# block 1

$ cat src/rtl/time_set_ctrl_pkg.sv
// Shared types and helpers for the time/alarm setting controller.
// Timestamps are seconds-of-day (0..86399) and fit in 17 bits.
package time_set_ctrl_pkg;

  localparam logic [16:0] MIN_TICK  = 17'd60;
  localparam logic [16:0] HOUR_TICK = 17'd3600;

  localparam int unsigned HOLD_TICKS_DEF    = 4;
  localparam int unsigned REPEAT_TICKS_DEF  = 2;
  localparam int unsigned TIMEOUT_TICKS_DEF = 60;

  typedef enum logic [2:0] {
    ST_RUN    = 3'd0,
    ST_T_HOUR = 3'd1,
    ST_T_MIN  = 3'd2,
    ST_T_SEC  = 3'd3,
    ST_A_HOUR = 3'd4,
    ST_A_MIN  = 3'd5
  } state_e;

  typedef struct packed {
    logic [4:0] h;
    logic [5:0] m;
    logic [5:0] s;
  } hms_t;

  function automatic hms_t unpack_ts(input logic [16:0] ts);
    hms_t t;
    t.h = 5'(ts / HOUR_TICK);
    t.m = 6'((ts % HOUR_TICK) / MIN_TICK);
    t.s = 6'(ts % MIN_TICK);
    return t;
  endfunction

  function automatic logic [16:0] pack_hms(input hms_t t);
    return 17'(t.h) * HOUR_TICK + 17'(t.m) * MIN_TICK + 17'(t.s);
  endfunction

endpackage

$ cat src/rtl/time_set_ctrl_btn_pulse.sv
// Button level to 1-cycle pulse, registered the edge after a 0->1 sample; optional auto-repeat.
// Latency: pulse visible 1 posedge after the rising sample; no backpressure.
module btn_pulse #(
  parameter int unsigned HOLD_TICKS   = 4,
  parameter int unsigned REPEAT_TICKS = 2
) (
  input  logic clock,
  input  logic reset_n,
  input  logic level,
  input  logic repeat_en,
  output logic pulse
);

  localparam int unsigned CW = $clog2(HOLD_TICKS + REPEAT_TICKS + 1);
  localparam logic [CW-1:0] RPT_AT = CW'(HOLD_TICKS + REPEAT_TICKS);
  localparam logic [CW-1:0] RELOAD = CW'(HOLD_TICKS);

  logic          level_q, level_d;
  logic          pulse_q, pulse_d;
  logic [CW-1:0] cnt_q, cnt_d;

  // cnt counts held cycles since the press pulse; reloading to HOLD makes later repeats REPEAT apart
  always_comb begin
    level_d = level;
    pulse_d = 1'b0;
    cnt_d   = cnt_q;
    if (!level) begin
      cnt_d = '0;
    end else if (!level_q) begin
      pulse_d = 1'b1;
      cnt_d   = '0;
    end else if (repeat_en) begin
      if (cnt_q + CW'(1) == RPT_AT) begin
        pulse_d = 1'b1;
        cnt_d   = RELOAD;
      end else begin
        cnt_d = cnt_q + CW'(1);
      end
    end
  end

  always_ff @(posedge clock or negedge reset_n) begin
    if (!reset_n) begin
      level_q <= 1'b0;
      pulse_q <= 1'b0;
      cnt_q   <= '0;
    end else begin
      level_q <= level_d;
      pulse_q <= pulse_d;
      cnt_q   <= cnt_d;
    end
  end

  assign pulse = pulse_q;

endmodule

$ cat src/rtl/time_set_ctrl.sv
// Button-driven edit FSM for setting the running time and the alarm time.
// Latency: button press to output change is 2 posedges; no backpressure.
module time_set_ctrl
  import time_set_ctrl_pkg::*;
#(
  parameter int unsigned HOLD_TICKS    = HOLD_TICKS_DEF,
  parameter int unsigned REPEAT_TICKS  = REPEAT_TICKS_DEF,
  parameter int unsigned TIMEOUT_TICKS = TIMEOUT_TICKS_DEF
) (
  input  logic        clock,
  input  logic        reset_n,
  input  logic        btn_mode,
  input  logic        btn_inc,
  input  logic        btn_alarm,
  input  logic [16:0] counter_state,
  output logic        set_flag,
  output logic [16:0] set_time,
  output logic        alarm_flag,
  output logic [16:0] alarm_time
);

  localparam int unsigned TW = $clog2(TIMEOUT_TICKS + 1);
  localparam logic [TW-1:0] IDLE_LAST = TW'(TIMEOUT_TICKS - 1);

  logic mode_p, inc_p, alarm_p;

  btn_pulse #(.HOLD_TICKS(HOLD_TICKS), .REPEAT_TICKS(REPEAT_TICKS)) u_mode (
    .clock(clock), .reset_n(reset_n), .level(btn_mode), .repeat_en(1'b0), .pulse(mode_p)
  );
  btn_pulse #(.HOLD_TICKS(HOLD_TICKS), .REPEAT_TICKS(REPEAT_TICKS)) u_inc (
    .clock(clock), .reset_n(reset_n), .level(btn_inc), .repeat_en(1'b1), .pulse(inc_p)
  );
  btn_pulse #(.HOLD_TICKS(HOLD_TICKS), .REPEAT_TICKS(REPEAT_TICKS)) u_alarm (
    .clock(clock), .reset_n(reset_n), .level(btn_alarm), .repeat_en(1'b0), .pulse(alarm_p)
  );

  state_e        state_q, state_d;
  hms_t          edit_q, edit_d;
  logic [16:0]   alarm_time_q, alarm_time_d;
  logic          alarm_en_q, alarm_en_d;
  logic [TW-1:0] idle_q, idle_d;

  // Priority mode > inc > alarm; idle time only accrues when no pulse arrives
  always_comb begin
    state_d      = state_q;
    edit_d       = edit_q;
    alarm_time_d = alarm_time_q;
    alarm_en_d   = alarm_en_q;
    idle_d       = '0;
    if (mode_p) begin
      unique case (state_q)
        ST_RUN: begin
          state_d = ST_T_HOUR;
          edit_d  = unpack_ts(counter_state);
        end
        ST_T_HOUR: state_d = ST_T_MIN;
        ST_T_MIN:  state_d = ST_T_SEC;
        ST_T_SEC: begin
          state_d = ST_A_HOUR;
          edit_d  = unpack_ts(alarm_time_q);
        end
        ST_A_HOUR: state_d = ST_A_MIN;
        ST_A_MIN: begin
          state_d      = ST_RUN;
          alarm_time_d = pack_hms('{h: edit_q.h, m: edit_q.m, s: 6'd0});
        end
        default: state_d = ST_RUN;
      endcase
    end else if (inc_p) begin
      unique case (state_q)
        ST_T_HOUR, ST_A_HOUR: edit_d.h = (edit_q.h >= 5'd23) ? 5'd0 : edit_q.h + 5'd1;
        ST_T_MIN, ST_A_MIN:   edit_d.m = (edit_q.m >= 6'd59) ? 6'd0 : edit_q.m + 6'd1;
        ST_T_SEC:             edit_d.s = (edit_q.s >= 6'd59) ? 6'd0 : edit_q.s + 6'd1;
        default: ;
      endcase
    end else if (alarm_p) begin
      if (state_q == ST_RUN) alarm_en_d = ~alarm_en_q;
    end else if (state_q != ST_RUN) begin
      if (idle_q == IDLE_LAST) state_d = ST_RUN;
      else                     idle_d  = idle_q + TW'(1);
    end
  end

  always_ff @(posedge clock or negedge reset_n) begin
    if (!reset_n) begin
      state_q      <= ST_RUN;
      edit_q       <= '0;
      alarm_time_q <= '0;
      alarm_en_q   <= 1'b0;
      idle_q       <= '0;
    end else begin
      state_q      <= state_d;
      edit_q       <= edit_d;
      alarm_time_q <= alarm_time_d;
      alarm_en_q   <= alarm_en_d;
      idle_q       <= idle_d;
    end
  end

  // Flags decode from state so they move on the transition edge and drop with reset
  assign set_flag   = (state_q == ST_T_HOUR) || (state_q == ST_T_MIN) || (state_q == ST_T_SEC);
  assign alarm_flag = alarm_en_q && (state_q != ST_A_HOUR) && (state_q != ST_A_MIN);
  assign set_time   = pack_hms(edit_q);
  assign alarm_time = alarm_time_q;

endmodule

$ cat config.mk
export PLATFORM = sky130hd
export DESIGN_NAME = time_set_ctrl
export DESIGN_NICKNAME = d
export VERILOG_FILES = /design/src/rtl/time_set_ctrl_pkg.sv /design/src/rtl/time_set_ctrl_btn_pulse.sv /design/src/rtl/time_set_ctrl.sv
export SDC_FILE = /design/constraint.sdc
export NUM_CORES = 1
export LEC_CHECK = 0
export CORE_AREA = 2 2 118 120
export DETAILED_ROUTE_END_ITERATION = 12
export DIE_AREA = 0 0 120 122
export GPL_TIMING_DRIVEN = 0
export PLACE_DENSITY = 0.81
export SETUP_SLACK_MARGIN = 0.05
export SLEW_MARGIN = 0
export SYNTH_ARGS = -nofsm -noshare
export SYNTH_HDL_FRONTEND = slang
export SYNTH_SLANG_ARGS = --single-unit
$ cat constraint.sdc
create_clock -name clock -period 9.3 [get_ports clock]
set_input_delay 1.395 -clock clock [delete_from_list [all_inputs] [get_ports clock]]
set_output_delay 1.395 -clock clock [all_outputs]
set_load 0.005 [all_outputs]
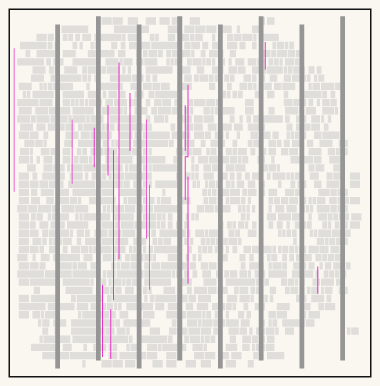
*Met4 routing, block 1*
Drawn at 3 px/um. Supply wires on this layer in gray.
15 nets have wire on it. The layer carries 460 um of wire. The wires run mostly vertical. The layer holds 2.1% of the routed length.

==> notes.md <==
Implementation numbers.

- The critical path depth reads 27.
- The worst min-delay path category is reg2reg.
- The inverter count reads 44.
- The clock root buffer is sky130_fd_sc_hd__clkbuf_16.
- The met3 demand-to-capacity share in global routing is 2.57%.
- The run reported a max-capacitance violation count of 0.
- The footprint of the flip-flops and latches is 1280 um^2.
- The run finished with clean final reports.
- The count of clock buffers in the final design reads 5.
- The post-synthesis cell area is 7950 um^2.
- For this run, the number of Yosys warnings is 0.
- Counting cells, the worst reg-to-reg path comes to 33.
- The synthesized instance count is 1,002.
- Entering global routing, the biggest net connects 42 pins.
- The biggest combinational cell group after synthesis is AND-OR/OR-AND gates.
- The post-synth tally of flip-flops with integrated enable reads 0.
- The shortest period the worst path allows is 8.67 ns.
- The total of hold buffers inserted after clock tree synthesis reads 0.
- The violation count after the first detailed-route iteration is 772.
- The register fraction of the total cell area reads 14.3%.
- At the placement stage, the worst setup path has a slack of 0.327 ns.
- After clock tree synthesis, the repair step resized 0 gates.
- Among all cell types in the netlist, the one instantiated most often is sky130_fd_sc_hd__nand2_1.
- The source of the worst hold timing path is u_mode.level_q.
- The number of filler cells placed in the layout reads 1,131.

# block 2

### Close-up of the layout, block 2

Window x 48 to 98, y 118 to 168 um. Cells in gray, sequential cells in the stronger gray; small squares are vias.
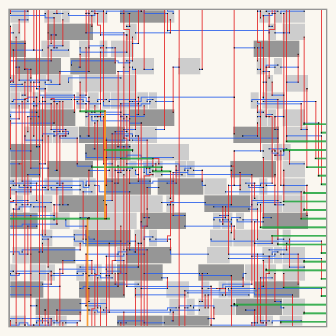
### Metal 3, block 2

Drawn at 3 px/um.
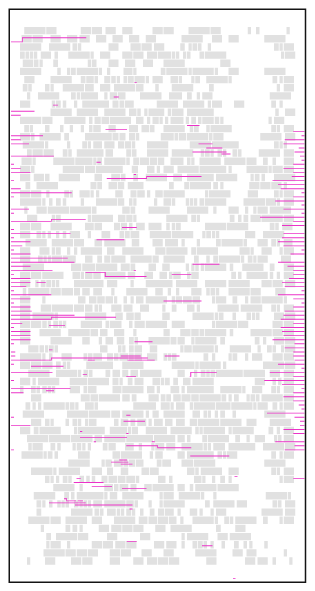
==> src/rtl/fetch_pkg.sv <==
// fetch_pkg: shared fetch-stage types and the reset fetch address.
package fetch_pkg;
    localparam logic [31:0] RESET_PC = 32'h0000_0000;
    typedef enum logic {FS_REQ, FS_WAIT} fetch_state_e;
    typedef struct packed {
        logic [31:0] pc;
        logic [31:0] inst;
        logic        pred_taken;
        logic [31:0] pred_target;
    } fetch_pkt_t;
endpackage

==> src/rtl/fetch_pc_gen_if.sv <==
// fetch_pc_gen_if: BTB query, imem request/response, EX redirect and ID output slot signals.
interface fetch_pc_gen_if;
    logic [31:0] btb_pc;
    logic        btb_hit;
    logic [31:0] btb_target;
    logic        imem_req;
    logic [31:0] imem_addr;
    logic        imem_gnt;
    logic        imem_rvalid;
    logic [31:0] imem_rdata;
    logic        redirect_en;
    logic [31:0] redirect_pc;
    logic        id_ready;
    logic        if_valid;
    logic [31:0] if_pc;
    logic [31:0] if_inst;
    logic        if_pred_taken;
    logic [31:0] if_pred_target;
    modport master (
        output btb_pc, imem_req, imem_addr, if_valid, if_pc, if_inst, if_pred_taken, if_pred_target,
        input  btb_hit, btb_target, imem_gnt, imem_rvalid, imem_rdata, redirect_en, redirect_pc, id_ready
    );
    modport slave (
        input  btb_pc, imem_req, imem_addr, if_valid, if_pc, if_inst, if_pred_taken, if_pred_target,
        output btb_hit, btb_target, imem_gnt, imem_rvalid, imem_rdata, redirect_en, redirect_pc, id_ready
    );
endinterface

==> src/rtl/fetch_pc_gen.sv <==
// fetch_pc_gen: fetch PC owner issuing one-outstanding imem fetches into a one-entry ID slot.
// Define FETCH_BTB_PRED_EN to steer the next PC from the BTB; otherwise fetch is always sequential.
module fetch_pc_gen
    import fetch_pkg::*;
(
    input logic            clk,
    input logic            rst,
    fetch_pc_gen_if.master f
);
    fetch_state_e state_q, state_d;
    logic [31:0]  pc_q, pc_d, pc_inc, pred_target;
    logic         kill_q, kill_d, valid_q, valid_d;
    fetch_pkt_t   pend_q, pend_d, slot_q, slot_d;
    logic         slot_free, rsp, fire, load, pred_taken, unused_bits;

    assign pc_inc = pc_q + 32'd4;
`ifdef FETCH_BTB_PRED_EN
    assign pred_taken  = f.btb_hit;
    assign pred_target = f.btb_hit ? {f.btb_target[31:2], 2'b00} : pc_inc;
    assign unused_bits = ^{f.btb_target[1:0], f.redirect_pc[1:0]};
`else
    assign pred_taken  = 1'b0;
    assign pred_target = pc_inc;
    assign unused_bits = ^{f.btb_hit, f.btb_target, f.redirect_pc[1:0]};
`endif

    always_comb begin
        rsp        = state_q == FS_WAIT && f.imem_rvalid;
        slot_free  = !valid_q || f.id_ready;
        // a killed response never chains a new request; reset also holds the request low
        f.imem_req = !rst && !f.redirect_en && slot_free && (state_q == FS_REQ || (rsp && !kill_q));
        f.imem_addr = pc_q;
        f.btb_pc    = pc_q;
        fire    = f.imem_req && f.imem_gnt;
        load    = rsp && !kill_q && !f.redirect_en;
        state_d = fire ? FS_WAIT : (rsp ? FS_REQ : state_q);
        kill_d  = f.redirect_en ? (state_q == FS_WAIT && !f.imem_rvalid) : (rsp ? 1'b0 : kill_q);
        pc_d    = f.redirect_en ? {f.redirect_pc[31:2], 2'b00} : (fire ? pred_target : pc_q);
        pend_d  = fire ? {pc_q, 32'd0, pred_taken, pred_target} : pend_q;
        slot_d  = slot_q;
        if (load) begin
            slot_d      = pend_q;
            slot_d.inst = f.imem_rdata;
        end
        valid_d = !f.redirect_en && (load || (valid_q && !f.id_ready));
        f.if_valid       = valid_q;
        f.if_pc          = slot_q.pc;
        f.if_inst        = slot_q.inst;
        f.if_pred_taken  = slot_q.pred_taken;
        f.if_pred_target = slot_q.pred_target;
    end

    always_ff @(posedge clk) begin
        if (rst) begin
            state_q <= FS_REQ;
            pc_q    <= RESET_PC;
            kill_q  <= 1'b0;
            pend_q  <= '0;
            slot_q  <= '0;
            valid_q <= 1'b0;
        end else begin
            state_q <= state_d;
            pc_q    <= pc_d;
            kill_q  <= kill_d;
            pend_q  <= pend_d;
            slot_q  <= slot_d;
            valid_q <= valid_d;
        end
    end
endmodule

==> src/flat_wrapper.sv <==
// flat-port wrapper written by rule: the top's interface ports become plain ports
module fetch_pc_gen_flat import fetch_pkg::*;
  (clk, rst, f_btb_pc, f_imem_req, f_imem_addr, f_if_valid, f_if_pc, f_if_inst, f_if_pred_taken, f_if_pred_target, f_btb_hit, f_btb_target, f_imem_gnt, f_imem_rvalid, f_imem_rdata, f_redirect_en, f_redirect_pc, f_id_ready);
  fetch_pc_gen_if f_i ();
  input logic clk;
  input logic rst;
  output wire logic [$bits(f_i.btb_pc)-1:0] f_btb_pc;
  output wire logic [$bits(f_i.imem_req)-1:0] f_imem_req;
  output wire logic [$bits(f_i.imem_addr)-1:0] f_imem_addr;
  output wire logic [$bits(f_i.if_valid)-1:0] f_if_valid;
  output wire logic [$bits(f_i.if_pc)-1:0] f_if_pc;
  output wire logic [$bits(f_i.if_inst)-1:0] f_if_inst;
  output wire logic [$bits(f_i.if_pred_taken)-1:0] f_if_pred_taken;
  output wire logic [$bits(f_i.if_pred_target)-1:0] f_if_pred_target;
  input wire logic [$bits(f_i.btb_hit)-1:0] f_btb_hit;
  input wire logic [$bits(f_i.btb_target)-1:0] f_btb_target;
  input wire logic [$bits(f_i.imem_gnt)-1:0] f_imem_gnt;
  input wire logic [$bits(f_i.imem_rvalid)-1:0] f_imem_rvalid;
  input wire logic [$bits(f_i.imem_rdata)-1:0] f_imem_rdata;
  input wire logic [$bits(f_i.redirect_en)-1:0] f_redirect_en;
  input wire logic [$bits(f_i.redirect_pc)-1:0] f_redirect_pc;
  input wire logic [$bits(f_i.id_ready)-1:0] f_id_ready;
  assign f_btb_pc = f_i.btb_pc;
  assign f_imem_req = f_i.imem_req;
  assign f_imem_addr = f_i.imem_addr;
  assign f_if_valid = f_i.if_valid;
  assign f_if_pc = f_i.if_pc;
  assign f_if_inst = f_i.if_inst;
  assign f_if_pred_taken = f_i.if_pred_taken;
  assign f_if_pred_target = f_i.if_pred_target;
  assign f_i.btb_hit = f_btb_hit;
  assign f_i.btb_target = f_btb_target;
  assign f_i.imem_gnt = f_imem_gnt;
  assign f_i.imem_rvalid = f_imem_rvalid;
  assign f_i.imem_rdata = f_imem_rdata;
  assign f_i.redirect_en = f_redirect_en;
  assign f_i.redirect_pc = f_redirect_pc;
  assign f_i.id_ready = f_id_ready;
  fetch_pc_gen u_core (.clk(clk), .rst(rst), .f(f_i));
endmodule
==> config.mk <==
export PLATFORM = sky130hd
export DESIGN_NAME = fetch_pc_gen_flat
export DESIGN_NICKNAME = d
export VERILOG_FILES = /design/src/rtl/fetch_pkg.sv /design/src/rtl/fetch_pc_gen_if.sv /design/src/rtl/fetch_pc_gen.sv /design/src/flat_wrapper.sv
export SDC_FILE = /design/constraint.sdc
export NUM_CORES = 1
export LEC_CHECK = 0
export CAP_MARGIN = 5
export CORE_ASPECT_RATIO = 2
export CORE_MARGIN = 3
export CORE_UTILIZATION = 45
export CTS_CLUSTER_DIAMETER = 120
export DETAILED_ROUTE_END_ITERATION = 8
export PLACE_DENSITY_LB_ADDON = 0.1
export SYNTH_ARGS = -nofsm -noshare
export SYNTH_HDL_FRONTEND = slang
export SYNTH_SLANG_ARGS = --single-unit
==> constraint.sdc <==
create_clock -name clk -period 2.4 [get_ports clk]
set_clock_uncertainty 0.15 [all_clocks]
set_input_delay 0.36 -clock clk [delete_from_list [all_inputs] [get_ports clk]]
set_output_delay 0.36 -clock clk [all_outputs]
set_load 0.01 [all_outputs]
==> notes.md <==
Implementation numbers.

- The flow ran to the end, and the final reports show no timing, DRC or antenna violations.
- Cells fill 64.6% of the core in the end.
- The critical path depth reads 5.
- Setup total negative slack on the finished layout was measured at 0 ns.
- The iteration tally of the first detailed-router pass is 4.
- The total of hold buffers inserted after clock tree synthesis reads 0.
- The internal cell power is 0.00494 W.
- The script reports the combined buffer and inverter count of the critical path as 0.
- The synthesis-to-finish area growth reads 39.4%.
- The net switching power of the design reads 0.00179 W.
- Detailed routing placed a total of 1180 um of wire on met3.
- The endpoint of the worst hold-timing path is u_core.f.btb_pc[3].
- The inverter count is 4.
- The number of well taps reads 204.
- The global placement routability congestion reads 0.837.
- The maximum frequency from static timing analysis is 0.464 GHz.
- The floorplan row count reads 66.
- The post-route clock period utilization reads 89.9%.
- The number of ports placed on the die boundary reads 266.
- The timing report gives the biggest stage delay along the critical path as 0.45 ns.
- The count of plain and timing-repair buffers in the layout reads 280.
- The number of distinct library cells after synthesis reads 45.
- The dominant synthesized flop cell is sky130_fd_sc_hd__dfxtp_1.
- Warnings reported by Yosys during synthesis add up to 0.
- The highest-delay cell along the critical path is sky130_fd_sc_hd__and4_1.
- Warnings raised by the tools during the run amount to 61.
- The pin closest to its max-slew limit shows a slew of 1.19 ns.
- The worst path setup slack after routing is 0.243 ns.
- The fraction of power spent switching nets is 26.7%.
- The top routing layer in use reads met4.
- The final design instance area without fill is 10,700 um^2.
- The routed wirelength normalized by instance count is 15.6 um.
- The total half-perimeter wirelength after legalization and detailed placement reads 15,100 um.
- Once iteration 0 of detailed routing completed, the report listed 241 DRC markers.
- The terminus of the critical flop-to-flop path is u_core.pend_q[26].
- The combinational logic power reads 0.000670 W.
- The library cell occupying the most area in the post-synthesis netlist reads sky130_fd_sc_hd__dfxtp_1.
- Global routing used 22.7% of the available tracks.
- The detailed-route wire length on metal 1 reads 8600 um.
- The cell-mix breakdown from Yosys lists the adder-cell area share as 0.163%.
- The met3 demand-to-capacity share in global routing reads 4.47%.
- The count of pins over their slew limit reads 0.
- The cell count after synthesis is 950.
- The source of the worst hold timing path is rst.
- The global-route track usage on met1 is 26.6%.
- For this run, asynchronously set or reset flops after synthesis account for 0%.
- The flop count reads 185.
- In this run the critical path is formed by and4_1, and4_1, nand4_1, xor2_1, a211oi_2.
- The shortest period the worst path allows is 2.16 ns.
- The via count of the first global-routing pass reads 6,836.
- Per the layout area report, the sequential fraction of cell area is 34.7%.
- The vertical die dimension reported for this design is 190 um.
- The main power-consuming group reads sequential cells.
Notes on 'Close-up of the layout' of block 2 above:
metal 1: drawn in blue. metal 4: drawn in orange. metal 2: drawn in red. metal 3: drawn in green.
Most frequent: nand2_1 (44), dfxtp_1 (33), clkdlybuf4s50_1 (28). Netlist names of flops here include u_core.pend_q (11), u_core.f.if_inst (8), u_core.f.if_pred_target (7). 160 logic cells have their middle in the window. Sequential cells in the window: 33.

Notes on 'Metal 3' of block 2 above:
The layer carries 1,180 um of wire. 166 nets have wire on it. The wires run mostly horizontal.


# block 3

--- src/rtl/rotor_decoder.sv ---
// rtl/rotor_decoder.sv - rotary encoder synchronizer, debouncer, quadrature decoder and event register
module rotor_decoder #(
    parameter int DEBOUNCE  = 2,
    parameter int POS_WIDTH = 8
) (
    input  logic                 CLK,
    input  logic                 RST,
    input  logic                 ROT_A,
    input  logic                 ROT_B,
    input  logic                 ROT_CENTER,
    input  logic                 EVT_ACK,
    output logic                 EVT_VALID,
    output logic [1:0]           EVT_CODE,
    output logic [POS_WIDTH-1:0] POSITION,
    output logic                 OVERFLOW
);

    localparam int              CW       = $clog2(DEBOUNCE + 1);
    localparam logic [CW-1:0]   DB_MAX   = CW'(DEBOUNCE);
    // Line order is {CENTER, B, A}; idle encoder rests at A=1, B=1, released.
    localparam logic [2:0]      LINE_RST = 3'b011;

    localparam logic [1:0] CODE_NONE  = 2'b00;
    localparam logic [1:0] CODE_LEFT  = 2'b01;
    localparam logic [1:0] CODE_RIGHT = 2'b10;
    localparam logic [1:0] CODE_PRESS = 2'b11;

    typedef enum logic [2:0] {
        S_IDLE,
        S_L1,
        S_R1,
        S_L2,
        S_R2,
        S_WAIT
    } state_t;

    logic [2:0]    raw;
    logic [2:0]    sync1_q, sync2_q, filt_q;
    logic [CW-1:0] cnt_q [3];
    logic [1:0]    ab;
    state_t        state_q;
    logic [POS_WIDTH-1:0] pos_q;
    logic          center_prev_q;
    logic          pend_q, pend_d;
    logic          ovf_q, ovf_set;
    logic          evt_valid_q;
    logic [1:0]    evt_code_q, code_d;
    logic          offer, slot_free, turn_l, turn_r, press_rise;

    assign raw = {ROT_CENTER, ROT_B, ROT_A};
    assign ab  = {filt_q[0], filt_q[1]};

    // Two-flop synchronizer followed by a per-line hold counter; filtered level follows only after DEBOUNCE disagreeing cycles.
    always_ff @(posedge CLK) begin
        if (RST) begin
            sync1_q <= LINE_RST;
            sync2_q <= LINE_RST;
            filt_q  <= LINE_RST;
            for (int i = 0; i < 3; i++) cnt_q[i] <= '0;
        end else begin
            sync1_q <= raw;
            sync2_q <= sync1_q;
            for (int i = 0; i < 3; i++) begin
                if (sync2_q[i] != filt_q[i]) begin
                    if (cnt_q[i] == DB_MAX) begin
                        filt_q[i] <= sync2_q[i];
                        cnt_q[i]  <= '0;
                    end else begin
                        cnt_q[i]  <= cnt_q[i] + CW'(1);
                    end
                end else begin
                    cnt_q[i] <= '0;
                end
            end
        end
    end

    // A turn completes when a committed direction returns to the detent (11).
    assign turn_l     = (state_q == S_L2) && (ab == 2'b11);
    assign turn_r     = (state_q == S_R2) && (ab == 2'b11);
    assign press_rise = filt_q[2] & ~center_prev_q;

    // Quadrature FSM and position counter; position moves even when the event itself is dropped.
    always_ff @(posedge CLK) begin
        if (RST) begin
            state_q       <= S_IDLE;
            pos_q         <= '0;
            center_prev_q <= 1'b0;
        end else begin
            center_prev_q <= filt_q[2];
            if (turn_l) pos_q <= pos_q - POS_WIDTH'(1);
            if (turn_r) pos_q <= pos_q + POS_WIDTH'(1);
            case (state_q)
                S_IDLE: case (ab)
                    2'b01:   state_q <= S_L1;
                    2'b10:   state_q <= S_R1;
                    2'b00:   state_q <= S_WAIT;
                    default: state_q <= S_IDLE;
                endcase
                S_L1: case (ab)
                    2'b00:   state_q <= S_L2;
                    2'b11:   state_q <= S_IDLE;
                    2'b10:   state_q <= S_WAIT;
                    default: state_q <= S_L1;
                endcase
                S_R1: case (ab)
                    2'b00:   state_q <= S_R2;
                    2'b11:   state_q <= S_IDLE;
                    2'b01:   state_q <= S_WAIT;
                    default: state_q <= S_R1;
                endcase
                S_L2, S_R2, S_WAIT: if (ab == 2'b11) state_q <= S_IDLE;
                default: state_q <= S_IDLE;
            endcase
        end
    end

    assign slot_free = !evt_valid_q || EVT_ACK;

    // Arbitration: a turn wins the cycle and parks a coincident press in the one-deep pending flag.
    always_comb begin
        offer   = 1'b0;
        code_d  = CODE_NONE;
        pend_d  = pend_q;
        ovf_set = 1'b0;
        if (turn_l || turn_r) begin
            offer  = 1'b1;
            code_d = turn_l ? CODE_LEFT : CODE_RIGHT;
            if (press_rise) begin
                if (pend_q) ovf_set = 1'b1;
                else        pend_d  = 1'b1;
            end
        end else if (pend_q) begin
            offer  = 1'b1;
            code_d = CODE_PRESS;
            pend_d = 1'b0;
            if (press_rise) ovf_set = 1'b1;
        end else if (press_rise) begin
            offer  = 1'b1;
            code_d = CODE_PRESS;
        end
        if (offer && !slot_free) ovf_set = 1'b1;
    end

    // One-deep event register with valid/ack handshake and sticky overflow.
    always_ff @(posedge CLK) begin
        if (RST) begin
            evt_valid_q <= 1'b0;
            evt_code_q  <= CODE_NONE;
            pend_q      <= 1'b0;
            ovf_q       <= 1'b0;
        end else begin
            pend_q <= pend_d;
            if (ovf_set) ovf_q <= 1'b1;
            if (offer && slot_free) begin
                evt_valid_q <= 1'b1;
                evt_code_q  <= code_d;
            end else if (evt_valid_q && EVT_ACK) begin
                evt_valid_q <= 1'b0;
                evt_code_q  <= CODE_NONE;
            end
        end
    end

    assign EVT_VALID = evt_valid_q;
    assign EVT_CODE  = evt_code_q;
    assign POSITION  = pos_q;
    assign OVERFLOW  = ovf_q;

endmodule

--- config.mk ---
export PLATFORM = sky130hd
export DESIGN_NAME = rotor_decoder
export DESIGN_NICKNAME = d
export VERILOG_FILES = /design/src/rtl/rotor_decoder.sv
export SDC_FILE = /design/constraint.sdc
export NUM_CORES = 1
export LEC_CHECK = 0
export ABC_AREA = 1
export CORE_MARGIN = 2
export CORE_UTILIZATION = 30
export DETAILED_ROUTE_END_ITERATION = 6
export MAX_ROUTING_LAYER = met4
export PLACE_DENSITY = 0.6
export SYNTH_ARGS = -nofsm -noshare
export SYNTH_HDL_FRONTEND = slang
export SYNTH_SLANG_ARGS = --single-unit
--- constraint.sdc ---
create_clock -name CLK -period 1.9 [get_ports CLK]
set_clock_uncertainty 0.15 [all_clocks]
set_input_delay 0.475 -clock CLK [delete_from_list [all_inputs] [get_ports CLK]]
set_output_delay 0.475 -clock CLK [all_outputs]
set_load 0.005 [all_outputs]
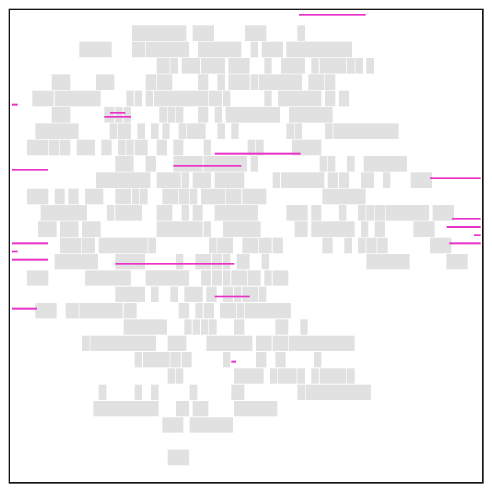
*Metal 3, block 3*
Drawn at 6 px/um.
The longest straight run is 19.5 um. The layer holds 3.5% of the routed length. The wires run mostly horizontal. The layer carries 114 um of wire.
routing usage on met3: 3.45%
drt total wl: 3280 um
total via count after detailed routing: 1,371

==> notes.md <==
Implementation numbers.

- The main power-consuming group reads sequential cells.
- The internal cell power is 0.00110 W.
- Per the timing report, the most critical flop-to-flop path finishes at POSITION[7].
- The global router's overall resource usage reads 11.7%.
- The flow ran to the end, and the final reports show no timing, DRC or antenna violations.
- The post-synthesis cell area is 1670 um^2.
- The count of pins over their slew limit reads 0.
- The footprint of the flip-flops and latches is 708 um^2.
- The layout report gives the register share of total cell area as 32.1%.
- The length of routed met2 wiring is 1470 um.
- The number of warnings reported in the yosys synthesis log reads 0.
- TritonRoute reported its final design rule violation total as 0.
- The top routing layer in use reads met4.
- In this run, the synthesized area fraction spent on AND-OR/OR-AND gates is recorded as 11.4%.
- After synthesis, the most frequently instantiated cells are sky130_fd_sc_hd__nand2_1 (33), sky130_fd_sc_hd__inv_1 (28), sky130_fd_sc_hd__dfxtp_1 (26).
- The flow measured a signed area growth from synthesis to layout of 31.8%.
- The layout summary lists the proportion of cells stronger than drive strength 1 as 24.8%.
- The highest-delay cell along the critical path is sky130_fd_sc_hd__dfxtp_2.
- The detailed-route wire length on metal 1 is 1640 um.
- From left edge to right edge, the die measures 78.7 um.
- The most used logic cell in the final layout is sky130_fd_sc_hd__nand2_1.
- On met1, the global router reports a usage of 14.3%.
- The count of endpoints failing setup in the final report reads 0.
- The post-placement cell area reads 1990 um^2.
- The most used routing layer reads met2.
- STA classifies the critical path startpoint as a flop.
- The biggest combinational cell group after synthesis reads simple AND/OR/NAND/NOR gates.
- The dominant synthesized flop cell is sky130_fd_sc_hd__dfxtp_1.

# block 4

### Met4 routing, block 4

Drawn at 6 px/um. Supply wires on this layer in gray.
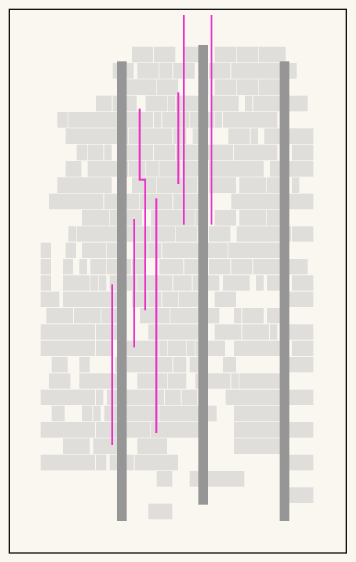
File: src/rtl/uart_pkg.sv
// Shared definitions for the UART transmit arbiter.
//   arb_state_e    : arbiter FSM state encoding
//   tmo_cnt_width  : width of a counter that must hold 0..timeout inclusive
package uart_pkg;

  typedef enum logic [1:0] {
    ST_IDLE       = 2'd0,
    ST_ISSUE      = 2'd1,
    ST_WAIT_START = 2'd2,
    ST_WAIT_DONE  = 2'd3
  } arb_state_e;

  function automatic int tmo_cnt_width(input int timeout);
    if (timeout < 1) begin
      return 1;
    end else begin
      return $clog2(timeout + 1);
    end
  endfunction

endpackage

File: src/rtl/rr_arbiter.sv
// Combinational round-robin arbiter.
// The search starts at (i_last+1) mod NUM_REQ and wraps, so the requester
// that was served last has the lowest priority.
//   i_req   : request vector
//   i_last  : index of the requester served last
//   o_grant : index of the winning requester (0 when none)
//   o_valid : at least one request present
module rr_arbiter #(
  parameter int NUM_REQ = 4,
  parameter int IDX_W   = (NUM_REQ > 1) ? $clog2(NUM_REQ) : 1
) (
  input  logic [NUM_REQ-1:0] i_req,
  input  logic [IDX_W-1:0]   i_last,
  output logic [IDX_W-1:0]   o_grant,
  output logic               o_valid
);

  localparam int SW = IDX_W + 1;

  // last+offset never exceeds 2*NUM_REQ-1, which fits in IDX_W+1 bits
  logic [SW-1:0]    w_sum;
  logic [IDX_W-1:0] w_idx;

  // Walk offsets 1..NUM_REQ from the last winner; the first live request wins
  always_comb begin
    o_grant = '0;
    o_valid = 1'b0;
    w_sum   = '0;
    w_idx   = '0;
    for (int off = 1; off <= NUM_REQ; off++) begin
      w_sum = {1'b0, i_last} + SW'(off);
      if (w_sum >= SW'(NUM_REQ)) begin
        w_sum = w_sum - SW'(NUM_REQ);
      end else begin
        w_sum = w_sum;
      end
      w_idx = w_sum[IDX_W-1:0];
      if (!o_valid && i_req[w_idx]) begin
        o_valid = 1'b1;
        o_grant = w_idx;
      end else begin
        o_valid = o_valid;
      end
    end
  end

endmodule

File: src/rtl/uart_tx_arb.sv
// Round-robin arbiter sharing one UART transmitter among NUM_REQ requesters.
//   sys_clk_i / sys_rst_i : clock, async active-low reset
//   req_i / dat_i         : per-requester request and byte (byte k at [8k+7:8k])
//   ack_o                 : one-cycle pulse when requester k's byte is written
//   uart_wr_o/uart_dat_o  : write strobe and byte to the transmitter
//   uart_busy_i           : transmitter busy
//   grant_o               : requester currently owning the transmitter
//   err_o                 : one-cycle pulse when busy never rose after a write
module uart_tx_arb
  import uart_pkg::*;
#(
  parameter int NUM_REQ       = 4,
  parameter int START_TIMEOUT = 8,
  parameter int GW            = (NUM_REQ > 1) ? $clog2(NUM_REQ) : 1
) (
  input  logic                 sys_clk_i,
  input  logic                 sys_rst_i,
  input  logic [NUM_REQ-1:0]   req_i,
  input  logic [NUM_REQ*8-1:0] dat_i,
  output logic [NUM_REQ-1:0]   ack_o,
  output logic                 uart_wr_o,
  output logic [7:0]           uart_dat_o,
  input  logic                 uart_busy_i,
  output logic [GW-1:0]        grant_o,
  output logic                 err_o
);

  localparam int CW = tmo_cnt_width(START_TIMEOUT);
  localparam logic [CW-1:0] CNT_MAX  = CW'(START_TIMEOUT);
  localparam logic [CW-1:0] CNT_LAST = CW'(START_TIMEOUT - 1);
  localparam logic [NUM_REQ-1:0] ACK_ONE = NUM_REQ'(1);

  arb_state_e         r_state, w_state_nxt;
  logic               r_wr, w_wr_nxt;
  logic [NUM_REQ-1:0] r_ack, w_ack_nxt;
  logic [7:0]         r_dat, w_dat_nxt;
  logic [GW-1:0]      r_grant, w_grant_nxt;
  logic [GW-1:0]      r_last, w_last_nxt;
  logic [CW-1:0]      r_cnt, w_cnt_nxt;
  logic               r_err, w_err_nxt;

  logic [GW-1:0]      w_arb_grant;
  logic               w_arb_valid;
  logic [7:0]         w_arb_byte;

  rr_arbiter #(
    .NUM_REQ (NUM_REQ),
    .IDX_W   (GW)
  ) u_rr (
    .i_req   (req_i),
    .i_last  (r_last),
    .o_grant (w_arb_grant),
    .o_valid (w_arb_valid)
  );

  assign w_arb_byte = dat_i[{w_arb_grant, 3'b000} +: 8];

  // State and output registers; outputs are computed one cycle ahead
  always_ff @(posedge sys_clk_i or negedge sys_rst_i) begin
    if (!sys_rst_i) begin
      r_state <= ST_IDLE;
      r_wr    <= 1'b0;
      r_ack   <= '0;
      r_dat   <= 8'h00;
      r_grant <= '0;
      r_last  <= GW'(NUM_REQ - 1);
      r_cnt   <= '0;
      r_err   <= 1'b0;
    end else begin
      r_state <= w_state_nxt;
      r_wr    <= w_wr_nxt;
      r_ack   <= w_ack_nxt;
      r_dat   <= w_dat_nxt;
      r_grant <= w_grant_nxt;
      r_last  <= w_last_nxt;
      r_cnt   <= w_cnt_nxt;
      r_err   <= w_err_nxt;
    end
  end

  // Next-state and next-output logic
  always_comb begin
    w_state_nxt = r_state;
    w_wr_nxt    = 1'b0;
    w_ack_nxt   = '0;
    w_err_nxt   = 1'b0;
    w_dat_nxt   = r_dat;
    w_grant_nxt = r_grant;
    w_last_nxt  = r_last;
    w_cnt_nxt   = '0;
    case (r_state)
      ST_IDLE: begin
        // busy here may come from another source sharing the transmitter
        if (!uart_busy_i && w_arb_valid) begin
          w_state_nxt = ST_ISSUE;
          w_wr_nxt    = 1'b1;
          w_ack_nxt   = ACK_ONE << w_arb_grant;
          w_dat_nxt   = w_arb_byte;
          w_grant_nxt = w_arb_grant;
        end else begin
          w_state_nxt = ST_IDLE;
        end
      end
      ST_ISSUE: begin
        // the ISSUE cycle counts as the first cycle of the start window, so
        // err_o lands exactly START_TIMEOUT cycles after uart_wr_o
        w_state_nxt = ST_WAIT_START;
        w_cnt_nxt   = CW'(1);
      end
      ST_WAIT_START: begin
        if (uart_busy_i) begin
          w_state_nxt = ST_WAIT_DONE;
        end else if (r_cnt >= CNT_LAST) begin
          w_state_nxt = ST_IDLE;
          w_err_nxt   = 1'b1;
        end else begin
          w_cnt_nxt   = (r_cnt < CNT_MAX) ? r_cnt + CW'(1) : r_cnt;
        end
      end
      ST_WAIT_DONE: begin
        if (!uart_busy_i) begin
          w_state_nxt = ST_IDLE;
          w_last_nxt  = r_grant;
        end else begin
          w_state_nxt = ST_WAIT_DONE;
        end
      end
      default: begin
        w_state_nxt = ST_IDLE;
      end
    endcase
  end

  assign ack_o      = r_ack;
  assign uart_wr_o  = r_wr;
  assign uart_dat_o = r_dat;
  assign grant_o    = r_grant;
  assign err_o      = r_err;

endmodule

File: config.mk
export PLATFORM = sky130hd
export DESIGN_NAME = uart_tx_arb
export DESIGN_NICKNAME = d
export VERILOG_FILES = /design/src/rtl/uart_pkg.sv /design/src/rtl/rr_arbiter.sv /design/src/rtl/uart_tx_arb.sv
export SDC_FILE = /design/constraint.sdc
export NUM_CORES = 1
export LEC_CHECK = 0
export CORE_ASPECT_RATIO = 1.75
export CORE_MARGIN = 5
export CORE_UTILIZATION = 39
export CTS_CLUSTER_DIAMETER = 80
export CTS_CLUSTER_SIZE = 20
export DETAILED_ROUTE_END_ITERATION = 12
export GPL_TIMING_DRIVEN = 0
export PLACE_DENSITY = 0.84
export SETUP_SLACK_MARGIN = 0.2
export SLEW_MARGIN = 40
export SYNTH_ARGS = -nofsm -noshare
export SYNTH_HDL_FRONTEND = slang
export SYNTH_SLANG_ARGS = --single-unit
File: constraint.sdc
create_clock -name sys_clk_i -period 1.57 [get_ports sys_clk_i]
set_input_delay 0.471 -clock sys_clk_i [delete_from_list [all_inputs] [get_ports sys_clk_i]]
set_output_delay 0.471 -clock sys_clk_i [all_outputs]
set_load 0.1 [all_outputs]
==> notes.md <==
Implementation numbers.

- The checks that failed: setup timing.
- The number of distinct library cells after synthesis reads 36.
- The launch point of the worst reg-to-reg path is r_last[0].
- The initial antenna violation count is 0.
- The via count of the first global-routing pass was 1,449.
- Yosys reports that the most numerous cell types are sky130_fd_sc_hd__dfrtp_1 (22), sky130_fd_sc_hd__nor2_1 (16), sky130_fd_sc_hd__a211oi_2 (15).
- The number of cells in the finished layout apart from fillers is 254.
- In the final layout, excluding clock buffers the buffer count is 78.
- The combinational logic power reads 0.00354 W.
- The worst path setup slack after routing reads -0.198 ns.
- The flop-to-flop setup slack reads -0.20 ns.
- The startpoint of the most critical setup path reads r_last[0].
- The dominant synthesized flop cell is sky130_fd_sc_hd__dfrtp_1.
- The clock root buffer is sky130_fd_sc_hd__clkbuf_8.
- The worst slew slack as a fraction of its limit reads 63.4%.
- The height of the die is 90.4 um.
- The compound-gate portion of the synthesized area reads 24.8%.
- The share of the core filled with cells in the final layout is 69.8%.
- The final antenna diode count reads 0.
- The post-synthesis cell area is 1440 um^2.
- The placeable core region reads 3590 um^2.
- The count of endpoints failing setup in the final report is 10.
- Gates resized during post-CTS repair numbered 64.
- Data on the critical path arrives at its endpoint at 1.94 ns.
- The critical path endpoint category is a flop.
- The largest stage delay on the critical path reads 0.54 ns.
- Global routing finished with a remaining overflow of 0.
- The flow ran to the end, but the final reports show violations.
- The highest net fanout along the worst path is 5.
- Of the total synthesized cell area, the portion taken by full adders, half adders and majority gates is 5.21%.
Notes on 'Met4 routing' of block 4 above:
The layer holds 4.3% of the routed length. The layer carries 205 um of wire. The longest straight run is 38.8 um. The wires run mostly vertical. 7 nets have wire on it.


# block 5

### Close-up of the layout, block 5

Window x 383 to 433, y 384 to 434 um. Cells in gray, sequential cells in the stronger gray; small squares are vias.
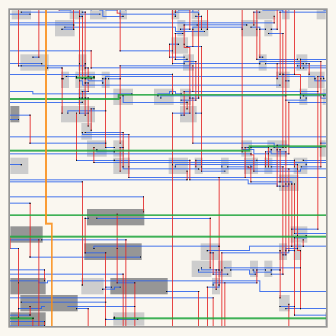
### The clock network, block 5

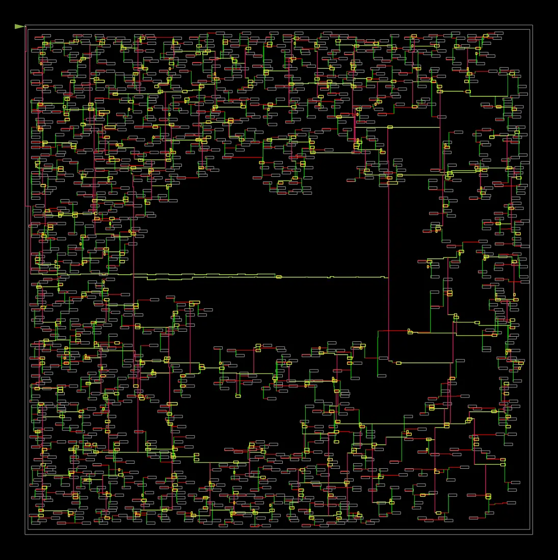
[src/rtl/vai_tx_auditor.sv]
// Per-sub-AFU CCI-P Tx auditor: relocates c0/c1 request addresses by the VMID offset,
// blocks and drains traffic under soft reset, and reports when the sub-AFU is quiesced.
package vai_ccip_pkg;
  typedef struct packed {
    logic [1:0]  vc_sel;
    logic [1:0]  cl_len;
    logic [3:0]  req_type;
    logic [41:0] address;
    logic [15:0] mdata;
  } t_ccip_c0_req_hdr;

  typedef struct packed {
    logic [1:0]  vc_sel;
    logic        sop;
    logic [1:0]  cl_len;
    logic [3:0]  req_type;
    logic [41:0] address;
    logic [15:0] mdata;
  } t_ccip_c1_req_hdr;

  typedef struct packed {
    t_ccip_c0_req_hdr hdr;
    logic             valid;
  } t_if_ccip_c0_Tx;

  typedef struct packed {
    t_ccip_c1_req_hdr hdr;
    logic [511:0]     data;
    logic             valid;
  } t_if_ccip_c1_Tx;
endpackage

module vai_tx_auditor
  import vai_ccip_pkg::*;
#(
  parameter int VMID   = 0,
  parameter int CNT_W  = 10,
  parameter int DROP_W = 16
) (
  input  logic              clk,
  input  logic              Resetb,
  input  logic [63:0]       offset,
  input  logic              afu_reset,
  input  t_if_ccip_c0_Tx    in_c0,
  input  t_if_ccip_c1_Tx    in_c1,
  input  logic              rsp_c0_line,
  input  logic              rsp_c1_line,
  output t_if_ccip_c0_Tx    out_c0,
  output t_if_ccip_c1_Tx    out_c1,
  output logic              quiesced,
  output logic [DROP_W-1:0] drop_cnt,
  output logic              cnt_err
);
  typedef enum logic [1:0] {RUN, DRAIN, QUIET} state_t;

  state_t            state;
  t_if_ccip_c0_Tx    s1_c0;
  t_if_ccip_c1_Tx    s1_c1;
  logic [41:0]       s1_off;
  logic [CNT_W-1:0]  rd_out, wr_out, rd_nxt, wr_nxt;
  logic              rd_err, wr_err;
  logic              run_ok, adm0, adm1, drop0, drop1, idle;
  logic [2:0]        rd_add, wr_add;
  logic [1:0]        drop_inc;
  logic [DROP_W:0]   drop_sum;
  logic              unused_ok;

  // VMID only labels the instance; the upper offset bits are outside the 42-bit address space
  assign unused_ok = &{1'b0, offset[63:42], 1'(VMID)};

  assign run_ok   = (state == RUN) & ~afu_reset;
  assign adm0     = in_c0.valid & run_ok;
  assign adm1     = in_c1.valid & run_ok;
  assign drop0    = in_c0.valid & ~run_ok;
  assign drop1    = in_c1.valid & ~run_ok;
  assign rd_add   = adm0 ? {1'b0, in_c0.hdr.cl_len} + 3'd1 : 3'd0;
  assign wr_add   = adm1 ? {1'b0, in_c1.hdr.cl_len} + 3'd1 : 3'd0;
  assign drop_inc = {1'b0, drop0} + {1'b0, drop1};
  assign drop_sum = {1'b0, drop_cnt} + {{(DROP_W-1){1'b0}}, drop_inc};
  assign idle     = (rd_out == '0) & (wr_out == '0) & ~s1_c0.valid & ~s1_c1.valid
                  & ~out_c0.valid & ~out_c1.valid;

  // Net add/subtract in a widened sum; underflow holds at 0, overflow saturates, both flag.
  function automatic void cnt_upd(input logic [CNT_W-1:0] cur, input logic [2:0] add,
                                  input logic dec, output logic [CNT_W-1:0] nxt,
                                  output logic err);
    logic [CNT_W+1:0] t;
    t   = {2'b00, cur} + {{(CNT_W-1){1'b0}}, add};
    err = 1'b0;
    if (dec) begin
      if (t == '0) err = 1'b1;
      else         t = t - {{(CNT_W+1){1'b0}}, 1'b1};
    end
    if (t > {2'b00, {CNT_W{1'b1}}}) begin
      t   = {2'b00, {CNT_W{1'b1}}};
      err = 1'b1;
    end
    nxt = t[CNT_W-1:0];
  endfunction

  always_comb begin
    rd_nxt = '0;
    wr_nxt = '0;
    rd_err = 1'b0;
    wr_err = 1'b0;
    cnt_upd(rd_out, rd_add, rsp_c0_line, rd_nxt, rd_err);
    cnt_upd(wr_out, wr_add, rsp_c1_line, wr_nxt, wr_err);
  end

  always_ff @(posedge clk or negedge Resetb) begin
    if (!Resetb) begin
      s1_c0    <= '0;
      s1_c1    <= '0;
      s1_off   <= '0;
      out_c0   <= '0;
      out_c1   <= '0;
      rd_out   <= '0;
      wr_out   <= '0;
      drop_cnt <= '0;
      cnt_err  <= 1'b0;
      quiesced <= 1'b0;
      state    <= RUN;
    end else begin
      s1_c0       <= in_c0;
      s1_c0.valid <= adm0;
      s1_c1       <= in_c1;
      s1_c1.valid <= adm1;
      s1_off      <= offset[41:0];

      // Offset captured alongside the request so later offset updates cannot touch it
      out_c0             <= s1_c0;
      out_c0.hdr.address <= s1_c0.hdr.address + s1_off;
      out_c1             <= s1_c1;
      out_c1.hdr.address <= s1_c1.hdr.address + s1_off;

      rd_out   <= rd_nxt;
      wr_out   <= wr_nxt;
      drop_cnt <= drop_sum[DROP_W] ? {DROP_W{1'b1}} : drop_sum[DROP_W-1:0];
      if (rd_err | wr_err | ((state == QUIET) & (rsp_c0_line | rsp_c1_line)))
        cnt_err <= 1'b1;

      unique case (state)
        RUN: if (afu_reset) state <= DRAIN;
        DRAIN: begin
          if (!afu_reset) state <= RUN;
          else if (idle) begin
            state    <= QUIET;
            quiesced <= 1'b1;
          end
        end
        QUIET: if (!afu_reset) begin
          state    <= RUN;
          quiesced <= 1'b0;
        end
        default: begin
          state    <= RUN;
          quiesced <= 1'b0;
        end
      endcase
    end
  end
endmodule

[config.mk]
export PLATFORM = sky130hd
export DESIGN_NAME = vai_tx_auditor
export DESIGN_NICKNAME = d
export VERILOG_FILES = /design/src/rtl/vai_tx_auditor.sv
export SDC_FILE = /design/constraint.sdc
export NUM_CORES = 1
export LEC_CHECK = 0
export ABC_CLOCK_PERIOD_IN_PS = 9420
export CAP_MARGIN = 20
export CELL_PAD_IN_SITES_DETAIL_PLACEMENT = 1
export CELL_PAD_IN_SITES_GLOBAL_PLACEMENT = 1
export CORE_AREA = 3 3 541 543
export CTS_BUF_LIST = sky130_fd_sc_hd__clkbuf_8
export DETAILED_ROUTE_END_ITERATION = 16
export DIE_AREA = 0 0 544 546
export PLACE_DENSITY_LB_ADDON = 0.08
export RECOVER_POWER = 100
export SLEW_MARGIN = 20
export SYNTH_ARGS = -nofsm -noshare
export SYNTH_HDL_FRONTEND = slang
export SYNTH_SLANG_ARGS = --single-unit
[constraint.sdc]
create_clock -name clk -period 9.42 [get_ports clk]
set_clock_uncertainty 0.2 [all_clocks]
set_input_delay 1.884 -clock clk [delete_from_list [all_inputs] [get_ports clk]]
set_output_delay 1.884 -clock clk [all_outputs]
set_load 0.01 [all_outputs]
==> notes.md <==
Implementation numbers.

- The flow ran to the end, but the final reports show violations.
- The final reports fail on capacitance limit, slew limit.
- The final design instance area without fill reads 64,900 um^2.
- The report counts max-capacitance violations totalling 7.
- The total nets after synthesis is 3,103.
- The footprint of the flip-flops and latches is 34,400 um^2.
- Setup repair after global routing left no endpoint under its margin.
- Dividing the detail-routed via count by the number of cells gives 3.30.
- The fraction of power spent switching nets is 27.5%.
- Looking at the VDD voltage map, the peak drop is 95.2 uV.
- The wire length of the first global-routing pass reads 278,000 um.
- The final net count is 4,744.
- The floorplan step set the die width to 544 um.
- Counting buffers and inverters, the worst setup path is 16 cells deep.
- The most used routing layer reads met2.
- The adder and majority cell fraction of the synthesized area reads 3.16%.
- The count of pins over their slew limit reads 347.
- Buffers added to address setup during post-CTS repair amount to 0.
- The startpoint of the most critical setup path is afu_reset.
- The flop-to-flop setup slack is 3.95 ns.
- The TritonCTS clock tree reads built.
- The global-route track usage on met1 reads 13.7%.
- The remaining global-route overflow is 0.
- The met3 demand-to-capacity share in global routing is 7.33%.
- The worst slew slack as a fraction of its limit is -178%.
- The total half-perimeter wirelength after legalization and detailed placement reads 170,000 um.
- Summing all placed instances gives a cell area of 59,200 um^2.
- The total of hold buffers inserted after clock tree synthesis reads 0.
- The area fraction of clock buffers and clock inverters reads 8.54%.
- The final antenna diode count reads 116.
- The cell type that accounts for the most area after synthesis is sky130_fd_sc_hd__dfrtp_1.
- In this run, synthesis inferred 0 flip-flops with an integrated enable.
- The count of antenna-violating nets left after detailed routing reads 0.
- The CTS log lists the clock sinks for this run as 1,376.
- The number of distinct library cells after synthesis reads 83.
- The biggest combinational cell group after synthesis reads AND-OR/OR-AND gates.
- The layout has 31,342 filler cells.
- The post-route clock period utilization reads 70.2%.
- The number of CTS-inserted buffers reads 285.
- The number of logic gates is 848.
- The combinational logic power is 0.00170 W.
- In the routed design, unresolved DRC markers number 0.
- The top cell type by area accounts for 84.5% of the synthesized area.
- Per STA, the worst path accumulates the most delay in the family AND-OR/OR-AND gates.
- The largest registers in the layout are out_c1: 580 flops, s1_c1: 580 flops.
- Ranked by power, first place goes to sequential cells.
- The power report lists the sequential group at 0.00655 W.
- Compared with the post-synthesis result, the final layout area differs by 59.2%.
- The die covers 297,000 um^2.
- The registers of the reported paths see a clock transition of 0.06 ns.
- The share of the core area taken by cells at floorplan is 14.1%.
Notes on 'Close-up of the layout' of block 5 above:
metal 2: drawn in red. metal 1: drawn in blue. metal 4: drawn in orange. metal 3: drawn in green.
Most frequent: nand2_1 (14), dfrtp_1 (7). 66 logic cells have their middle in the window. Netlist names of flops here include out_c0 (4), s1_c0 (3). Sequential cells in the window: 7.

Notes on 'The clock network' of block 5 above:
seq_cells: 1,376
clock network power consumption: 0.00626 W
worst skew pair latency: 0.95 ns


# block 6

$ cat config.mk
export PLATFORM = sky130hd
export DESIGN_NAME = door_access_ctrl
export DESIGN_NICKNAME = d
export VERILOG_FILES = /design/src/rtl/door_pkg.sv /design/src/rtl/tick_timer.sv /design/src/rtl/door_access_ctrl.sv
export SDC_FILE = /design/constraint.sdc
export NUM_CORES = 1
export LEC_CHECK = 0
export CAP_MARGIN = 20
export CORE_MARGIN = 2
export CORE_UTILIZATION = 25
export CTS_CLUSTER_DIAMETER = 30
export DETAILED_ROUTE_END_ITERATION = 8
export GPL_ROUTABILITY_DRIVEN = 1
export GPL_TIMING_DRIVEN = 0
export PLACE_DENSITY = 0.43
export SYNTH_ARGS = -nofsm -noshare
export SYNTH_HDL_FRONTEND = slang
export SYNTH_SLANG_ARGS = --single-unit
$ cat constraint.sdc
create_clock -name clock_in -period 4.06 [get_ports clock_in]
set_clock_uncertainty 0.15 [all_clocks]
set_input_delay 0.812 -clock clock_in [delete_from_list [all_inputs] [get_ports clock_in]]
set_output_delay 0.812 -clock clock_in [all_outputs]
set_load 0.02 [all_outputs]
$ cat src/rtl/door_pkg.sv
// Shared definitions for the switch-code door lock controller.
// Holds the displayed state encoding, the power-on code and the width of the
// tick counters used for every timed interval.
package door_pkg;

   // State encoding is visible on the board display, so values are fixed.
   typedef enum logic [3:0] {
      S_IDLE         = 4'd0,
      S_CHECK        = 4'd1,
      S_OPEN         = 4'd2,
      S_WRONG        = 4'd3,
      S_LOCKED       = 4'd4,
      S_PROG_AUTH    = 4'd5,
      S_PROG_NEW     = 4'd6,
      S_PROG_CONFIRM = 4'd7,
      S_PROG_DONE    = 4'd8
   } doorState_e;

   localparam logic [7:0] DOOR_DEFAULT_CODE = 8'hA5;

   // Wide enough for the longest interval (lockout / programming timeout).
   localparam int TICK_W = 8;
   typedef logic [TICK_W-1:0] tickCount_t;

   // The attempt counter is two bits and must never wrap back to zero.
   function automatic logic [1:0] satInc(input logic [1:0] value);
      return (value == 2'd3) ? value : value + 2'd1;
   endfunction

endpackage

$ cat src/rtl/tick_timer.sv
// Tick-enable interval counter.
// Counts tick pulses while enabled and flags the cycle in which the
// limit-th tick arrives, so the owner can move on at the next clock edge.
// Ports:
//   clk_i    - system clock
//   rst_ni   - asynchronous active-low reset
//   clear_i  - synchronous clear (owner asserts it on every state change)
//   enable_i - count only while the owner is in a timed state
//   tick_i   - one-cycle timebase enable
//   limit_i  - number of ticks that make up the interval (>= 1)
//   done_o   - high in the cycle the limit-th tick is seen
module tick_timer
   import door_pkg::*;
(
   input  logic       clk_i,
   input  logic       rst_ni,
   input  logic       clear_i,
   input  logic       enable_i,
   input  logic       tick_i,
   input  tickCount_t limit_i,
   output logic       done_o
);

   tickCount_t count_q;

   // Saturating tick counter; clear has priority over counting so a fresh
   // interval always starts from zero.
   always_ff @(posedge clk_i or negedge rst_ni) begin
      if (!rst_ni) begin
         count_q <= '0;
      end else if (clear_i) begin
         count_q <= '0;
      end else if (enable_i && tick_i && (count_q != '1)) begin
         count_q <= count_q + tickCount_t'(1);
      end
   end

   // The tick being seen now is the (count_q+1)-th one.
   assign done_o = enable_i && tick_i && (count_q == (limit_i - tickCount_t'(1)));

endmodule

$ cat src/rtl/door_access_ctrl.sv
// Sequencing controller for the switch-code door lock.
// Runs code entry and check, timed unlock, failed-attempt counting with a
// timed lockout, and a three-step reprogram sequence for the stored code.
// Ports:
//   clock_in  - system clock
//   clr       - asynchronous active-low reset
//   tick      - one-cycle timebase enable from the divider
//   enter     - one-cycle pulse, submit sw
//   prog      - one-cycle pulse, start or abort reprogramming
//   sw        - code switches, sampled only on enter
//   unlock    - door release
//   LED_right - success indicator
//   LED_wrong - failure / lockout indicator
//   lockout   - high while locked out
//   counter   - current failed-attempt count
//   state     - current state encoding for display
module door_access_ctrl
   import door_pkg::*;
#(
   parameter logic [7:0] DEFAULT_CODE = DOOR_DEFAULT_CODE,
   parameter int         MAX_TRIES    = 3,
   parameter int         OPEN_TICKS   = 5,
   parameter int         WRONG_TICKS  = 2,
   parameter int         LOCK_TICKS   = 10,
   parameter int         PROG_TIMEOUT = 15
)
(
   input  logic       clock_in,
   input  logic       clr,
   input  logic       tick,
   input  logic       enter,
   input  logic       prog,
   input  logic [7:0] sw,
   output logic       unlock,
   output logic       LED_right,
   output logic       LED_wrong,
   output logic       lockout,
   output logic [1:0] counter,
   output logic [3:0] state
);

   doorState_e state_q, state_d;
   logic [7:0] code_q, code_d;
   logic [7:0] entry_q, entry_d;
   logic [7:0] pending_q, pending_d;
   logic [1:0] attempts_q, attempts_d;
   logic       unlock_q, ledRight_q, ledWrong_q, lockout_q;

   logic       timerEnable, timerClear, timerDone;
   tickCount_t timerLimit;
   logic [2:0] attemptsPlusOne;
   logic       failLocks;

   // Interval length depends only on the current state, which keeps the
   // timer's done output free of any path back through the next-state logic.
   always_comb begin
      timerEnable = 1'b1;
      timerLimit  = tickCount_t'(PROG_TIMEOUT);
      case (state_q)
         S_OPEN:                                  timerLimit = tickCount_t'(OPEN_TICKS);
         S_WRONG, S_PROG_DONE:                    timerLimit = tickCount_t'(WRONG_TICKS);
         S_LOCKED:                                timerLimit = tickCount_t'(LOCK_TICKS);
         S_PROG_AUTH, S_PROG_NEW, S_PROG_CONFIRM: timerLimit = tickCount_t'(PROG_TIMEOUT);
         default:                                 timerEnable = 1'b0;
      endcase
   end

   // Every enter in a programming state moves to another state, so clearing
   // on state change also restarts the idle timeout on each enter.
   assign timerClear = (state_d != state_q);

   tick_timer u_timer (
      .clk_i   (clock_in),
      .rst_ni  (clr),
      .clear_i (timerClear),
      .enable_i(timerEnable),
      .tick_i  (tick),
      .limit_i (timerLimit),
      .done_o  (timerDone)
   );

   // A failed check either locks out (when this failure reaches the limit)
   // or bumps the saturating attempt count.
   assign attemptsPlusOne = {1'b0, attempts_q} + 3'd1;
   assign failLocks       = (attemptsPlusOne == 3'(MAX_TRIES));

   // Next-state and datapath updates. Enter always beats prog and beats a
   // coincident timeout tick; timed display states ignore the buttons.
   always_comb begin
      state_d    = state_q;
      code_d     = code_q;
      entry_d    = entry_q;
      pending_d  = pending_q;
      attempts_d = attempts_q;
      case (state_q)
         S_IDLE: begin
            if (enter) begin
               entry_d = sw;
               state_d = S_CHECK;
            end else if (prog) begin
               state_d = S_PROG_AUTH;
            end
         end
         S_CHECK: begin
            if (entry_q == code_q) begin
               attempts_d = 2'd0;
               state_d    = S_OPEN;
            end else if (failLocks) begin
               attempts_d = 2'(MAX_TRIES);
               state_d    = S_LOCKED;
            end else begin
               attempts_d = satInc(attempts_q);
               state_d    = S_WRONG;
            end
         end
         S_OPEN, S_WRONG, S_PROG_DONE: begin
            if (timerDone) state_d = S_IDLE;
         end
         S_LOCKED: begin
            if (timerDone) begin
               attempts_d = 2'd0;
               state_d    = S_IDLE;
            end
         end
         S_PROG_AUTH: begin
            if (enter) begin
               if (sw == code_q) begin
                  state_d = S_PROG_NEW;
               end else if (failLocks) begin
                  attempts_d = 2'(MAX_TRIES);
                  state_d    = S_LOCKED;
               end else begin
                  attempts_d = satInc(attempts_q);
                  state_d    = S_WRONG;
               end
            end else if (prog || timerDone) begin
               state_d = S_IDLE;
            end
         end
         S_PROG_NEW: begin
            if (enter) begin
               pending_d = sw;
               state_d   = S_PROG_CONFIRM;
            end else if (prog || timerDone) begin
               state_d = S_IDLE;
            end
         end
         S_PROG_CONFIRM: begin
            if (enter) begin
               if (sw == pending_q) begin
                  code_d  = pending_q;
                  state_d = S_PROG_DONE;
               end else begin
                  state_d = S_WRONG;
               end
            end else if (prog || timerDone) begin
               state_d = S_IDLE;
            end
         end
         default: state_d = S_IDLE;
      endcase
   end

   // State, datapath and output registers. Outputs are decoded from the
   // next state so they line up exactly with the registered state.
   always_ff @(posedge clock_in or negedge clr) begin
      if (!clr) begin
         state_q    <= S_IDLE;
         code_q     <= DEFAULT_CODE;
         entry_q    <= 8'd0;
         pending_q  <= 8'd0;
         attempts_q <= 2'd0;
         unlock_q   <= 1'b0;
         ledRight_q <= 1'b0;
         ledWrong_q <= 1'b0;
         lockout_q  <= 1'b0;
      end else begin
         state_q    <= state_d;
         code_q     <= code_d;
         entry_q    <= entry_d;
         pending_q  <= pending_d;
         attempts_q <= attempts_d;
         unlock_q   <= (state_d == S_OPEN);
         ledRight_q <= (state_d == S_OPEN) || (state_d == S_PROG_DONE);
         ledWrong_q <= (state_d == S_WRONG) || (state_d == S_LOCKED);
         lockout_q  <= (state_d == S_LOCKED);
      end
   end

   assign unlock    = unlock_q;
   assign LED_right = ledRight_q;
   assign LED_wrong = ledWrong_q;
   assign lockout   = lockout_q;
   assign counter   = attempts_q;
   assign state     = state_q;

endmodule

==> notes.md <==
Implementation numbers.

- The number of logged tool warnings is 29.
- The tree is rooted in a sky130_fd_sc_hd__clkbuf_8.
- The sequential-to-total area share from yosys stat is 41.1%.
- The number of warnings reported in the yosys synthesis log reads 0.
- The number of well taps is 136.
- The most used routing layer is met2.
- The largest net degree at the start of global routing is 25.
- The synthesis-to-finish area growth is 25.8%.
- The maximum frequency from static timing analysis is 0.259 GHz.
- On the reported timing paths, the clock transition at the registers reads 0.08 ns.
- Summed over all cells, the static leakage comes to 1.25 nW.
- The total of hold buffers inserted after clock tree synthesis is 0.
- For this run, the final setup violation count is recorded as 0.
- The wire length of the first global-routing pass reads 10,300 um.
- The highest net fanout along the worst path reads 8.
- Counting only logic cells after layout, the most numerous master is sky130_fd_sc_hd__dfrtp_1.
- Summing the areas of all and, or, nand and nor instances in the mapped netlist gives 16.7% of the synthesized area.
- The fraction of power spent switching nets reads 39.9%.
- The number of ports placed on the die boundary is 23.
- The number of CTS-inserted buffers reads 5.
- The library cell occupying the most area in the post-synthesis netlist reads sky130_fd_sc_hd__dfrtp_1.
- The cell count in the Yosys report reads 237.
- The final net count is 286.
- The flow ran to the end, and the final reports show no timing, DRC or antenna violations.
- The pre-CTS worst setup slack is -0.835 ns.
- The startpoint of the most critical setup path is prog.
- The critical setup path kind reads in2reg.
- In the floorplan report the effective utilization is 25.3%.
- Detailed routing placed a total of 3110 um of wire on met2.
- The number of filler cells placed in the layout is 1,044.
- The sequential group share of total power is 29.5%.
- The post-CTS setup-driven buffer insertion count reads 0.
- After detailed routing, the met3 layer carries 232 um of wire.
- The post-route clock period utilization reads 95.1%.
- The power in sequential cells is 0.000653 W.
- Ranked by instance count, the synthesized netlist is headed by sky130_fd_sc_hd__dfrtp_1 (38), sky130_fd_sc_hd__mux2_2 (24), sky130_fd_sc_hd__xnor2_1 (24).
- The fraction of area in multi-input gates reads 47.4%.
- Per the detailed placement report, the placed cell area equals 2970 um^2.
- The combinational logic power reads 0.00115 W.
- The global-route track usage on met1 reads 15.6%.
- The largest stage delay on the critical path reads 0.55 ns.
- The terminus of the critical flop-to-flop path is u_timer.count_q[7].
- The worst setup path is captured at a flop.
- Counting stages on the worst path, the most repeated cell is sky130_fd_sc_hd__inv_1.
- The worst path setup slack after routing is 0.199 ns.
- The reported max-cap violation count reads 0.
- The count of unresolved DRC violations after routing reads 0.
- The adder and majority cell fraction of the synthesized area reads 2.44%.
- The layout summary lists the proportion of cells stronger than drive strength 1 as 29.7%.
- The final report lists a non-filler cell total of 405.
- The count of clock buffers in the final design is 6.
- The report lists the number of cells resized after CTS as 8.
- Per the OpenROAD floorplan log, the area of the die is 11,100 um^2.
- The measured slew at the worst slew-check pin reads 0.984 ns.
- The count of buffer and inverter cells on the critical path is 4.
- The portion of synthesized area spent on multiplexers is 10.9%.
- The biggest combinational cell group after synthesis is simple AND/OR/NAND/NOR gates.
- The end of the critical path reads u_timer.count_q[7].
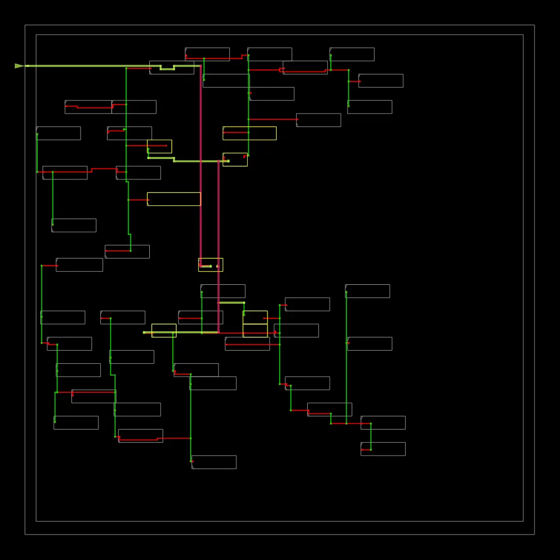
*The clock network, block 6*
sink count of the clock tree: 42
seq_cells: 42

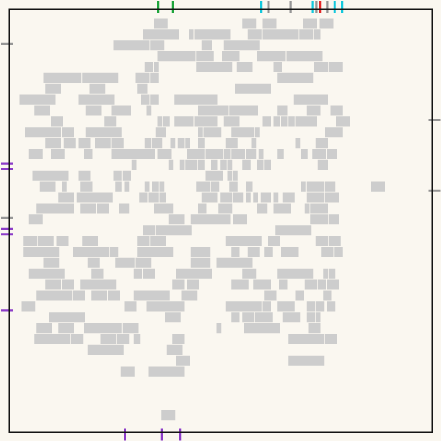
*I/O pins on the die edge, block 6*
Drawn at 4 px/um. Pins as bars across the die edge, other pins in gray.
sw: drawn in purple, pins 8, direction input, edge 5 left, 3 bottom. clr: drawn in red, pins 1, direction input, edge top. counter: drawn in green, pins 2, direction output, edge top. state: drawn in cyan, pins 4, direction output, edge top.
All pins by edge: 11 top, 7 left, 3 bottom, 2 right.
count of input and output buffers: 21
Die X-Extent: 105 um
die height: 105 um

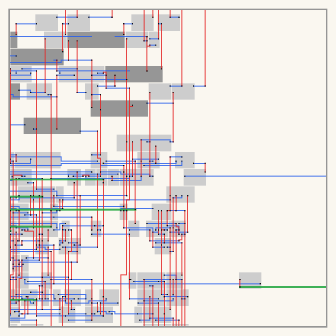
*Close-up of the layout, block 6*
Window x 54 to 104, y 54 to 104 um. Cells in gray, sequential cells in the stronger gray; small squares are vias.
metal 3: drawn in green. metal 2: drawn in red. metal 1: drawn in blue.
Netlist names of flops here include state (2). 71 logic cells have their middle in the window. Sequential cells in the window: 5. Most frequent: clkdlybuf4s50_1 (9), dfrtp_1 (5), inv_1 (5).


# block 7

### config.mk
export PLATFORM = sky130hd
export DESIGN_NAME = bc_control_unit
export DESIGN_NICKNAME = d
export VERILOG_FILES = /design/src/rtl/bc_control_unit.sv
export SDC_FILE = /design/constraint.sdc
export NUM_CORES = 1
export LEC_CHECK = 0
export ABC_AREA = 1
export CORE_MARGIN = 8
export CORE_UTILIZATION = 29
export DETAILED_ROUTE_END_ITERATION = 6
export GPL_TIMING_DRIVEN = 0
export HOLD_SLACK_MARGIN = 0.15
export PLACE_DENSITY = 0.77
export SYNTH_ARGS = -nofsm -noshare
export SYNTH_HDL_FRONTEND = slang
export SYNTH_SLANG_ARGS = --single-unit
### constraint.sdc
create_clock -name clk -period 1.3 [get_ports clk]
set_input_delay 0.13 -clock clk [delete_from_list [all_inputs] [get_ports clk]]
set_output_delay 0.13 -clock clk [all_outputs]
set_load 0.02 [all_outputs]
### src/rtl/bc_control_unit.sv
// Hardwired control unit for the 16-bit basic computer: sequences fetch/decode/execute
// with a 3-bit sequence counter and drives the bus select plus the control-signal array.
module bc_control_unit #(
    parameter int WIDTH      = 16,
    parameter int CTRL_LNGTH = 21
) (
    input  logic             clk,
    input  logic             RST_N,
    input  logic [WIDTH-1:0] IR_IN,
    input  logic [WIDTH-1:0] AC_IN,
    input  logic [WIDTH-1:0] DR_IN,
    input  logic             E_IN,
    output logic [2:0]       BUS_SEL,
    output logic [2:0]       CTRL_SGNLS [0:CTRL_LNGTH-1],
    output logic [2:0]       SC_OUT,
    output logic             HALTED,
    output logic             INSTR_DONE
);

    localparam int LD_AR  = 0,  INR_AR = 1,  CLR_AR = 2,  LD_PC  = 3,  INR_PC = 4,
                   CLR_PC = 5,  LD_DR  = 6,  INR_DR = 7,  CLR_DR = 8,  LD_AC  = 9,
                   INR_AC = 10, CLR_AC = 11, LD_IR  = 12, LD_TR  = 13, INR_TR = 14,
                   CLR_TR = 15, MEM_WE = 16, LD_E   = 17, CMP_E  = 18, CLR_E  = 19,
                   OPSEL_ALU = 20;

    typedef enum logic [2:0] {
        BUS_AR, BUS_PC, BUS_DR, BUS_AC, BUS_IR, BUS_TR, BUS_MEM, BUS_ZERO
    } bus_e;

    typedef enum logic [2:0] {
        ALU_AND, ALU_ADD, ALU_PASS_DR, ALU_CMA, ALU_SHR, ALU_SHL
    } alu_e;

    logic                 init_q, halt_q, halt_d;
    logic [2:0]           sc_q, sc_d;
    logic [2:0]           d_q, d_d;
    logic                 i_q, i_d;
    bus_e                 bus;
    alu_e                 opsel;
    logic [OPSEL_ALU-1:0] strb;
    logic                 done;

    // NOTE: every signal gets a default before the case tree so no path leaves one
    // unassigned; otherwise synthesis infers a latch to hold the old value.
    always_comb begin
        bus    = BUS_AR;
        opsel  = ALU_AND;
        strb   = '0;
        done   = 1'b0;
        sc_d   = sc_q;
        d_d    = d_q;
        i_d    = i_q;
        halt_d = halt_q;

        if (halt_q) begin
            sc_d = '0;
        end else if (init_q) begin
            strb[CLR_AR] = 1'b1;
            strb[CLR_PC] = 1'b1;
            strb[CLR_DR] = 1'b1;
            strb[CLR_AC] = 1'b1;
            strb[CLR_TR] = 1'b1;
            strb[CLR_E]  = 1'b1;
            sc_d         = '0;
        end else begin
            sc_d = sc_q + 3'd1;
            case (sc_q)
                3'd0: begin bus = BUS_PC;  strb[LD_AR] = 1'b1; end
                3'd1: begin bus = BUS_MEM; strb[LD_IR] = 1'b1; strb[INR_PC] = 1'b1; end
                3'd2: begin
                    bus         = BUS_IR;
                    strb[LD_AR] = 1'b1;
                    d_d         = IR_IN[14:12];
                    i_d         = IR_IN[15];
                end
                3'd3: begin
                    if (d_q == 3'd7) begin
                        done = 1'b1;
                        // Register reference: only the highest set bit of IR[11:0] acts.
                        if (!i_q) begin
                            priority casez (IR_IN[11:0])
                                12'b1???_????_????: strb[CLR_AC] = 1'b1;
                                12'b01??_????_????: strb[CLR_E]  = 1'b1;
                                12'b001?_????_????: begin strb[LD_AC] = 1'b1; opsel = ALU_CMA; end
                                12'b0001_????_????: strb[CMP_E] = 1'b1;
                                12'b0000_1???_????: begin
                                    strb[LD_AC] = 1'b1; strb[LD_E] = 1'b1; opsel = ALU_SHR;
                                end
                                12'b0000_01??_????: begin
                                    strb[LD_AC] = 1'b1; strb[LD_E] = 1'b1; opsel = ALU_SHL;
                                end
                                12'b0000_001?_????: strb[INR_AC] = 1'b1;
                                12'b0000_0001_????: strb[INR_PC] = ~AC_IN[WIDTH-1];
                                12'b0000_0000_1???: strb[INR_PC] = AC_IN[WIDTH-1];
                                12'b0000_0000_01??: strb[INR_PC] = (AC_IN == '0);
                                12'b0000_0000_001?: strb[INR_PC] = ~E_IN;
                                12'b0000_0000_0001: halt_d = 1'b1;
                                default: ;
                            endcase
                        end
                    end else if (i_q) begin
                        bus         = BUS_MEM;
                        strb[LD_AR] = 1'b1;
                    end
                end
                3'd4: begin
                    case (d_q)
                        3'd0, 3'd1, 3'd2, 3'd6: begin bus = BUS_MEM; strb[LD_DR] = 1'b1; end
                        3'd3: begin bus = BUS_AC; strb[MEM_WE] = 1'b1; done = 1'b1; end
                        3'd4: begin bus = BUS_AR; strb[LD_PC] = 1'b1; done = 1'b1; end
                        3'd5: begin bus = BUS_PC; strb[MEM_WE] = 1'b1; strb[INR_AR] = 1'b1; end
                        default: ;
                    endcase
                end
                3'd5: begin
                    case (d_q)
                        3'd0: begin strb[LD_AC] = 1'b1; opsel = ALU_AND; done = 1'b1; end
                        3'd1: begin
                            strb[LD_AC] = 1'b1; strb[LD_E] = 1'b1; opsel = ALU_ADD; done = 1'b1;
                        end
                        3'd2: begin strb[LD_AC] = 1'b1; opsel = ALU_PASS_DR; done = 1'b1; end
                        3'd5: begin bus = BUS_AR; strb[LD_PC] = 1'b1; done = 1'b1; end
                        3'd6: strb[INR_DR] = 1'b1;
                        default: ;
                    endcase
                end
                3'd6: begin
                    if (d_q == 3'd6) begin
                        bus            = BUS_DR;
                        strb[MEM_WE]   = 1'b1;
                        strb[INR_PC]   = (DR_IN == '0);
                        done           = 1'b1;
                    end
                end
                default: sc_d = '0;
            endcase
            if (done) begin
                sc_d = '0;
            end
        end
    end

    // NOTE: state registers use non-blocking assignments so every flop samples the
    // pre-edge values; blocking here would create order-dependent simulation races.
    always_ff @(posedge clk) begin
        if (!RST_N) begin
            init_q <= 1'b1;
            halt_q <= 1'b0;
            sc_q   <= '0;
            d_q    <= '0;
            i_q    <= 1'b0;
        end else begin
            init_q <= 1'b0;
            halt_q <= halt_d;
            sc_q   <= sc_d;
            d_q    <= d_d;
            i_q    <= i_d;
        end
    end

    // All outputs are forced low for as long as reset is held.
    always_comb begin
        for (int k = 0; k < CTRL_LNGTH; k++) begin
            CTRL_SGNLS[k] = '0;
        end
        if (RST_N) begin
            for (int k = 0; k < OPSEL_ALU; k++) begin
                CTRL_SGNLS[k] = {2'b00, strb[k]};
            end
            CTRL_SGNLS[OPSEL_ALU] = opsel;
        end
    end

    assign BUS_SEL    = RST_N ? bus : BUS_AR;
    assign SC_OUT     = RST_N ? sc_q : 3'd0;
    assign HALTED     = RST_N & halt_q;
    assign INSTR_DONE = RST_N & done;

endmodule
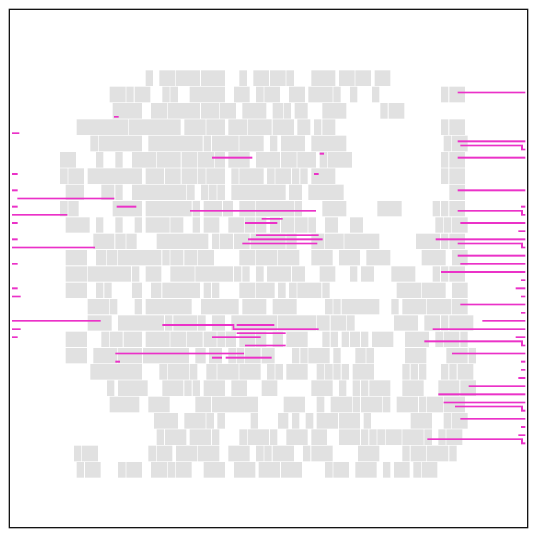
*Metal 3, block 7*
Drawn at 6 px/um.
The layer carries 505 um of wire. The layer holds 8.3% of the routed length. 65 nets have wire on it. The wires run mostly horizontal.

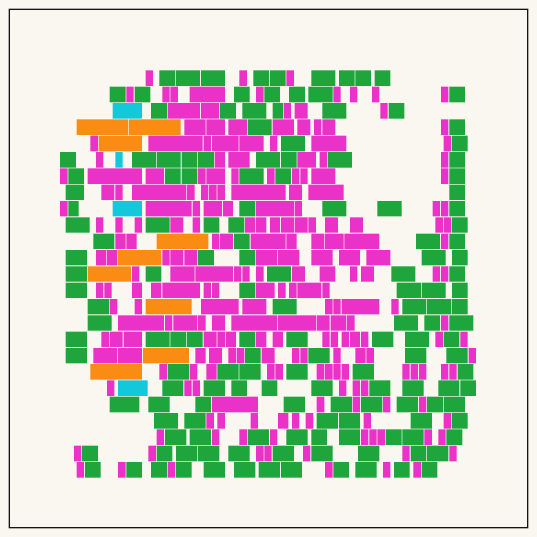
*Cells colored by class, block 7*
Drawn at 6 px/um.
combinational and other logic: drawn in magenta, cells 230, share of their area 46%. other buffers and delay cells: drawn in green, cells 156, share of their area 46%. clock drivers and dummy loads: drawn in cyan, cells 4, share of their area 1.5%. flops: drawn in orange, cells 9, share of their area 6.4%.
sequential cell area share: 6.22%
utilization of the core after routing: 67.3%
total core area: 4720 um^2
number of rows in the core area: 25

==> notes.md <==
Implementation numbers.

- The run finished, with violations left.
- The reported leakage power reads 1.54 nW.
- The count of clock buffers in the final design is 4.
- The critical path endpoint category reads an output pin.
- The number of warnings reported in the yosys synthesis log is 0.
- By count the netlist is led by sky130_fd_sc_hd__buf_4 (46), sky130_fd_sc_hd__nor2_1 (45), sky130_fd_sc_hd__nand2_1 (40).
- Per the cell usage report, the commonest logic cells after layout are sky130_fd_sc_hd__buf_4 (69), sky130_fd_sc_hd__clkdlybuf4s50_1 (49), sky130_fd_sc_hd__conb_1 (42).
- The worst path setup slack after routing reads -0.553 ns.
- The proportion of layout cells with a drive suffix above 1 is 45.9%.
- The latest clock arrival within the worst-skew pair reads 0.24 ns.
- The number of placed instances, taps included reads 432.
- The total cell area reported by yosys after synthesis reads 1430 um^2.
- The data arrival time of the critical path is 1.72 ns.
- The final-layout setup total negative slack is -9.61 ns.
- The placed instances occupy a cell area of 2600 um^2.
- The area fraction in xor and xnor cells reads 0%.
- The combinational logic power reads 0.000655 W.
- The final reports fail on setup timing.
- The report lists the cells along the critical path as ha_4, ha_4, nand3_4, nor2_4, inv_4, nor2_4, nand2_1, nand2_1, nand2_1, nand2_2, buf_6.
- The most used logic cell in the final layout is sky130_fd_sc_hd__buf_4.
- The total wire length reads 6100 um.
- TritonCTS built the clock tree.
- The critical setup path kind reads reg2out.
- The iteration tally of the first detailed-router pass is 4.
- The pre-CTS worst setup slack is -1.08 ns.
- Clock tree synthesis inserted a total of 3 buffers.
- The worst hold path depth reads 3.
- The floorplan die width reads 86.2 um.
- The number of distinct library cells after synthesis is 30.
- Yosys reports the multiplexer fraction of the synthesized area as 0%.
- The count of endpoints failing setup in the final report reads 24.

# block 8

### The clock network, block 8

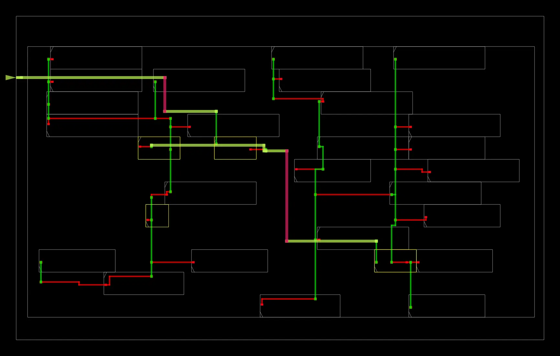
==> src/rtl/ram_sync_nxm_if.sv <==
// Request/response bundle for ram_sync_nxm: one write port, one read port,
// registered read data with valid strobe, and the clear-sequence busy flag.
interface ram_sync_nxm_if #(
    parameter int DATA_WIDTH = 4,
    parameter int ADDR_WIDTH = 2
);
    logic                  write_en;
    logic [ADDR_WIDTH-1:0] write_addr;
    logic [DATA_WIDTH-1:0] data_in;
    logic                  read_en;
    logic [ADDR_WIDTH-1:0] read_addr;
    logic [DATA_WIDTH-1:0] data_out;
    logic                  read_valid;
    logic                  busy;

    modport master (
        output write_en, write_addr, data_in, read_en, read_addr,
        input  data_out, read_valid, busy
    );

    modport slave (
        input  write_en, write_addr, data_in, read_en, read_addr,
        output data_out, read_valid, busy
    );
endinterface

==> src/rtl/ram_sync_nxm.sv <==
// Single-clock DEPTH x DATA_WIDTH RAM with registered, write-first reads and a
// post-reset sequencer that zeroes every word before accepting requests.
//
// state   | meaning
// --------+-------------------------------------------------------------
// ST_INIT | clearing word[clr_cnt] each edge; busy=1, requests ignored
// ST_READY| normal operation; writes and reads accepted
module ram_sync_nxm #(
    parameter int DATA_WIDTH = 4,
    parameter int DEPTH      = 4,
    parameter int ADDR_WIDTH = 2
) (
    input  logic                 clk,
    input  logic                 rst_n,
    ram_sync_nxm_if.slave        bus
);

    typedef enum logic {ST_INIT, ST_READY} state_t;

    localparam logic [ADDR_WIDTH:0]   DEPTH_W   = (ADDR_WIDTH+1)'(DEPTH);
    localparam logic [ADDR_WIDTH-1:0] LAST_ADDR = ADDR_WIDTH'(DEPTH - 1);

    logic [DATA_WIDTH-1:0] mem [DEPTH];

    state_t                state;
    logic [ADDR_WIDTH-1:0] clr_cnt;
    logic [DATA_WIDTH-1:0] data_out_q;
    logic                  read_valid_q;
    logic                  busy_q;

    logic wr_in_range;
    logic rd_in_range;
    logic wr_hit_rd;

    assign wr_in_range = ({1'b0, bus.write_addr} < DEPTH_W);
    assign rd_in_range = ({1'b0, bus.read_addr} < DEPTH_W);
    assign wr_hit_rd   = bus.write_en && wr_in_range && (bus.write_addr == bus.read_addr);

    // Storage has no reset; the clear sequence zeroes it instead.
    always_ff @(posedge clk) begin
        if (state == ST_INIT) begin
            mem[clr_cnt] <= '0;
        end else if (bus.write_en && wr_in_range) begin
            mem[bus.write_addr] <= bus.data_in;
        end
    end

    always_ff @(posedge clk or negedge rst_n) begin
        if (!rst_n) begin
            state        <= ST_INIT;
            clr_cnt      <= '0;
            data_out_q   <= '0;
            read_valid_q <= 1'b0;
            busy_q       <= 1'b1;
        end else begin
            case (state)
                ST_INIT: begin
                    read_valid_q <= 1'b0;
                    if (clr_cnt == LAST_ADDR) begin
                        state   <= ST_READY;
                        busy_q  <= 1'b0;
                        clr_cnt <= '0;
                    end else begin
                        clr_cnt <= clr_cnt + 1'b1;
                    end
                end
                ST_READY: begin
                    read_valid_q <= bus.read_en;
                    if (bus.read_en) begin
                        if (!rd_in_range) begin
                            data_out_q <= '0;
                        end else if (wr_hit_rd) begin
                            data_out_q <= bus.data_in;
                        end else begin
                            data_out_q <= mem[bus.read_addr];
                        end
                    end
                end
                default: begin
                    state  <= ST_INIT;
                    busy_q <= 1'b1;
                end
            endcase
        end
    end

    assign bus.data_out   = data_out_q;
    assign bus.read_valid = read_valid_q;
    assign bus.busy       = busy_q;

endmodule
==> src/flat_wrapper.sv <==
// flat-port wrapper written by rule: the top's interface ports become plain ports
module ram_sync_nxm_flat 
#(
    parameter int DATA_WIDTH = 4,
    parameter int DEPTH      = 4,
    parameter int ADDR_WIDTH = 2
)
  (clk, rst_n, bus_write_en, bus_write_addr, bus_data_in, bus_read_en, bus_read_addr, bus_data_out, bus_read_valid, bus_busy);
  ram_sync_nxm_if #(.DATA_WIDTH(DATA_WIDTH), .ADDR_WIDTH(ADDR_WIDTH)) bus_i ();
  input  logic clk;
  input  logic rst_n;
  input wire logic [$bits(bus_i.write_en)-1:0] bus_write_en;
  input wire logic [$bits(bus_i.write_addr)-1:0] bus_write_addr;
  input wire logic [$bits(bus_i.data_in)-1:0] bus_data_in;
  input wire logic [$bits(bus_i.read_en)-1:0] bus_read_en;
  input wire logic [$bits(bus_i.read_addr)-1:0] bus_read_addr;
  output wire logic [$bits(bus_i.data_out)-1:0] bus_data_out;
  output wire logic [$bits(bus_i.read_valid)-1:0] bus_read_valid;
  output wire logic [$bits(bus_i.busy)-1:0] bus_busy;
  assign bus_i.write_en = bus_write_en;
  assign bus_i.write_addr = bus_write_addr;
  assign bus_i.data_in = bus_data_in;
  assign bus_i.read_en = bus_read_en;
  assign bus_i.read_addr = bus_read_addr;
  assign bus_data_out = bus_i.data_out;
  assign bus_read_valid = bus_i.read_valid;
  assign bus_busy = bus_i.busy;
  ram_sync_nxm #(.DATA_WIDTH(DATA_WIDTH), .DEPTH(DEPTH), .ADDR_WIDTH(ADDR_WIDTH)) u_core (.clk(clk), .rst_n(rst_n), .bus(bus_i));
endmodule
==> config.mk <==
export PLATFORM = sky130hd
export DESIGN_NAME = ram_sync_nxm_flat
export DESIGN_NICKNAME = d
export VERILOG_FILES = /design/src/rtl/ram_sync_nxm_if.sv /design/src/rtl/ram_sync_nxm.sv /design/src/flat_wrapper.sv
export SDC_FILE = /design/constraint.sdc
export NUM_CORES = 1
export LEC_CHECK = 0
export CAP_MARGIN = 30
export CORE_ASPECT_RATIO = 0.6
export CORE_UTILIZATION = 51
export CTS_CLUSTER_DIAMETER = 100
export CTS_CLUSTER_SIZE = 30
export DETAILED_ROUTE_END_ITERATION = 10
export PLACE_DENSITY_LB_ADDON = 0.1
export SYNTH_ARGS = -nofsm -noshare
export SYNTH_HDL_FRONTEND = slang
export SYNTH_SLANG_ARGS = --single-unit
export TNS_END_PERCENT = 100
==> constraint.sdc <==
create_clock -name clk -period 1.7 [get_ports clk]
set_input_delay 0.17 -clock clk [delete_from_list [all_inputs] [get_ports clk]]
set_output_delay 0.17 -clock clk [all_outputs]
set_load 0.1 [all_outputs]
==> notes.md <==
Implementation numbers.

- The fraction of registers with async set/reset reads 36.0%.
- The count of antenna-violating nets left after detailed routing is 0.
- The commonest cells after synthesis are sky130_fd_sc_hd__edfxtp_1 (16), sky130_fd_sc_hd__dfrtp_1 (8), sky130_fd_sc_hd__inv_1 (7).
- The flow ran to the end, and the final reports show no timing, DRC or antenna violations.
- Buffers inserted to repair hold after CTS numbered 0.
- CTS reports a maximum clock tree buffer depth of 2.
- The proportion of final cell area spent on non-clock buffers is 17.1%.
- The share of the core filled with cells in the final layout reads 73.5%.
- The routed length on met3 is 101 um.
- The iteration tally of the first detailed-router pass is 4.
- The routed wirelength normalized by instance count reads 16.8 um.
- The largest delay contributor family on the critical path reads AND-OR/OR-AND gates.
- STA shows the worst reg2reg path with a cell count of 4.
- Looking at the clock tree report, the root buffer type is sky130_fd_sc_hd__clkbuf_8.
- The fraction of power spent switching nets reads 28.3%.
- The post-synthesis cell area reads 1160 um^2.
- The detailed-route wire length on metal 1 reads 1140 um.
- The height of the die reads 39.0 um.
- The commonest register cell is sky130_fd_sc_hd__edfxtp_1.
- The global router's overall resource usage reads 22.7%.
- The count of cells in the finished layout, fillers not included, comes to 140.
- The number of endpoints with negative hold slack in the final report reads 0.
- The post-synth count of flops with an enable pin is 16.
- The largest stage delay on the critical path is 0.50 ns.
- The floorplan row count is 12.
- The fraction of power consumed by combinational cells reads 19.8%.
- The main power-consuming group is sequential cells.
- Looking at the worst setup and hold paths, the clock pins of their registers show a slew of 0.09 ns.
- The worst min-delay path category reads in2async.
- Per the synthesis report, the single largest cell type by area occupies 41.2% of cell area.
- The count of cells resized by post-cts repair reads 0.
- The wire length of the first global-routing pass reads 3820 um.
- The internal cell power reads 0.000925 W.
- The flip-flop and latch count after synthesis reads 25.
- The highest-delay cell along the critical path reads sky130_fd_sc_hd__dfrtp_2.
- TritonRoute reported its final design rule violation total as 0.
- Summing the areas of all xor and xnor instances in the mapped netlist gives 0.752% of the synthesized area.
- 0 antenna diodes ended up in the layout.
- The startpoint of the most critical setup path reads u_core.state.
- The count of plain and timing-repair buffers in the layout is 28.
- Registers take 708 um^2.
- The switching component of the power was reported as 0.000364 W.
- The via total after detailed routing is 778.
- The met2 track utilization from global routing is 36.2%.
- Across all checked pins, the minimum headroom to the slew limit is 69.4%.
- The placeable core region reads 2000 um^2.
- The number of placed instances, taps included, is 136.
- The final-layout setup total negative slack is 0 ns.
About 'The clock network' of block 8:
worst skew pair latency: 0.27 ns
sink count of the clock tree: 25


# block 9

**src/rtl/led_ctrl_pkg.sv**
```systemverilog
// Shared encodings for the LED running-light sequencer: mode values, LED reset pattern,
// bounce direction and rotate helpers.
package led_ctrl_pkg;

    typedef enum logic [1:0] {
        STOP   = 2'd0,
        LEFT   = 2'd1,
        RIGHT  = 2'd2,
        BOUNCE = 2'd3
    } mode_e;

    localparam logic [3:0] LED_RESET = 4'b0001;
    localparam logic       DIR_LEFT  = 1'b0;
    localparam logic       DIR_RIGHT = 1'b1;

    function automatic logic [3:0] rot_left(input logic [3:0] v);
        return {v[2:0], v[3]};
    endfunction

    function automatic logic [3:0] rot_right(input logic [3:0] v);
        return {v[0], v[3:1]};
    endfunction

endpackage

```
**src/rtl/led_seq_ctrl_step_tick.sv**
```systemverilog
// Step-rate counter: counts 0..P-1 while enabled, P chosen between two periods,
// with a synchronous restart and a one-cycle tick on the last count.
module step_tick #(
    parameter int P_SLOW = 50_000_000,
    parameter int P_FAST = 12_500_000,
    parameter int CNT_W  = 26
) (
    input  logic clk,
    input  logic rst_n,
    input  logic en,
    input  logic restart,
    input  logic sel_fast,
    output logic tick
);

    localparam logic [CNT_W-1:0] LAST_SLOW = CNT_W'(P_SLOW - 1);
    localparam logic [CNT_W-1:0] LAST_FAST = CNT_W'(P_FAST - 1);
    localparam logic [CNT_W-1:0] CNT_ONE   = CNT_W'(1);

    logic [CNT_W-1:0] cnt_r;
    logic [CNT_W-1:0] last_s;

    // Period select and tick decode from the registered count.
    always_comb begin
        last_s = sel_fast ? LAST_FAST : LAST_SLOW;
        tick   = en & (cnt_r == last_s);
    end

    // Counter: restart wins, held at zero when disabled, wraps on the last count.
    always_ff @(posedge clk or negedge rst_n) begin
        if (!rst_n) begin
            cnt_r <= {CNT_W{1'b0}};
        end else if (restart || !en) begin
            cnt_r <= {CNT_W{1'b0}};
        end else if (cnt_r == last_s) begin
            cnt_r <= {CNT_W{1'b0}};
        end else begin
            cnt_r <= cnt_r + CNT_ONE;
        end
    end

endmodule

```
**src/rtl/led_seq_ctrl.sv**
```systemverilog
// 4-LED running-light sequencer: key press detect, mode FSM and one-hot LED register.
// Optional bounce mode (left+right together) is built when LED_BOUNCE_EN is defined.
module led_seq_ctrl
    import led_ctrl_pkg::*;
#(
    parameter int STEP_SLOW = 50_000_000,
    parameter int STEP_FAST = 12_500_000,
    parameter int CNT_W     = 26
) (
    input  logic       clk,
    input  logic       rst_n,
    input  logic       key_stop,
    input  logic       key_left,
    input  logic       key_right,
    input  logic       key_speed,
    output logic [3:0] led,
    output logic [1:0] mode,
    output logic       fast,
    output logic       tick
);

    logic [3:0] keys_s;
    logic [3:0] prev_r;
    logic       armed_r;
    logic [3:0] press_s;
    logic       stop_p_s, left_p_s, right_p_s, speed_p_s;
    mode_e      mode_r, mode_nxt_s;
    logic [3:0] led_r, led_nxt_s;
    logic       fast_r;
    logic       run_s, restart_s, tick_s, step_s;
`ifdef LED_BOUNCE_EN
    logic       dir_r, dir_nxt_s;
    logic       enter_bounce_s, bounce_step_s;
`endif

    assign keys_s = {key_speed, key_right, key_left, key_stop};

    // Falling-edge press detect; the first edge after reset only primes the history,
    // so a key already held across reset release does not count as a press.
    always_comb begin
        if (armed_r) begin
            press_s = prev_r & ~keys_s;
        end else begin
            press_s = 4'b0000;
        end
        stop_p_s  = press_s[0];
        left_p_s  = press_s[1];
        right_p_s = press_s[2];
        speed_p_s = press_s[3];
    end

    // Mode next-state with press priority stop > left+right > left > right.
    always_comb begin
        mode_nxt_s = mode_r;
        if (stop_p_s) begin
            mode_nxt_s = STOP;
        end else if (left_p_s && right_p_s) begin
`ifdef LED_BOUNCE_EN
            mode_nxt_s = BOUNCE;
`else
            mode_nxt_s = LEFT;
`endif
        end else if (left_p_s) begin
            mode_nxt_s = LEFT;
        end else if (right_p_s) begin
            mode_nxt_s = RIGHT;
        end else begin
            mode_nxt_s = mode_r;
        end
    end

    // Counter control: runs in any non-stop mode, restarts on speed or a new run mode.
    always_comb begin
        run_s     = (mode_r != STOP);
        restart_s = speed_p_s | ((mode_nxt_s != mode_r) & (mode_nxt_s != STOP));
        step_s    = tick_s & ~stop_p_s;
    end

    step_tick #(
        .P_SLOW (STEP_SLOW),
        .P_FAST (STEP_FAST),
        .CNT_W  (CNT_W)
    ) u_step_tick (
        .clk      (clk),
        .rst_n    (rst_n),
        .en       (run_s),
        .restart  (restart_s),
        .sel_fast (fast_r),
        .tick     (tick_s)
    );

    // LED next pattern: shifts only on a tick that is not overridden by stop.
    always_comb begin
        led_nxt_s = led_r;
        if (step_s) begin
            case (mode_r)
                LEFT:    led_nxt_s = rot_left(led_r);
                RIGHT:   led_nxt_s = rot_right(led_r);
`ifdef LED_BOUNCE_EN
                BOUNCE: begin
                    if (dir_r == DIR_LEFT) begin
                        led_nxt_s = led_r[3] ? 4'b0100 : rot_left(led_r);
                    end else begin
                        led_nxt_s = led_r[0] ? 4'b0010 : rot_right(led_r);
                    end
                end
`endif
                default: led_nxt_s = led_r;
            endcase
        end else begin
            led_nxt_s = led_r;
        end
    end

`ifdef LED_BOUNCE_EN
    // Bounce direction: seeded on entry from the LED position, flipped at either end.
    always_comb begin
        enter_bounce_s = (mode_nxt_s == BOUNCE) && (mode_r != BOUNCE);
        bounce_step_s  = step_s && (mode_r == BOUNCE);
        if (enter_bounce_s) begin
            dir_nxt_s = led_r[3] ? DIR_RIGHT : DIR_LEFT;
        end else if (bounce_step_s && (dir_r == DIR_LEFT) && led_r[3]) begin
            dir_nxt_s = DIR_RIGHT;
        end else if (bounce_step_s && (dir_r == DIR_RIGHT) && led_r[0]) begin
            dir_nxt_s = DIR_LEFT;
        end else begin
            dir_nxt_s = dir_r;
        end
    end

    // Bounce direction register.
    always_ff @(posedge clk or negedge rst_n) begin
        if (!rst_n) begin
            dir_r <= DIR_LEFT;
        end else begin
            dir_r <= dir_nxt_s;
        end
    end
`endif

    // State registers: key history, mode, speed flag and LED pattern.
    always_ff @(posedge clk or negedge rst_n) begin
        if (!rst_n) begin
            prev_r  <= 4'b1111;
            armed_r <= 1'b0;
            mode_r  <= STOP;
            fast_r  <= 1'b0;
            led_r   <= LED_RESET;
        end else begin
            prev_r  <= keys_s;
            armed_r <= 1'b1;
            mode_r  <= mode_nxt_s;
            fast_r  <= fast_r ^ speed_p_s;
            led_r   <= led_nxt_s;
        end
    end

    assign led  = led_r;
    assign mode = mode_r;
    assign fast = fast_r;
    assign tick = tick_s;

endmodule

```
**config.mk**
```make
export PLATFORM = sky130hd
export DESIGN_NAME = led_seq_ctrl
export DESIGN_NICKNAME = d
export VERILOG_FILES = /design/src/rtl/led_ctrl_pkg.sv /design/src/rtl/led_seq_ctrl_step_tick.sv /design/src/rtl/led_seq_ctrl.sv
export SDC_FILE = /design/constraint.sdc
export NUM_CORES = 1
export LEC_CHECK = 0
export CAP_MARGIN = 0
export CORE_AREA = 5 5 71 60
export CTS_CLUSTER_DIAMETER = 60
export CTS_CLUSTER_SIZE = 40
export DETAILED_ROUTE_END_ITERATION = 7
export DIE_AREA = 0 0 76 65
export GPL_ROUTABILITY_DRIVEN = 0
export GPL_TIMING_DRIVEN = 0
export PLACE_DENSITY = 0.8
export SETUP_SLACK_MARGIN = 0.5
export SYNTH_ARGS = -nofsm -noshare
export SYNTH_HDL_FRONTEND = slang
export SYNTH_HIERARCHICAL = 1
export SYNTH_SLANG_ARGS = --single-unit
```
**constraint.sdc**
```tcl
create_clock -name clk -period 7 [get_ports clk]
set_input_delay 2.1 -clock clk [delete_from_list [all_inputs] [get_ports clk]]
set_output_delay 2.1 -clock clk [all_outputs]
set_load 0.02 [all_outputs]
```
==> notes.md <==
Implementation numbers.

- The critical path data required time is 4.90 ns.
- The cell count in the Yosys report reads 196.
- In this run, synthesis inferred 0 flip-flops with an integrated enable.
- Per the final report, the share of cell area in clock cells is 4.10%.
- The final antenna diode count is 0.
- Dividing the detail-routed via count by the number of cells gives 6.25.
- At the end of the flow the core is filled with cells to 64.8%.
- The fraction of registers with async set/reset is 100%.
- The total die size reads 4940 um^2.
- The timing report gives the clock slew at the launch and capture registers of the worst setup and hold paths as 0.08 ns.
- The count of clock buffers in the final design is 6.
- The timing report gives the biggest stage delay along the critical path as 0.62 ns.
- The post-synthesis cell area is 2040 um^2.
- The global-route track usage on met1 reads 24.2%.
- The critical path ends at tick.
- The startpoint of the most critical setup path is u_step_tick/cnt_r[7].
- The flow ran to the end, and the final reports show no timing, DRC or antenna violations.
- Routing resource usage on met3 recorded by global route was 5.00%.
- The total of hold buffers inserted after clock tree synthesis is 0.
- The stage logs contain a warning count of 27.
- Looking at the max-slew report, the worst-margin pin has a slew of 0.817 ns.
- The worst hold path depth is 1.
- Global route summary, busiest routing layer listed as met2.
- The floorplan step set the die height to 65 um.
- The fraction of power consumed by combinational cells reads 13.0%.
- The iteration tally of the first detailed-router pass reads 4.
- The via count of the first global-routing pass reads 1,622.
- The clock period could shrink to 4.93 ns.
- The fraction of area in multi-input gates is 43.8%.
- The largest vdd supply drop is 120 uV.
- The top routing layer in use reads met4.
- The CTS report gives the tree buffer count as 5.
- The post-route clock skew is 0.0121 ns.
- The footprint of the flip-flops and latches is 957 um^2.
- Counting flops per register, the top entry is u_step_tick/cnt_r.
- The most common cell in the synthesized netlist reads sky130_fd_sc_hd__dfrtp_1.
- The source of the worst hold timing path is u_step_tick/cnt_r[0].
- The worst-case reg-to-reg path depth is 8.
- The worst path setup slack after routing is 2.07 ns.
- Looking at the group totals, the largest power group turns out to be sequential cells.
- Leaving out fill and tap cells, the most frequent cell in the layout is sky130_fd_sc_hd__dfrtp_1.
- The count of endpoints failing setup in the final report reads 0.
- Looking at the setup timing report, the critical path kind is reg2out.
- The combinational logic power is 0.0000594 W.
- The flop-to-flop setup slack reads 4.30 ns.
- The flow reported a cell area power density of 198 nW/um^2.
- Among all stages on the critical path, the largest delay is contributed by sky130_fd_sc_hd__a2111oi_4.
- The compound-gate portion of the synthesized area reads 12.8%.
- The total power of the final layout is 0.000458 W.
- Setup repair after global routing left no endpoint under its margin.
- The register with the most flip-flops in the layout has 26 of them.
- The flop count is 38.
- By area the synthesized netlist is led by sky130_fd_sc_hd__dfrtp_1 (40%), sky130_fd_sc_hd__dfstp_2 (6.4%), sky130_fd_sc_hd__mux2_2 (4.4%).
- On the critical path the data arrives at 2.83 ns.
- The post-route clock period utilization is 70.5%.
- The first global-routing pass estimated 7440 um of wire.
- The floorplan row count reads 20.
- In this run, the clock network consumes 34.2% of the power.
- Per the OpenROAD floorplan log, the width of the die is 76 um.
- The remaining global-route overflow is 0.
- The flow measured a signed area growth from synthesis to layout of 13.5%.
- The total cell area reported by yosys after synthesis is 2040 um^2.
- The launch point of the worst reg-to-reg path reads u_step_tick/cnt_r[7].
- For reference, the top cells by count after synthesis are sky130_fd_sc_hd__dfrtp_1 (33), sky130_fd_sc_hd__nor3_1 (15), sky130_fd_sc_hd__a211oi_1 (10), sky130_fd_sc_hd__nand3_1 (10), sky130_fd_sc_hd__nand4_1 (9).
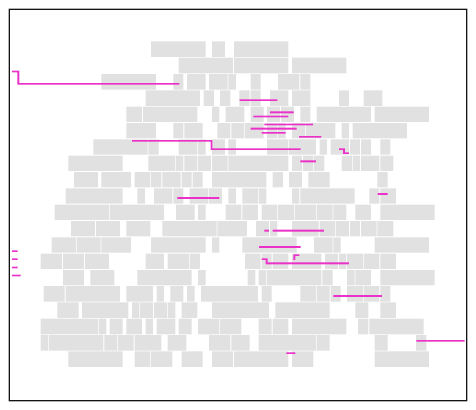
*Metal 3, block 9*
Drawn at 6 px/um.
The layer carries 160 um of wire. The layer holds 3.7% of the routed length.
drt total wl: 4280 um
total via count after detailed routing: 1,630

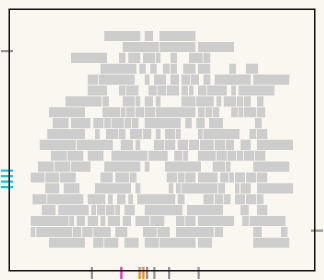
*I/O pins on the die edge, block 9*
Drawn at 4 px/um. Pins as bars across the die edge, other pins in gray.
mode: drawn in orange, pins 2, direction output, edge bottom. key_speed: drawn in magenta, pins 1, direction input, edge bottom. led: drawn in cyan, pins 4, direction output, edge left.
All pins by edge: 8 bottom, 5 left, 1 right.


# block 10

### src/rtl/mac_out_scheduler.sv
// Round-robin MAC lane arbiter feeding the output FIFO, plus a one-word valid/ready drain stage.
// Optional build macro MAC_OUT_SCHED_STATS_EN adds push/stall/drain event counters.
module mac_out_scheduler #(
  parameter int DataWidth  = 32,
  parameter int BufferSize = 4,
  parameter int NumReq     = 4,
  parameter int ReqWidth   = 2
) (
  input  logic                        clk,
  input  logic                        rst,
  input  logic [NumReq-1:0]           req,
  input  logic [NumReq*DataWidth-1:0] req_data,
  output logic [NumReq-1:0]           ack,
  input  logic                        Full,
  input  logic [BufferSize-1:0]       ReadyM,
  input  logic [DataWidth-1:0]        DataOut2,
  output logic                        Push,
  output logic [DataWidth-1:0]        DataIn,
  output logic                        Pop2,
  output logic                        out_valid,
  output logic [DataWidth-1:0]        out_data,
  input  logic                        out_ready
`ifdef MAC_OUT_SCHED_STATS_EN
  ,
  output logic [15:0]                 push_cnt,
  output logic [15:0]                 stall_cnt,
  output logic [15:0]                 drain_cnt
`endif
);

  typedef enum logic {
    S_EMPTY = 1'b0,
    S_FULL  = 1'b1
  } state_t;

  state_t              state;
  state_t              next_state;
  logic [ReqWidth-1:0] rr_ptr;
  logic [ReqWidth-1:0] winner;
  logic [ReqWidth-1:0] idx;
  logic                found;
  logic                any_ready;

  // Search starts at rr_ptr so the lane served last drops to lowest priority
  always_comb begin
    winner = rr_ptr;
    found  = 1'b0;
    idx    = '0;
    for (int i = 0; i < NumReq; i++) begin
      idx = ReqWidth'((int'(rr_ptr) + i) % NumReq);
      if (!found && req[idx]) begin
        winner = idx;
        found  = 1'b1;
      end
    end
  end

  assign Push      = rst & found & ~Full;
  assign DataIn    = req_data[int'(winner)*DataWidth +: DataWidth];
  assign any_ready = |ReadyM;
  assign out_valid = (state == S_FULL);

  always_comb begin
    next_state = state;
    Pop2       = 1'b0;
    case (state)
      S_EMPTY: begin
        if (any_ready) begin
          Pop2       = 1'b1;
          next_state = S_FULL;
        end
      end
      S_FULL: begin
        if (out_ready) begin
          if (any_ready) Pop2 = 1'b1;
          else           next_state = S_EMPTY;
        end
      end
      default: next_state = S_EMPTY;
    endcase
    if (!rst) Pop2 = 1'b0;
  end

  always_ff @(posedge clk or negedge rst) begin
    if (!rst) begin
      state    <= S_EMPTY;
      out_data <= '0;
      ack      <= '0;
      rr_ptr   <= '0;
    end else begin
      state <= next_state;
      if (Pop2) out_data <= DataOut2;
      ack <= Push ? (NumReq'(1) << winner) : '0;
      if (Push) begin
        rr_ptr <= (winner == ReqWidth'(NumReq-1)) ? '0 : winner + 1'b1;
      end
    end
  end

`ifdef MAC_OUT_SCHED_STATS_EN
  // Free-running 16-bit counters that wrap naturally
  always_ff @(posedge clk or negedge rst) begin
    if (!rst) begin
      push_cnt  <= '0;
      stall_cnt <= '0;
      drain_cnt <= '0;
    end else begin
      if (Push)               push_cnt  <= push_cnt + 16'd1;
      if ((|req) && Full)     stall_cnt <= stall_cnt + 16'd1;
      if (out_valid && out_ready) drain_cnt <= drain_cnt + 16'd1;
    end
  end
`endif

endmodule

### config.mk
export PLATFORM = sky130hd
export DESIGN_NAME = mac_out_scheduler
export DESIGN_NICKNAME = d
export VERILOG_FILES = /design/src/rtl/mac_out_scheduler.sv
export SDC_FILE = /design/constraint.sdc
export NUM_CORES = 1
export LEC_CHECK = 0
export CAP_MARGIN = 10
export CORE_MARGIN = 2
export CORE_UTILIZATION = 34
export DETAILED_ROUTE_END_ITERATION = 10
export PLACE_DENSITY_LB_ADDON = 0.08
export RECOVER_POWER = 50
export SLEW_MARGIN = 20
export SYNTH_ARGS = -nofsm -noshare
export SYNTH_HDL_FRONTEND = slang
export SYNTH_SLANG_ARGS = --single-unit
export TNS_END_PERCENT = 1
### constraint.sdc
create_clock -name clk -period 3.32 [get_ports clk]
set_input_delay 0.332 -clock clk [delete_from_list [all_inputs] [get_ports clk]]
set_output_delay 0.332 -clock clk [all_outputs]
set_load 0.03 [all_outputs]
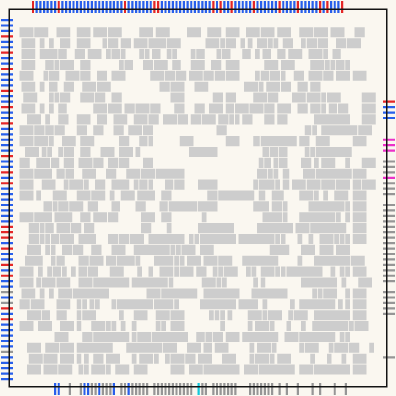
*I/O pins on the die edge, block 10*
Drawn at 4 px/um. Pins as bars across the die edge, other pins in gray.
out_ready: drawn in cyan, pins 1, direction input, edge bottom. DataIn: drawn in red, pins 32, direction output, edge 17 left, 14 top, 1 right. req_data: drawn in blue, pins 128, direction input, edge 71 top, 47 left, 7 bottom, 3 right. ack: drawn in magenta, pins 4, direction output, edge right.
All pins by edge: 85 top, 67 left, 56 bottom, 35 right.
count of input and output buffers: 242
die height: 94.0 um
Die X-Extent: 94.0 um

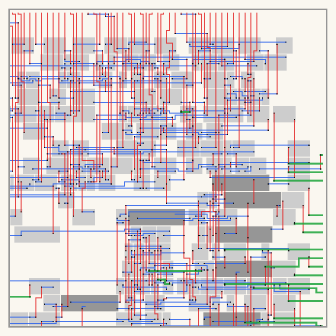
*Close-up of the layout, block 10*
Window x 44 to 94, y 44 to 94 um. Cells in gray, sequential cells in the stronger gray; small squares are vias.
metal 2: drawn in red. metal 1: drawn in blue. metal 3: drawn in green.
Netlist names of flops here include ack (4), rr_ptr (2). 160 logic cells have their middle in the window. Most frequent: clkdlybuf4s50_1 (46), nand2_1 (27), buf_4 (13). Sequential cells in the window: 7.

==> notes.md <==
Implementation numbers.

- The count of buffer and inverter cells on the critical path reads 4.
- The number of ports placed on the die boundary reads 243.
- The end of the critical path is DataIn[0].
- The met3 demand-to-capacity share in global routing reads 5.70%.
- The total cell area reported by yosys after synthesis reads 2750 um^2.
- The placeable core region is 7770 um^2.
- The flow measured a signed area growth from synthesis to layout of 90.9%.
- Clock buffers in the final layout number 7.
- The power in sequential cells reads 0.000581 W.
- Dividing total power by cell area gives a power density of 512 nW/um^2.
- TritonCTS created 5 clock buffers.
- The inverter count is 2.
- Detailed placement finished with a half-perimeter wire length of 8570 um.
- The iteration tally of the first detailed-router pass reads 4.
- out_data holds more flip-flops than any other register.
- The TritonCTS clock tree is built.
- Once placement completed, the tool counted placed cells totaling 692.
- The run finished with clean final reports.
- The via total after detailed routing is 3,469.
- The adder and majority cell fraction of the synthesized area reads 0%.
- The total of hold buffers inserted after clock tree synthesis is 0.

# block 11

### The clock network, block 11

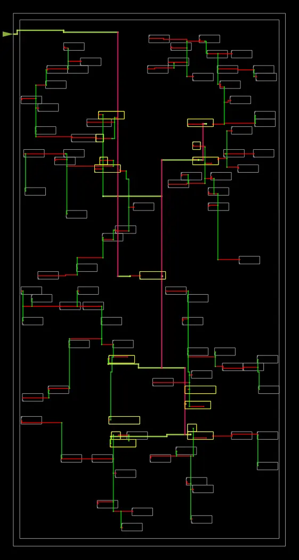
### Met4 routing, block 11

Drawn at 2 px/um. Supply wires on this layer in gray.
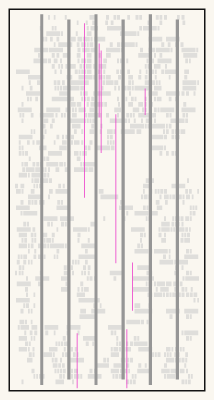
### Metal 3, block 11

Drawn at 3 px/um.
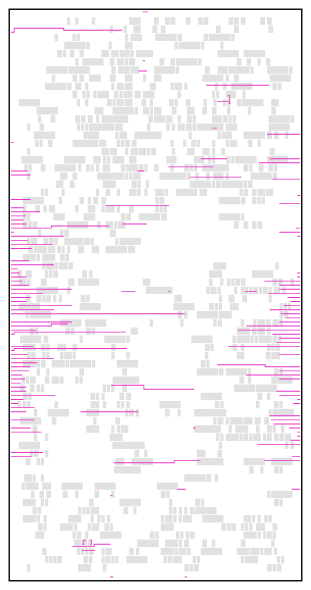
**config.mk**
```make
export PLATFORM = sky130hd
export DESIGN_NAME = uart_cmd_exec
export DESIGN_NICKNAME = d
export VERILOG_FILES = /design/src/rtl/uart_cmd_exec.sv
export SDC_FILE = /design/constraint.sdc
export NUM_CORES = 1
export LEC_CHECK = 0
export ABC_AREA = 1
export CORE_AREA = 2 2 95 188
export CTS_CLUSTER_DIAMETER = 150
export DETAILED_ROUTE_END_ITERATION = 8
export DIE_AREA = 0 0 97 190
export DONT_BUFFER_PORTS = 1
export PLACE_DENSITY = 0.43
export SYNTH_ARGS = -nofsm -noshare
export SYNTH_HDL_FRONTEND = slang
export SYNTH_SLANG_ARGS = --single-unit
```
**constraint.sdc**
```tcl
create_clock -name CLK -period 2.2 [get_ports CLK]
set_input_delay 0.55 -clock CLK [delete_from_list [all_inputs] [get_ports CLK]]
set_output_delay 0.55 -clock CLK [all_outputs]
set_load 0.02 [all_outputs]
```
**src/rtl/uart_cmd_exec.sv**
```systemverilog
// uart_cmd_exec: executes one parsed UART command at a time against a
// 256 x 32-bit register port and streams an ASCII response to the transmitter.
// Optional feature macro: UART_EXEC_TIMEOUT_EN (255-cycle MEM_ACK timeout, "TO").
module uart_cmd_exec (
    input  logic        CLK,
    input  logic        RST,
    input  logic        CMD_VALID,
    input  logic        CMD_W,
    input  logic        CMD_R,
    input  logic        CMD_FAIL,
    input  logic [15:0] CMD_ADDR,
    input  logic [63:0] CMD_DATA,
    output logic        PARSER_START,
    output logic        MEM_REQ,
    output logic        MEM_WE,
    output logic [7:0]  MEM_ADDR,
    output logic [31:0] MEM_WDATA,
    input  logic        MEM_ACK,
    input  logic [31:0] MEM_RDATA,
    output logic        TX_VALID,
    output logic [7:0]  TX_DATA,
    input  logic        TX_READY,
    output logic        BUSY,
    output logic        OVERRUN
);

    typedef enum logic [1:0] {ST_IDLE, ST_MEM, ST_RESP} state_t;
    typedef enum logic [1:0] {RSP_OK, RSP_ER, RSP_TO, RSP_HEX} resp_t;

    // '0'-'9' carry the nibble in their low four bits; 'A'-'F' (0x41-0x46)
    // need +9 on the low four bits. Anything else has already been rejected
    // by the parser and simply maps to zero.
    function automatic logic [3:0] asc_to_nib(input logic [7:0] c);
        if (c >= 8'h30 && c <= 8'h39)      return c[3:0];
        else if (c >= 8'h41 && c <= 8'h46) return c[3:0] + 4'd9;
        else                               return 4'h0;
    endfunction

    // Uppercase hex digit for a nibble.
    function automatic logic [7:0] nib_to_asc(input logic [3:0] n);
        if (n < 4'd10) return {4'h3, n};
        else           return {4'h4, n - 4'd9};
    endfunction

    state_t       state_q, state_d;
    resp_t        resp_q, resp_d;
    logic         we_q, we_d;
    logic [7:0]   addr_q, addr_d;
    logic [31:0]  wdata_q, wdata_d;
    logic [31:0]  rdata_q, rdata_d;
    logic [3:0]   idx_q, idx_d;
    logic [3:0]   end_q, end_d;
    logic         overrun_q, overrun_d;
`ifdef UART_EXEC_TIMEOUT_EN
    logic [7:0]   cnt_q, cnt_d;
`endif

    logic [7:0]   cmd_addr;
    logic [31:0]  cmd_wdata;
    logic [31:0]  rdata_shift;
    logic [7:0]   tx_byte;

    // Convert the ASCII-hex command fields to binary, MS character first.
    always_comb begin
        cmd_addr = {asc_to_nib(CMD_ADDR[15:8]), asc_to_nib(CMD_ADDR[7:0])};
        cmd_wdata = '0;
        for (int i = 0; i < 8; i++) begin
            cmd_wdata[4*i +: 4] = asc_to_nib(CMD_DATA[8*i +: 8]);
        end
    end

    // Select the response byte addressed by the index; CR and LF always
    // occupy the last two slots, whatever the response length.
    always_comb begin
        tx_byte     = 8'h00;
        rdata_shift = rdata_q << {idx_q[2:0], 2'b00};
        if (state_q == ST_RESP) begin
            if (idx_q == end_q) begin
                tx_byte = 8'h0A;
            end else if (idx_q == end_q - 4'd1) begin
                tx_byte = 8'h0D;
            end else begin
                case (resp_q)
                    RSP_OK:  tx_byte = idx_q[0] ? 8'h4B : 8'h4F;
                    RSP_ER:  tx_byte = idx_q[0] ? 8'h52 : 8'h45;
                    RSP_TO:  tx_byte = idx_q[0] ? 8'h4F : 8'h54;
                    default: tx_byte = nib_to_asc(rdata_shift[31:28]);
                endcase
            end
        end
    end

    // Next-state logic for the IDLE -> MEM -> RESP -> IDLE command flow.
    always_comb begin
        // NOTE: every variable gets its hold value first so no path through
        // the case statement leaves one unassigned (which would infer a latch).
        state_d   = state_q;
        resp_d    = resp_q;
        we_d      = we_q;
        addr_d    = addr_q;
        wdata_d   = wdata_q;
        rdata_d   = rdata_q;
        idx_d     = idx_q;
        end_d     = end_q;
        overrun_d = overrun_q | (CMD_VALID && state_q != ST_IDLE);
`ifdef UART_EXEC_TIMEOUT_EN
        cnt_d     = cnt_q;
`endif
        case (state_q)
            ST_IDLE: begin
                if (CMD_VALID) begin
                    idx_d  = 4'd0;
                    end_d  = 4'd3;
                    resp_d = RSP_ER;
`ifdef UART_EXEC_TIMEOUT_EN
                    cnt_d  = 8'd0;
`endif
                    if (CMD_FAIL) begin
                        state_d = ST_RESP;
                    end else if (CMD_W || CMD_R) begin
                        state_d = ST_MEM;
                        we_d    = CMD_W;
                        addr_d  = cmd_addr;
                        wdata_d = cmd_wdata;
                    end else begin
                        state_d = ST_RESP;
                    end
                end
            end
            ST_MEM: begin
                if (MEM_ACK) begin
                    state_d = ST_RESP;
                    idx_d   = 4'd0;
                    if (we_q) begin
                        resp_d = RSP_OK;
                        end_d  = 4'd3;
                    end else begin
                        resp_d  = RSP_HEX;
                        end_d   = 4'd9;
                        rdata_d = MEM_RDATA;
                    end
                end
`ifdef UART_EXEC_TIMEOUT_EN
                // An acknowledge in the final counted cycle still wins.
                else if (cnt_q == 8'hFF) begin
                    state_d = ST_RESP;
                    idx_d   = 4'd0;
                    resp_d  = RSP_TO;
                    end_d   = 4'd3;
                end else begin
                    cnt_d = cnt_q + 8'd1;
                end
`else
                // Without the timeout, MEM waits indefinitely for MEM_ACK.
`endif
            end
            ST_RESP: begin
                if (TX_READY) begin
                    if (idx_q == end_q) state_d = ST_IDLE;
                    else                idx_d   = idx_q + 4'd1;
                end
            end
            default: state_d = ST_IDLE;
        endcase
    end

    // State and datapath registers with synchronous reset.
    always_ff @(posedge CLK) begin
        // NOTE: non-blocking assignments so every flop samples pre-edge values.
        if (RST) begin
            state_q   <= ST_IDLE;
            resp_q    <= RSP_OK;
            we_q      <= 1'b0;
            addr_q    <= 8'h00;
            wdata_q   <= 32'h0;
            rdata_q   <= 32'h0;
            idx_q     <= 4'd0;
            end_q     <= 4'd3;
            overrun_q <= 1'b0;
`ifdef UART_EXEC_TIMEOUT_EN
            cnt_q     <= 8'd0;
`endif
        end else begin
            state_q   <= state_d;
            resp_q    <= resp_d;
            we_q      <= we_d;
            addr_q    <= addr_d;
            wdata_q   <= wdata_d;
            rdata_q   <= rdata_d;
            idx_q     <= idx_d;
            end_q     <= end_d;
            overrun_q <= overrun_d;
`ifdef UART_EXEC_TIMEOUT_EN
            cnt_q     <= cnt_d;
`endif
        end
    end

    assign PARSER_START = (state_q == ST_IDLE);
    assign BUSY         = (state_q != ST_IDLE);
    assign MEM_REQ      = (state_q == ST_MEM);
    assign MEM_WE       = MEM_REQ && we_q;
    assign MEM_ADDR     = addr_q;
    assign MEM_WDATA    = wdata_q;
    assign TX_VALID     = (state_q == ST_RESP);
    assign TX_DATA      = tx_byte;
    assign OVERRUN      = overrun_q;

endmodule

```
==> notes.md <==
Implementation numbers.

- The flow ran to the end, but the final reports show violations.
- The final reports fail on setup timing.
- The adder and majority cell fraction of the synthesized area reads 7.74%.
- The detailed-route wire length on metal 1 reads 6330 um.
- The path with the worst hold slack has its endpoint at MEM_WDATA[11].
- The power density over the cells reads 652 nW/um^2.
- The post-route clock period utilization is 119%.
- Wire segments on met3 add up to 1180 um in the final route.
- The total die size is 18,400 um^2.
- The via total after detailed routing reads 5,036.
- The fraction of power spent switching nets reads 28.9%.
- Setup repair after global routing could not meet its margin everywhere.
- The sequential cells in the finished layout cover a total of 1670 um^2.
- The maximum frequency from static timing analysis is 0.381 GHz.
- The final net count reads 980.
- The count of endpoints failing setup in the final report is 7.
- The register fraction of the total cell area is 27.1%.
- The count of plain and timing-repair buffers in the layout is 46.
- The area occupied by multi-input gates reads 3060 um^2.
- The via count of the first global-routing pass reads 4,834.
- The critical path endpoint category is an output pin.
- The worst path setup slack after routing is -0.427 ns.
- The compound-gate portion of the synthesized area is 18.4%.
- The fraction of area in multi-input gates is 49.7%.
- The stat command in Yosys gives a chip area of 5180 um^2.
- Max fanout on the critical path was recorded as 8.
- The iteration tally of the first detailed-router pass is 6.
- The TritonCTS clock tree is built.
- Ranked by instance count, the synthesized netlist is headed by sky130_fd_sc_hd__nand2_1 (196), sky130_fd_sc_hd__inv_1 (108), sky130_fd_sc_hd__dfxtp_1 (83).
- The post-synth tally of flip-flops with integrated enable is 0.
- The number of filler cells placed in the layout reads 1,879.
- The met2 track utilization from global routing reads 25.8%.
- The largest delay contributor family on the critical path reads AND-OR/OR-AND gates.
- The area fraction in mux cells reads 0%.
- The cell count in the Yosys report is 800.
- Entering global routing, the biggest net connects 47 pins.
- The highest-delay cell along the critical path reads sky130_fd_sc_hd__dfxtp_4.
- The data arrival time of the critical path reads 2.08 ns.
- The most frequently used library cell after synthesis is sky130_fd_sc_hd__nand2_1.
- For this run, the share of the core covered by cells in the final layout is 36.0%.
- The final report gives the standard cell area, fillers excluded, as 6160 um^2.
## Picture notes: 'The clock network' of block 11
worst skew pair latency: 0.35 ns
seq_cells: 83
number of clock buffers in the layout: 9
clock network power consumption: 0.00167 W

## Picture notes: 'Met4 routing' of block 11
The wires run mostly vertical. The layer carries 342 um of wire. The longest straight run is 87.0 um. 6 nets have wire on it. The layer holds 2.4% of the routed length.

## Picture notes: 'Metal 3' of block 11
The longest straight run is 57.7 um. The layer holds 8.2% of the routed length. The layer carries 1,180 um of wire.



==> notes/layouts.md <==
Pictures saved along the way, in no particular order.

Cells colored by class.
Plate I
Drawn at 6 px/um.
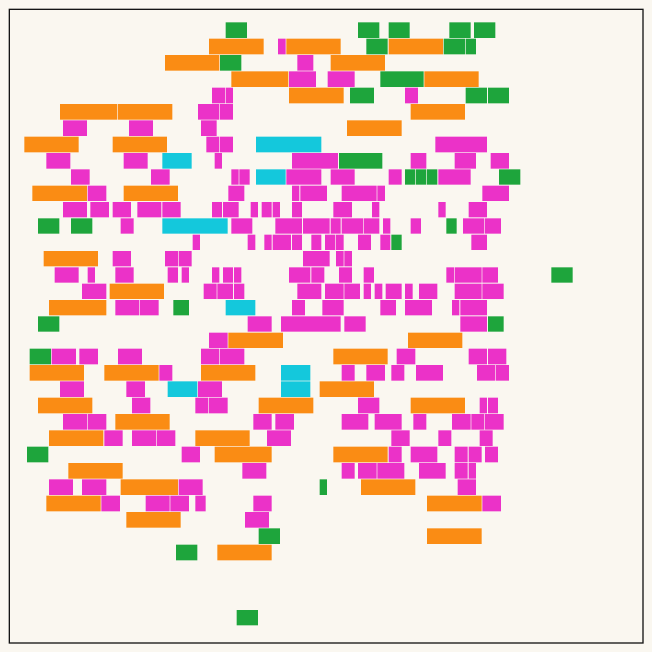
Plate II
Drawn at 12 px/um.
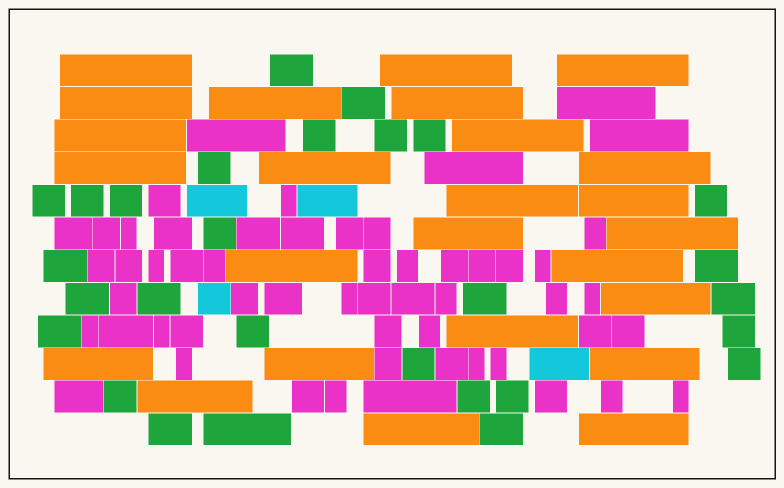
Plate III
Drawn at 8 px/um.
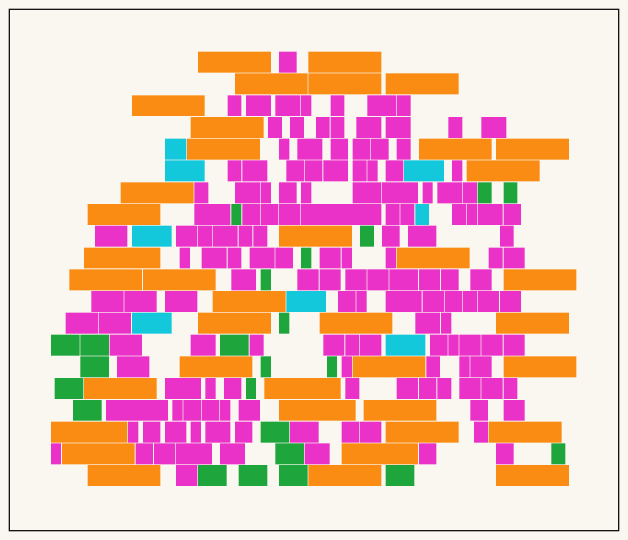
Plate IV
Drawn at 8 px/um.
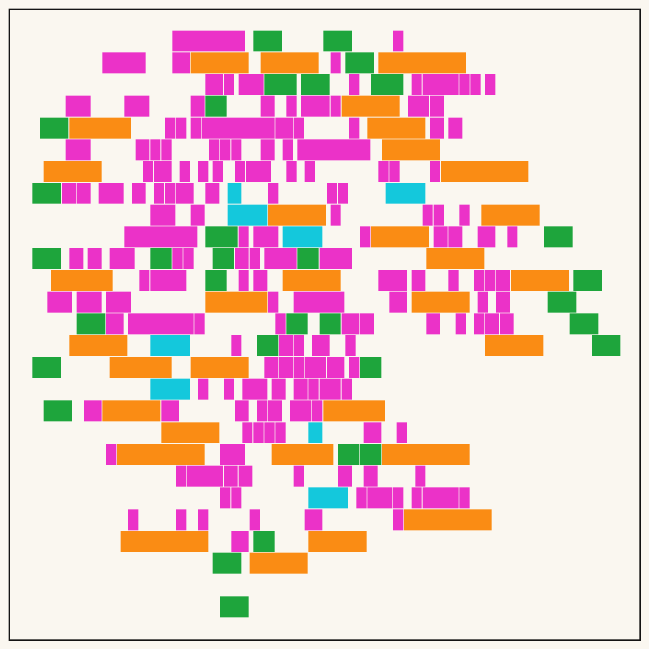
Plate V
Drawn at 8 px/um.
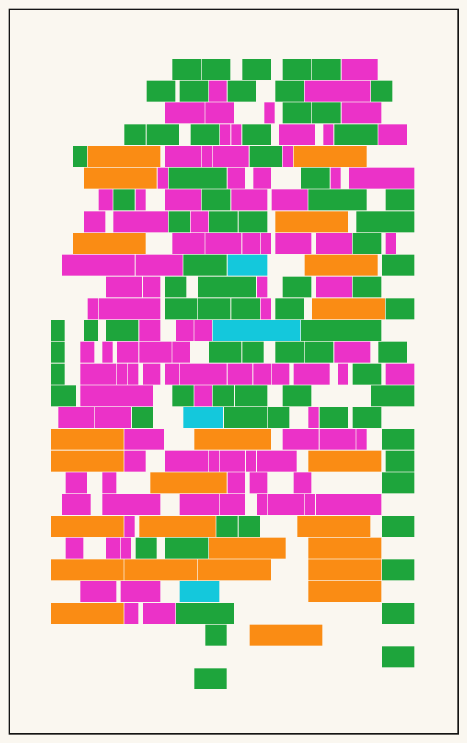
- lowest utilization: Plate I
- most cells: Plate I
block 6: Plate I
block 4: Plate V
block 9: Plate III
block 8: Plate II
block 3: Plate IV


==> screenshots <==
Metal 3.
panel A
Drawn at 4 px/um.
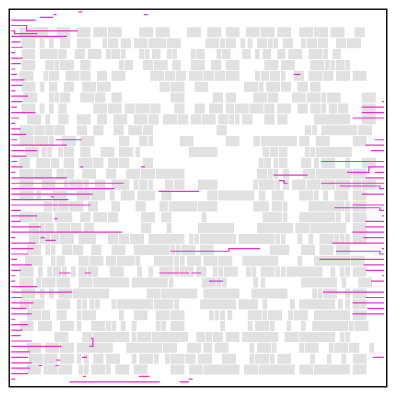
panel B
Drawn at 1 px/um.
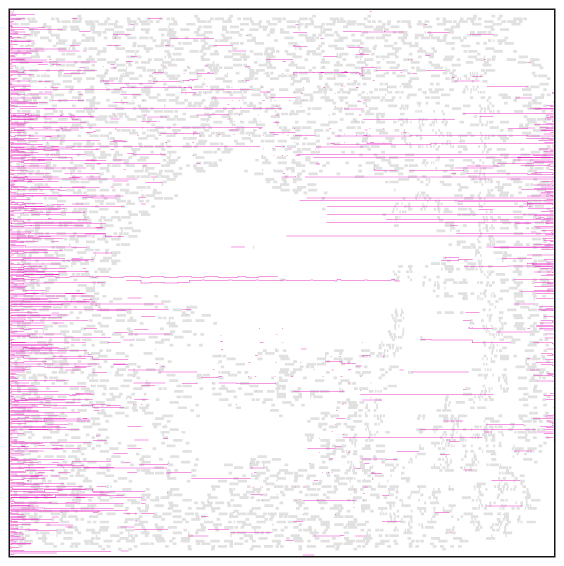
panel C
Drawn at 10 px/um.
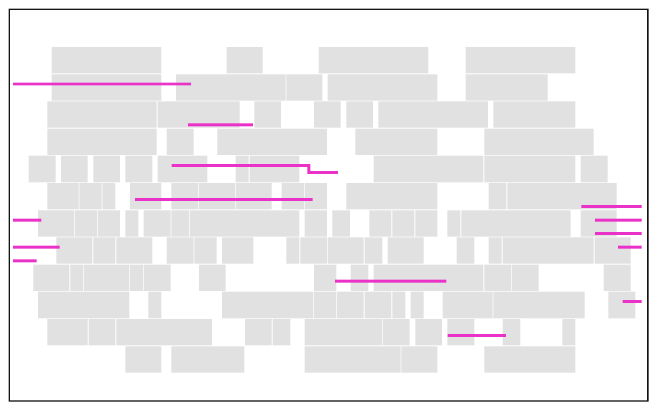
panel D
Drawn at 4 px/um.
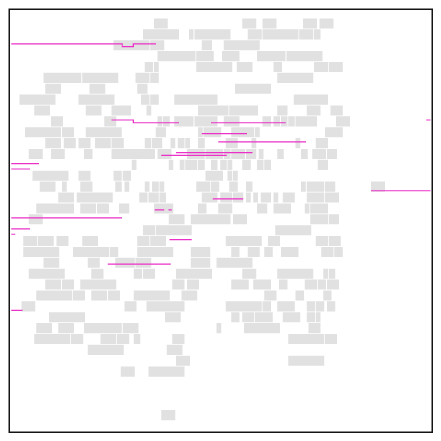
panel E
Drawn at 6 px/um.
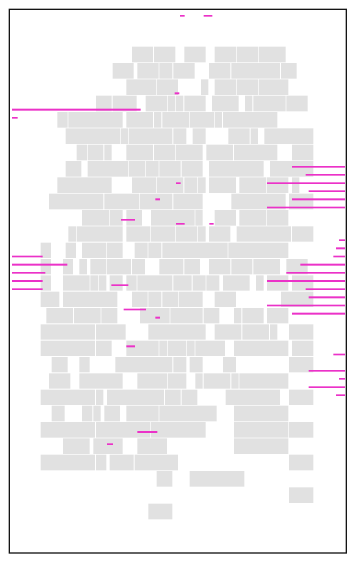
panel F
Drawn at 4 px/um.
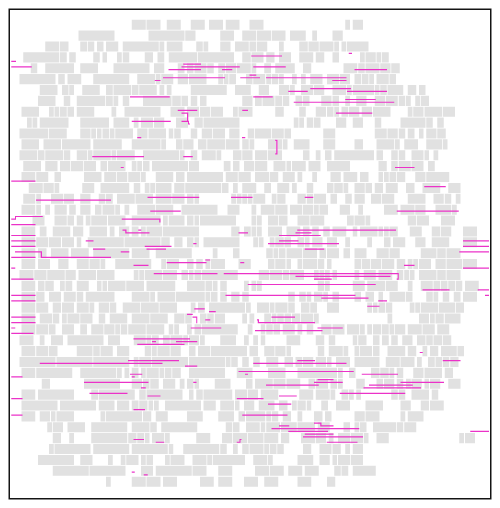
block 6: panel D
block 10: panel A
block 4: panel E
block 5: panel B
block 8: panel C
block 1: panel F
The one with the largest die is panel B.
The one with the smallest die is panel C.

Power is estimated from default activity; no workload was simulated.
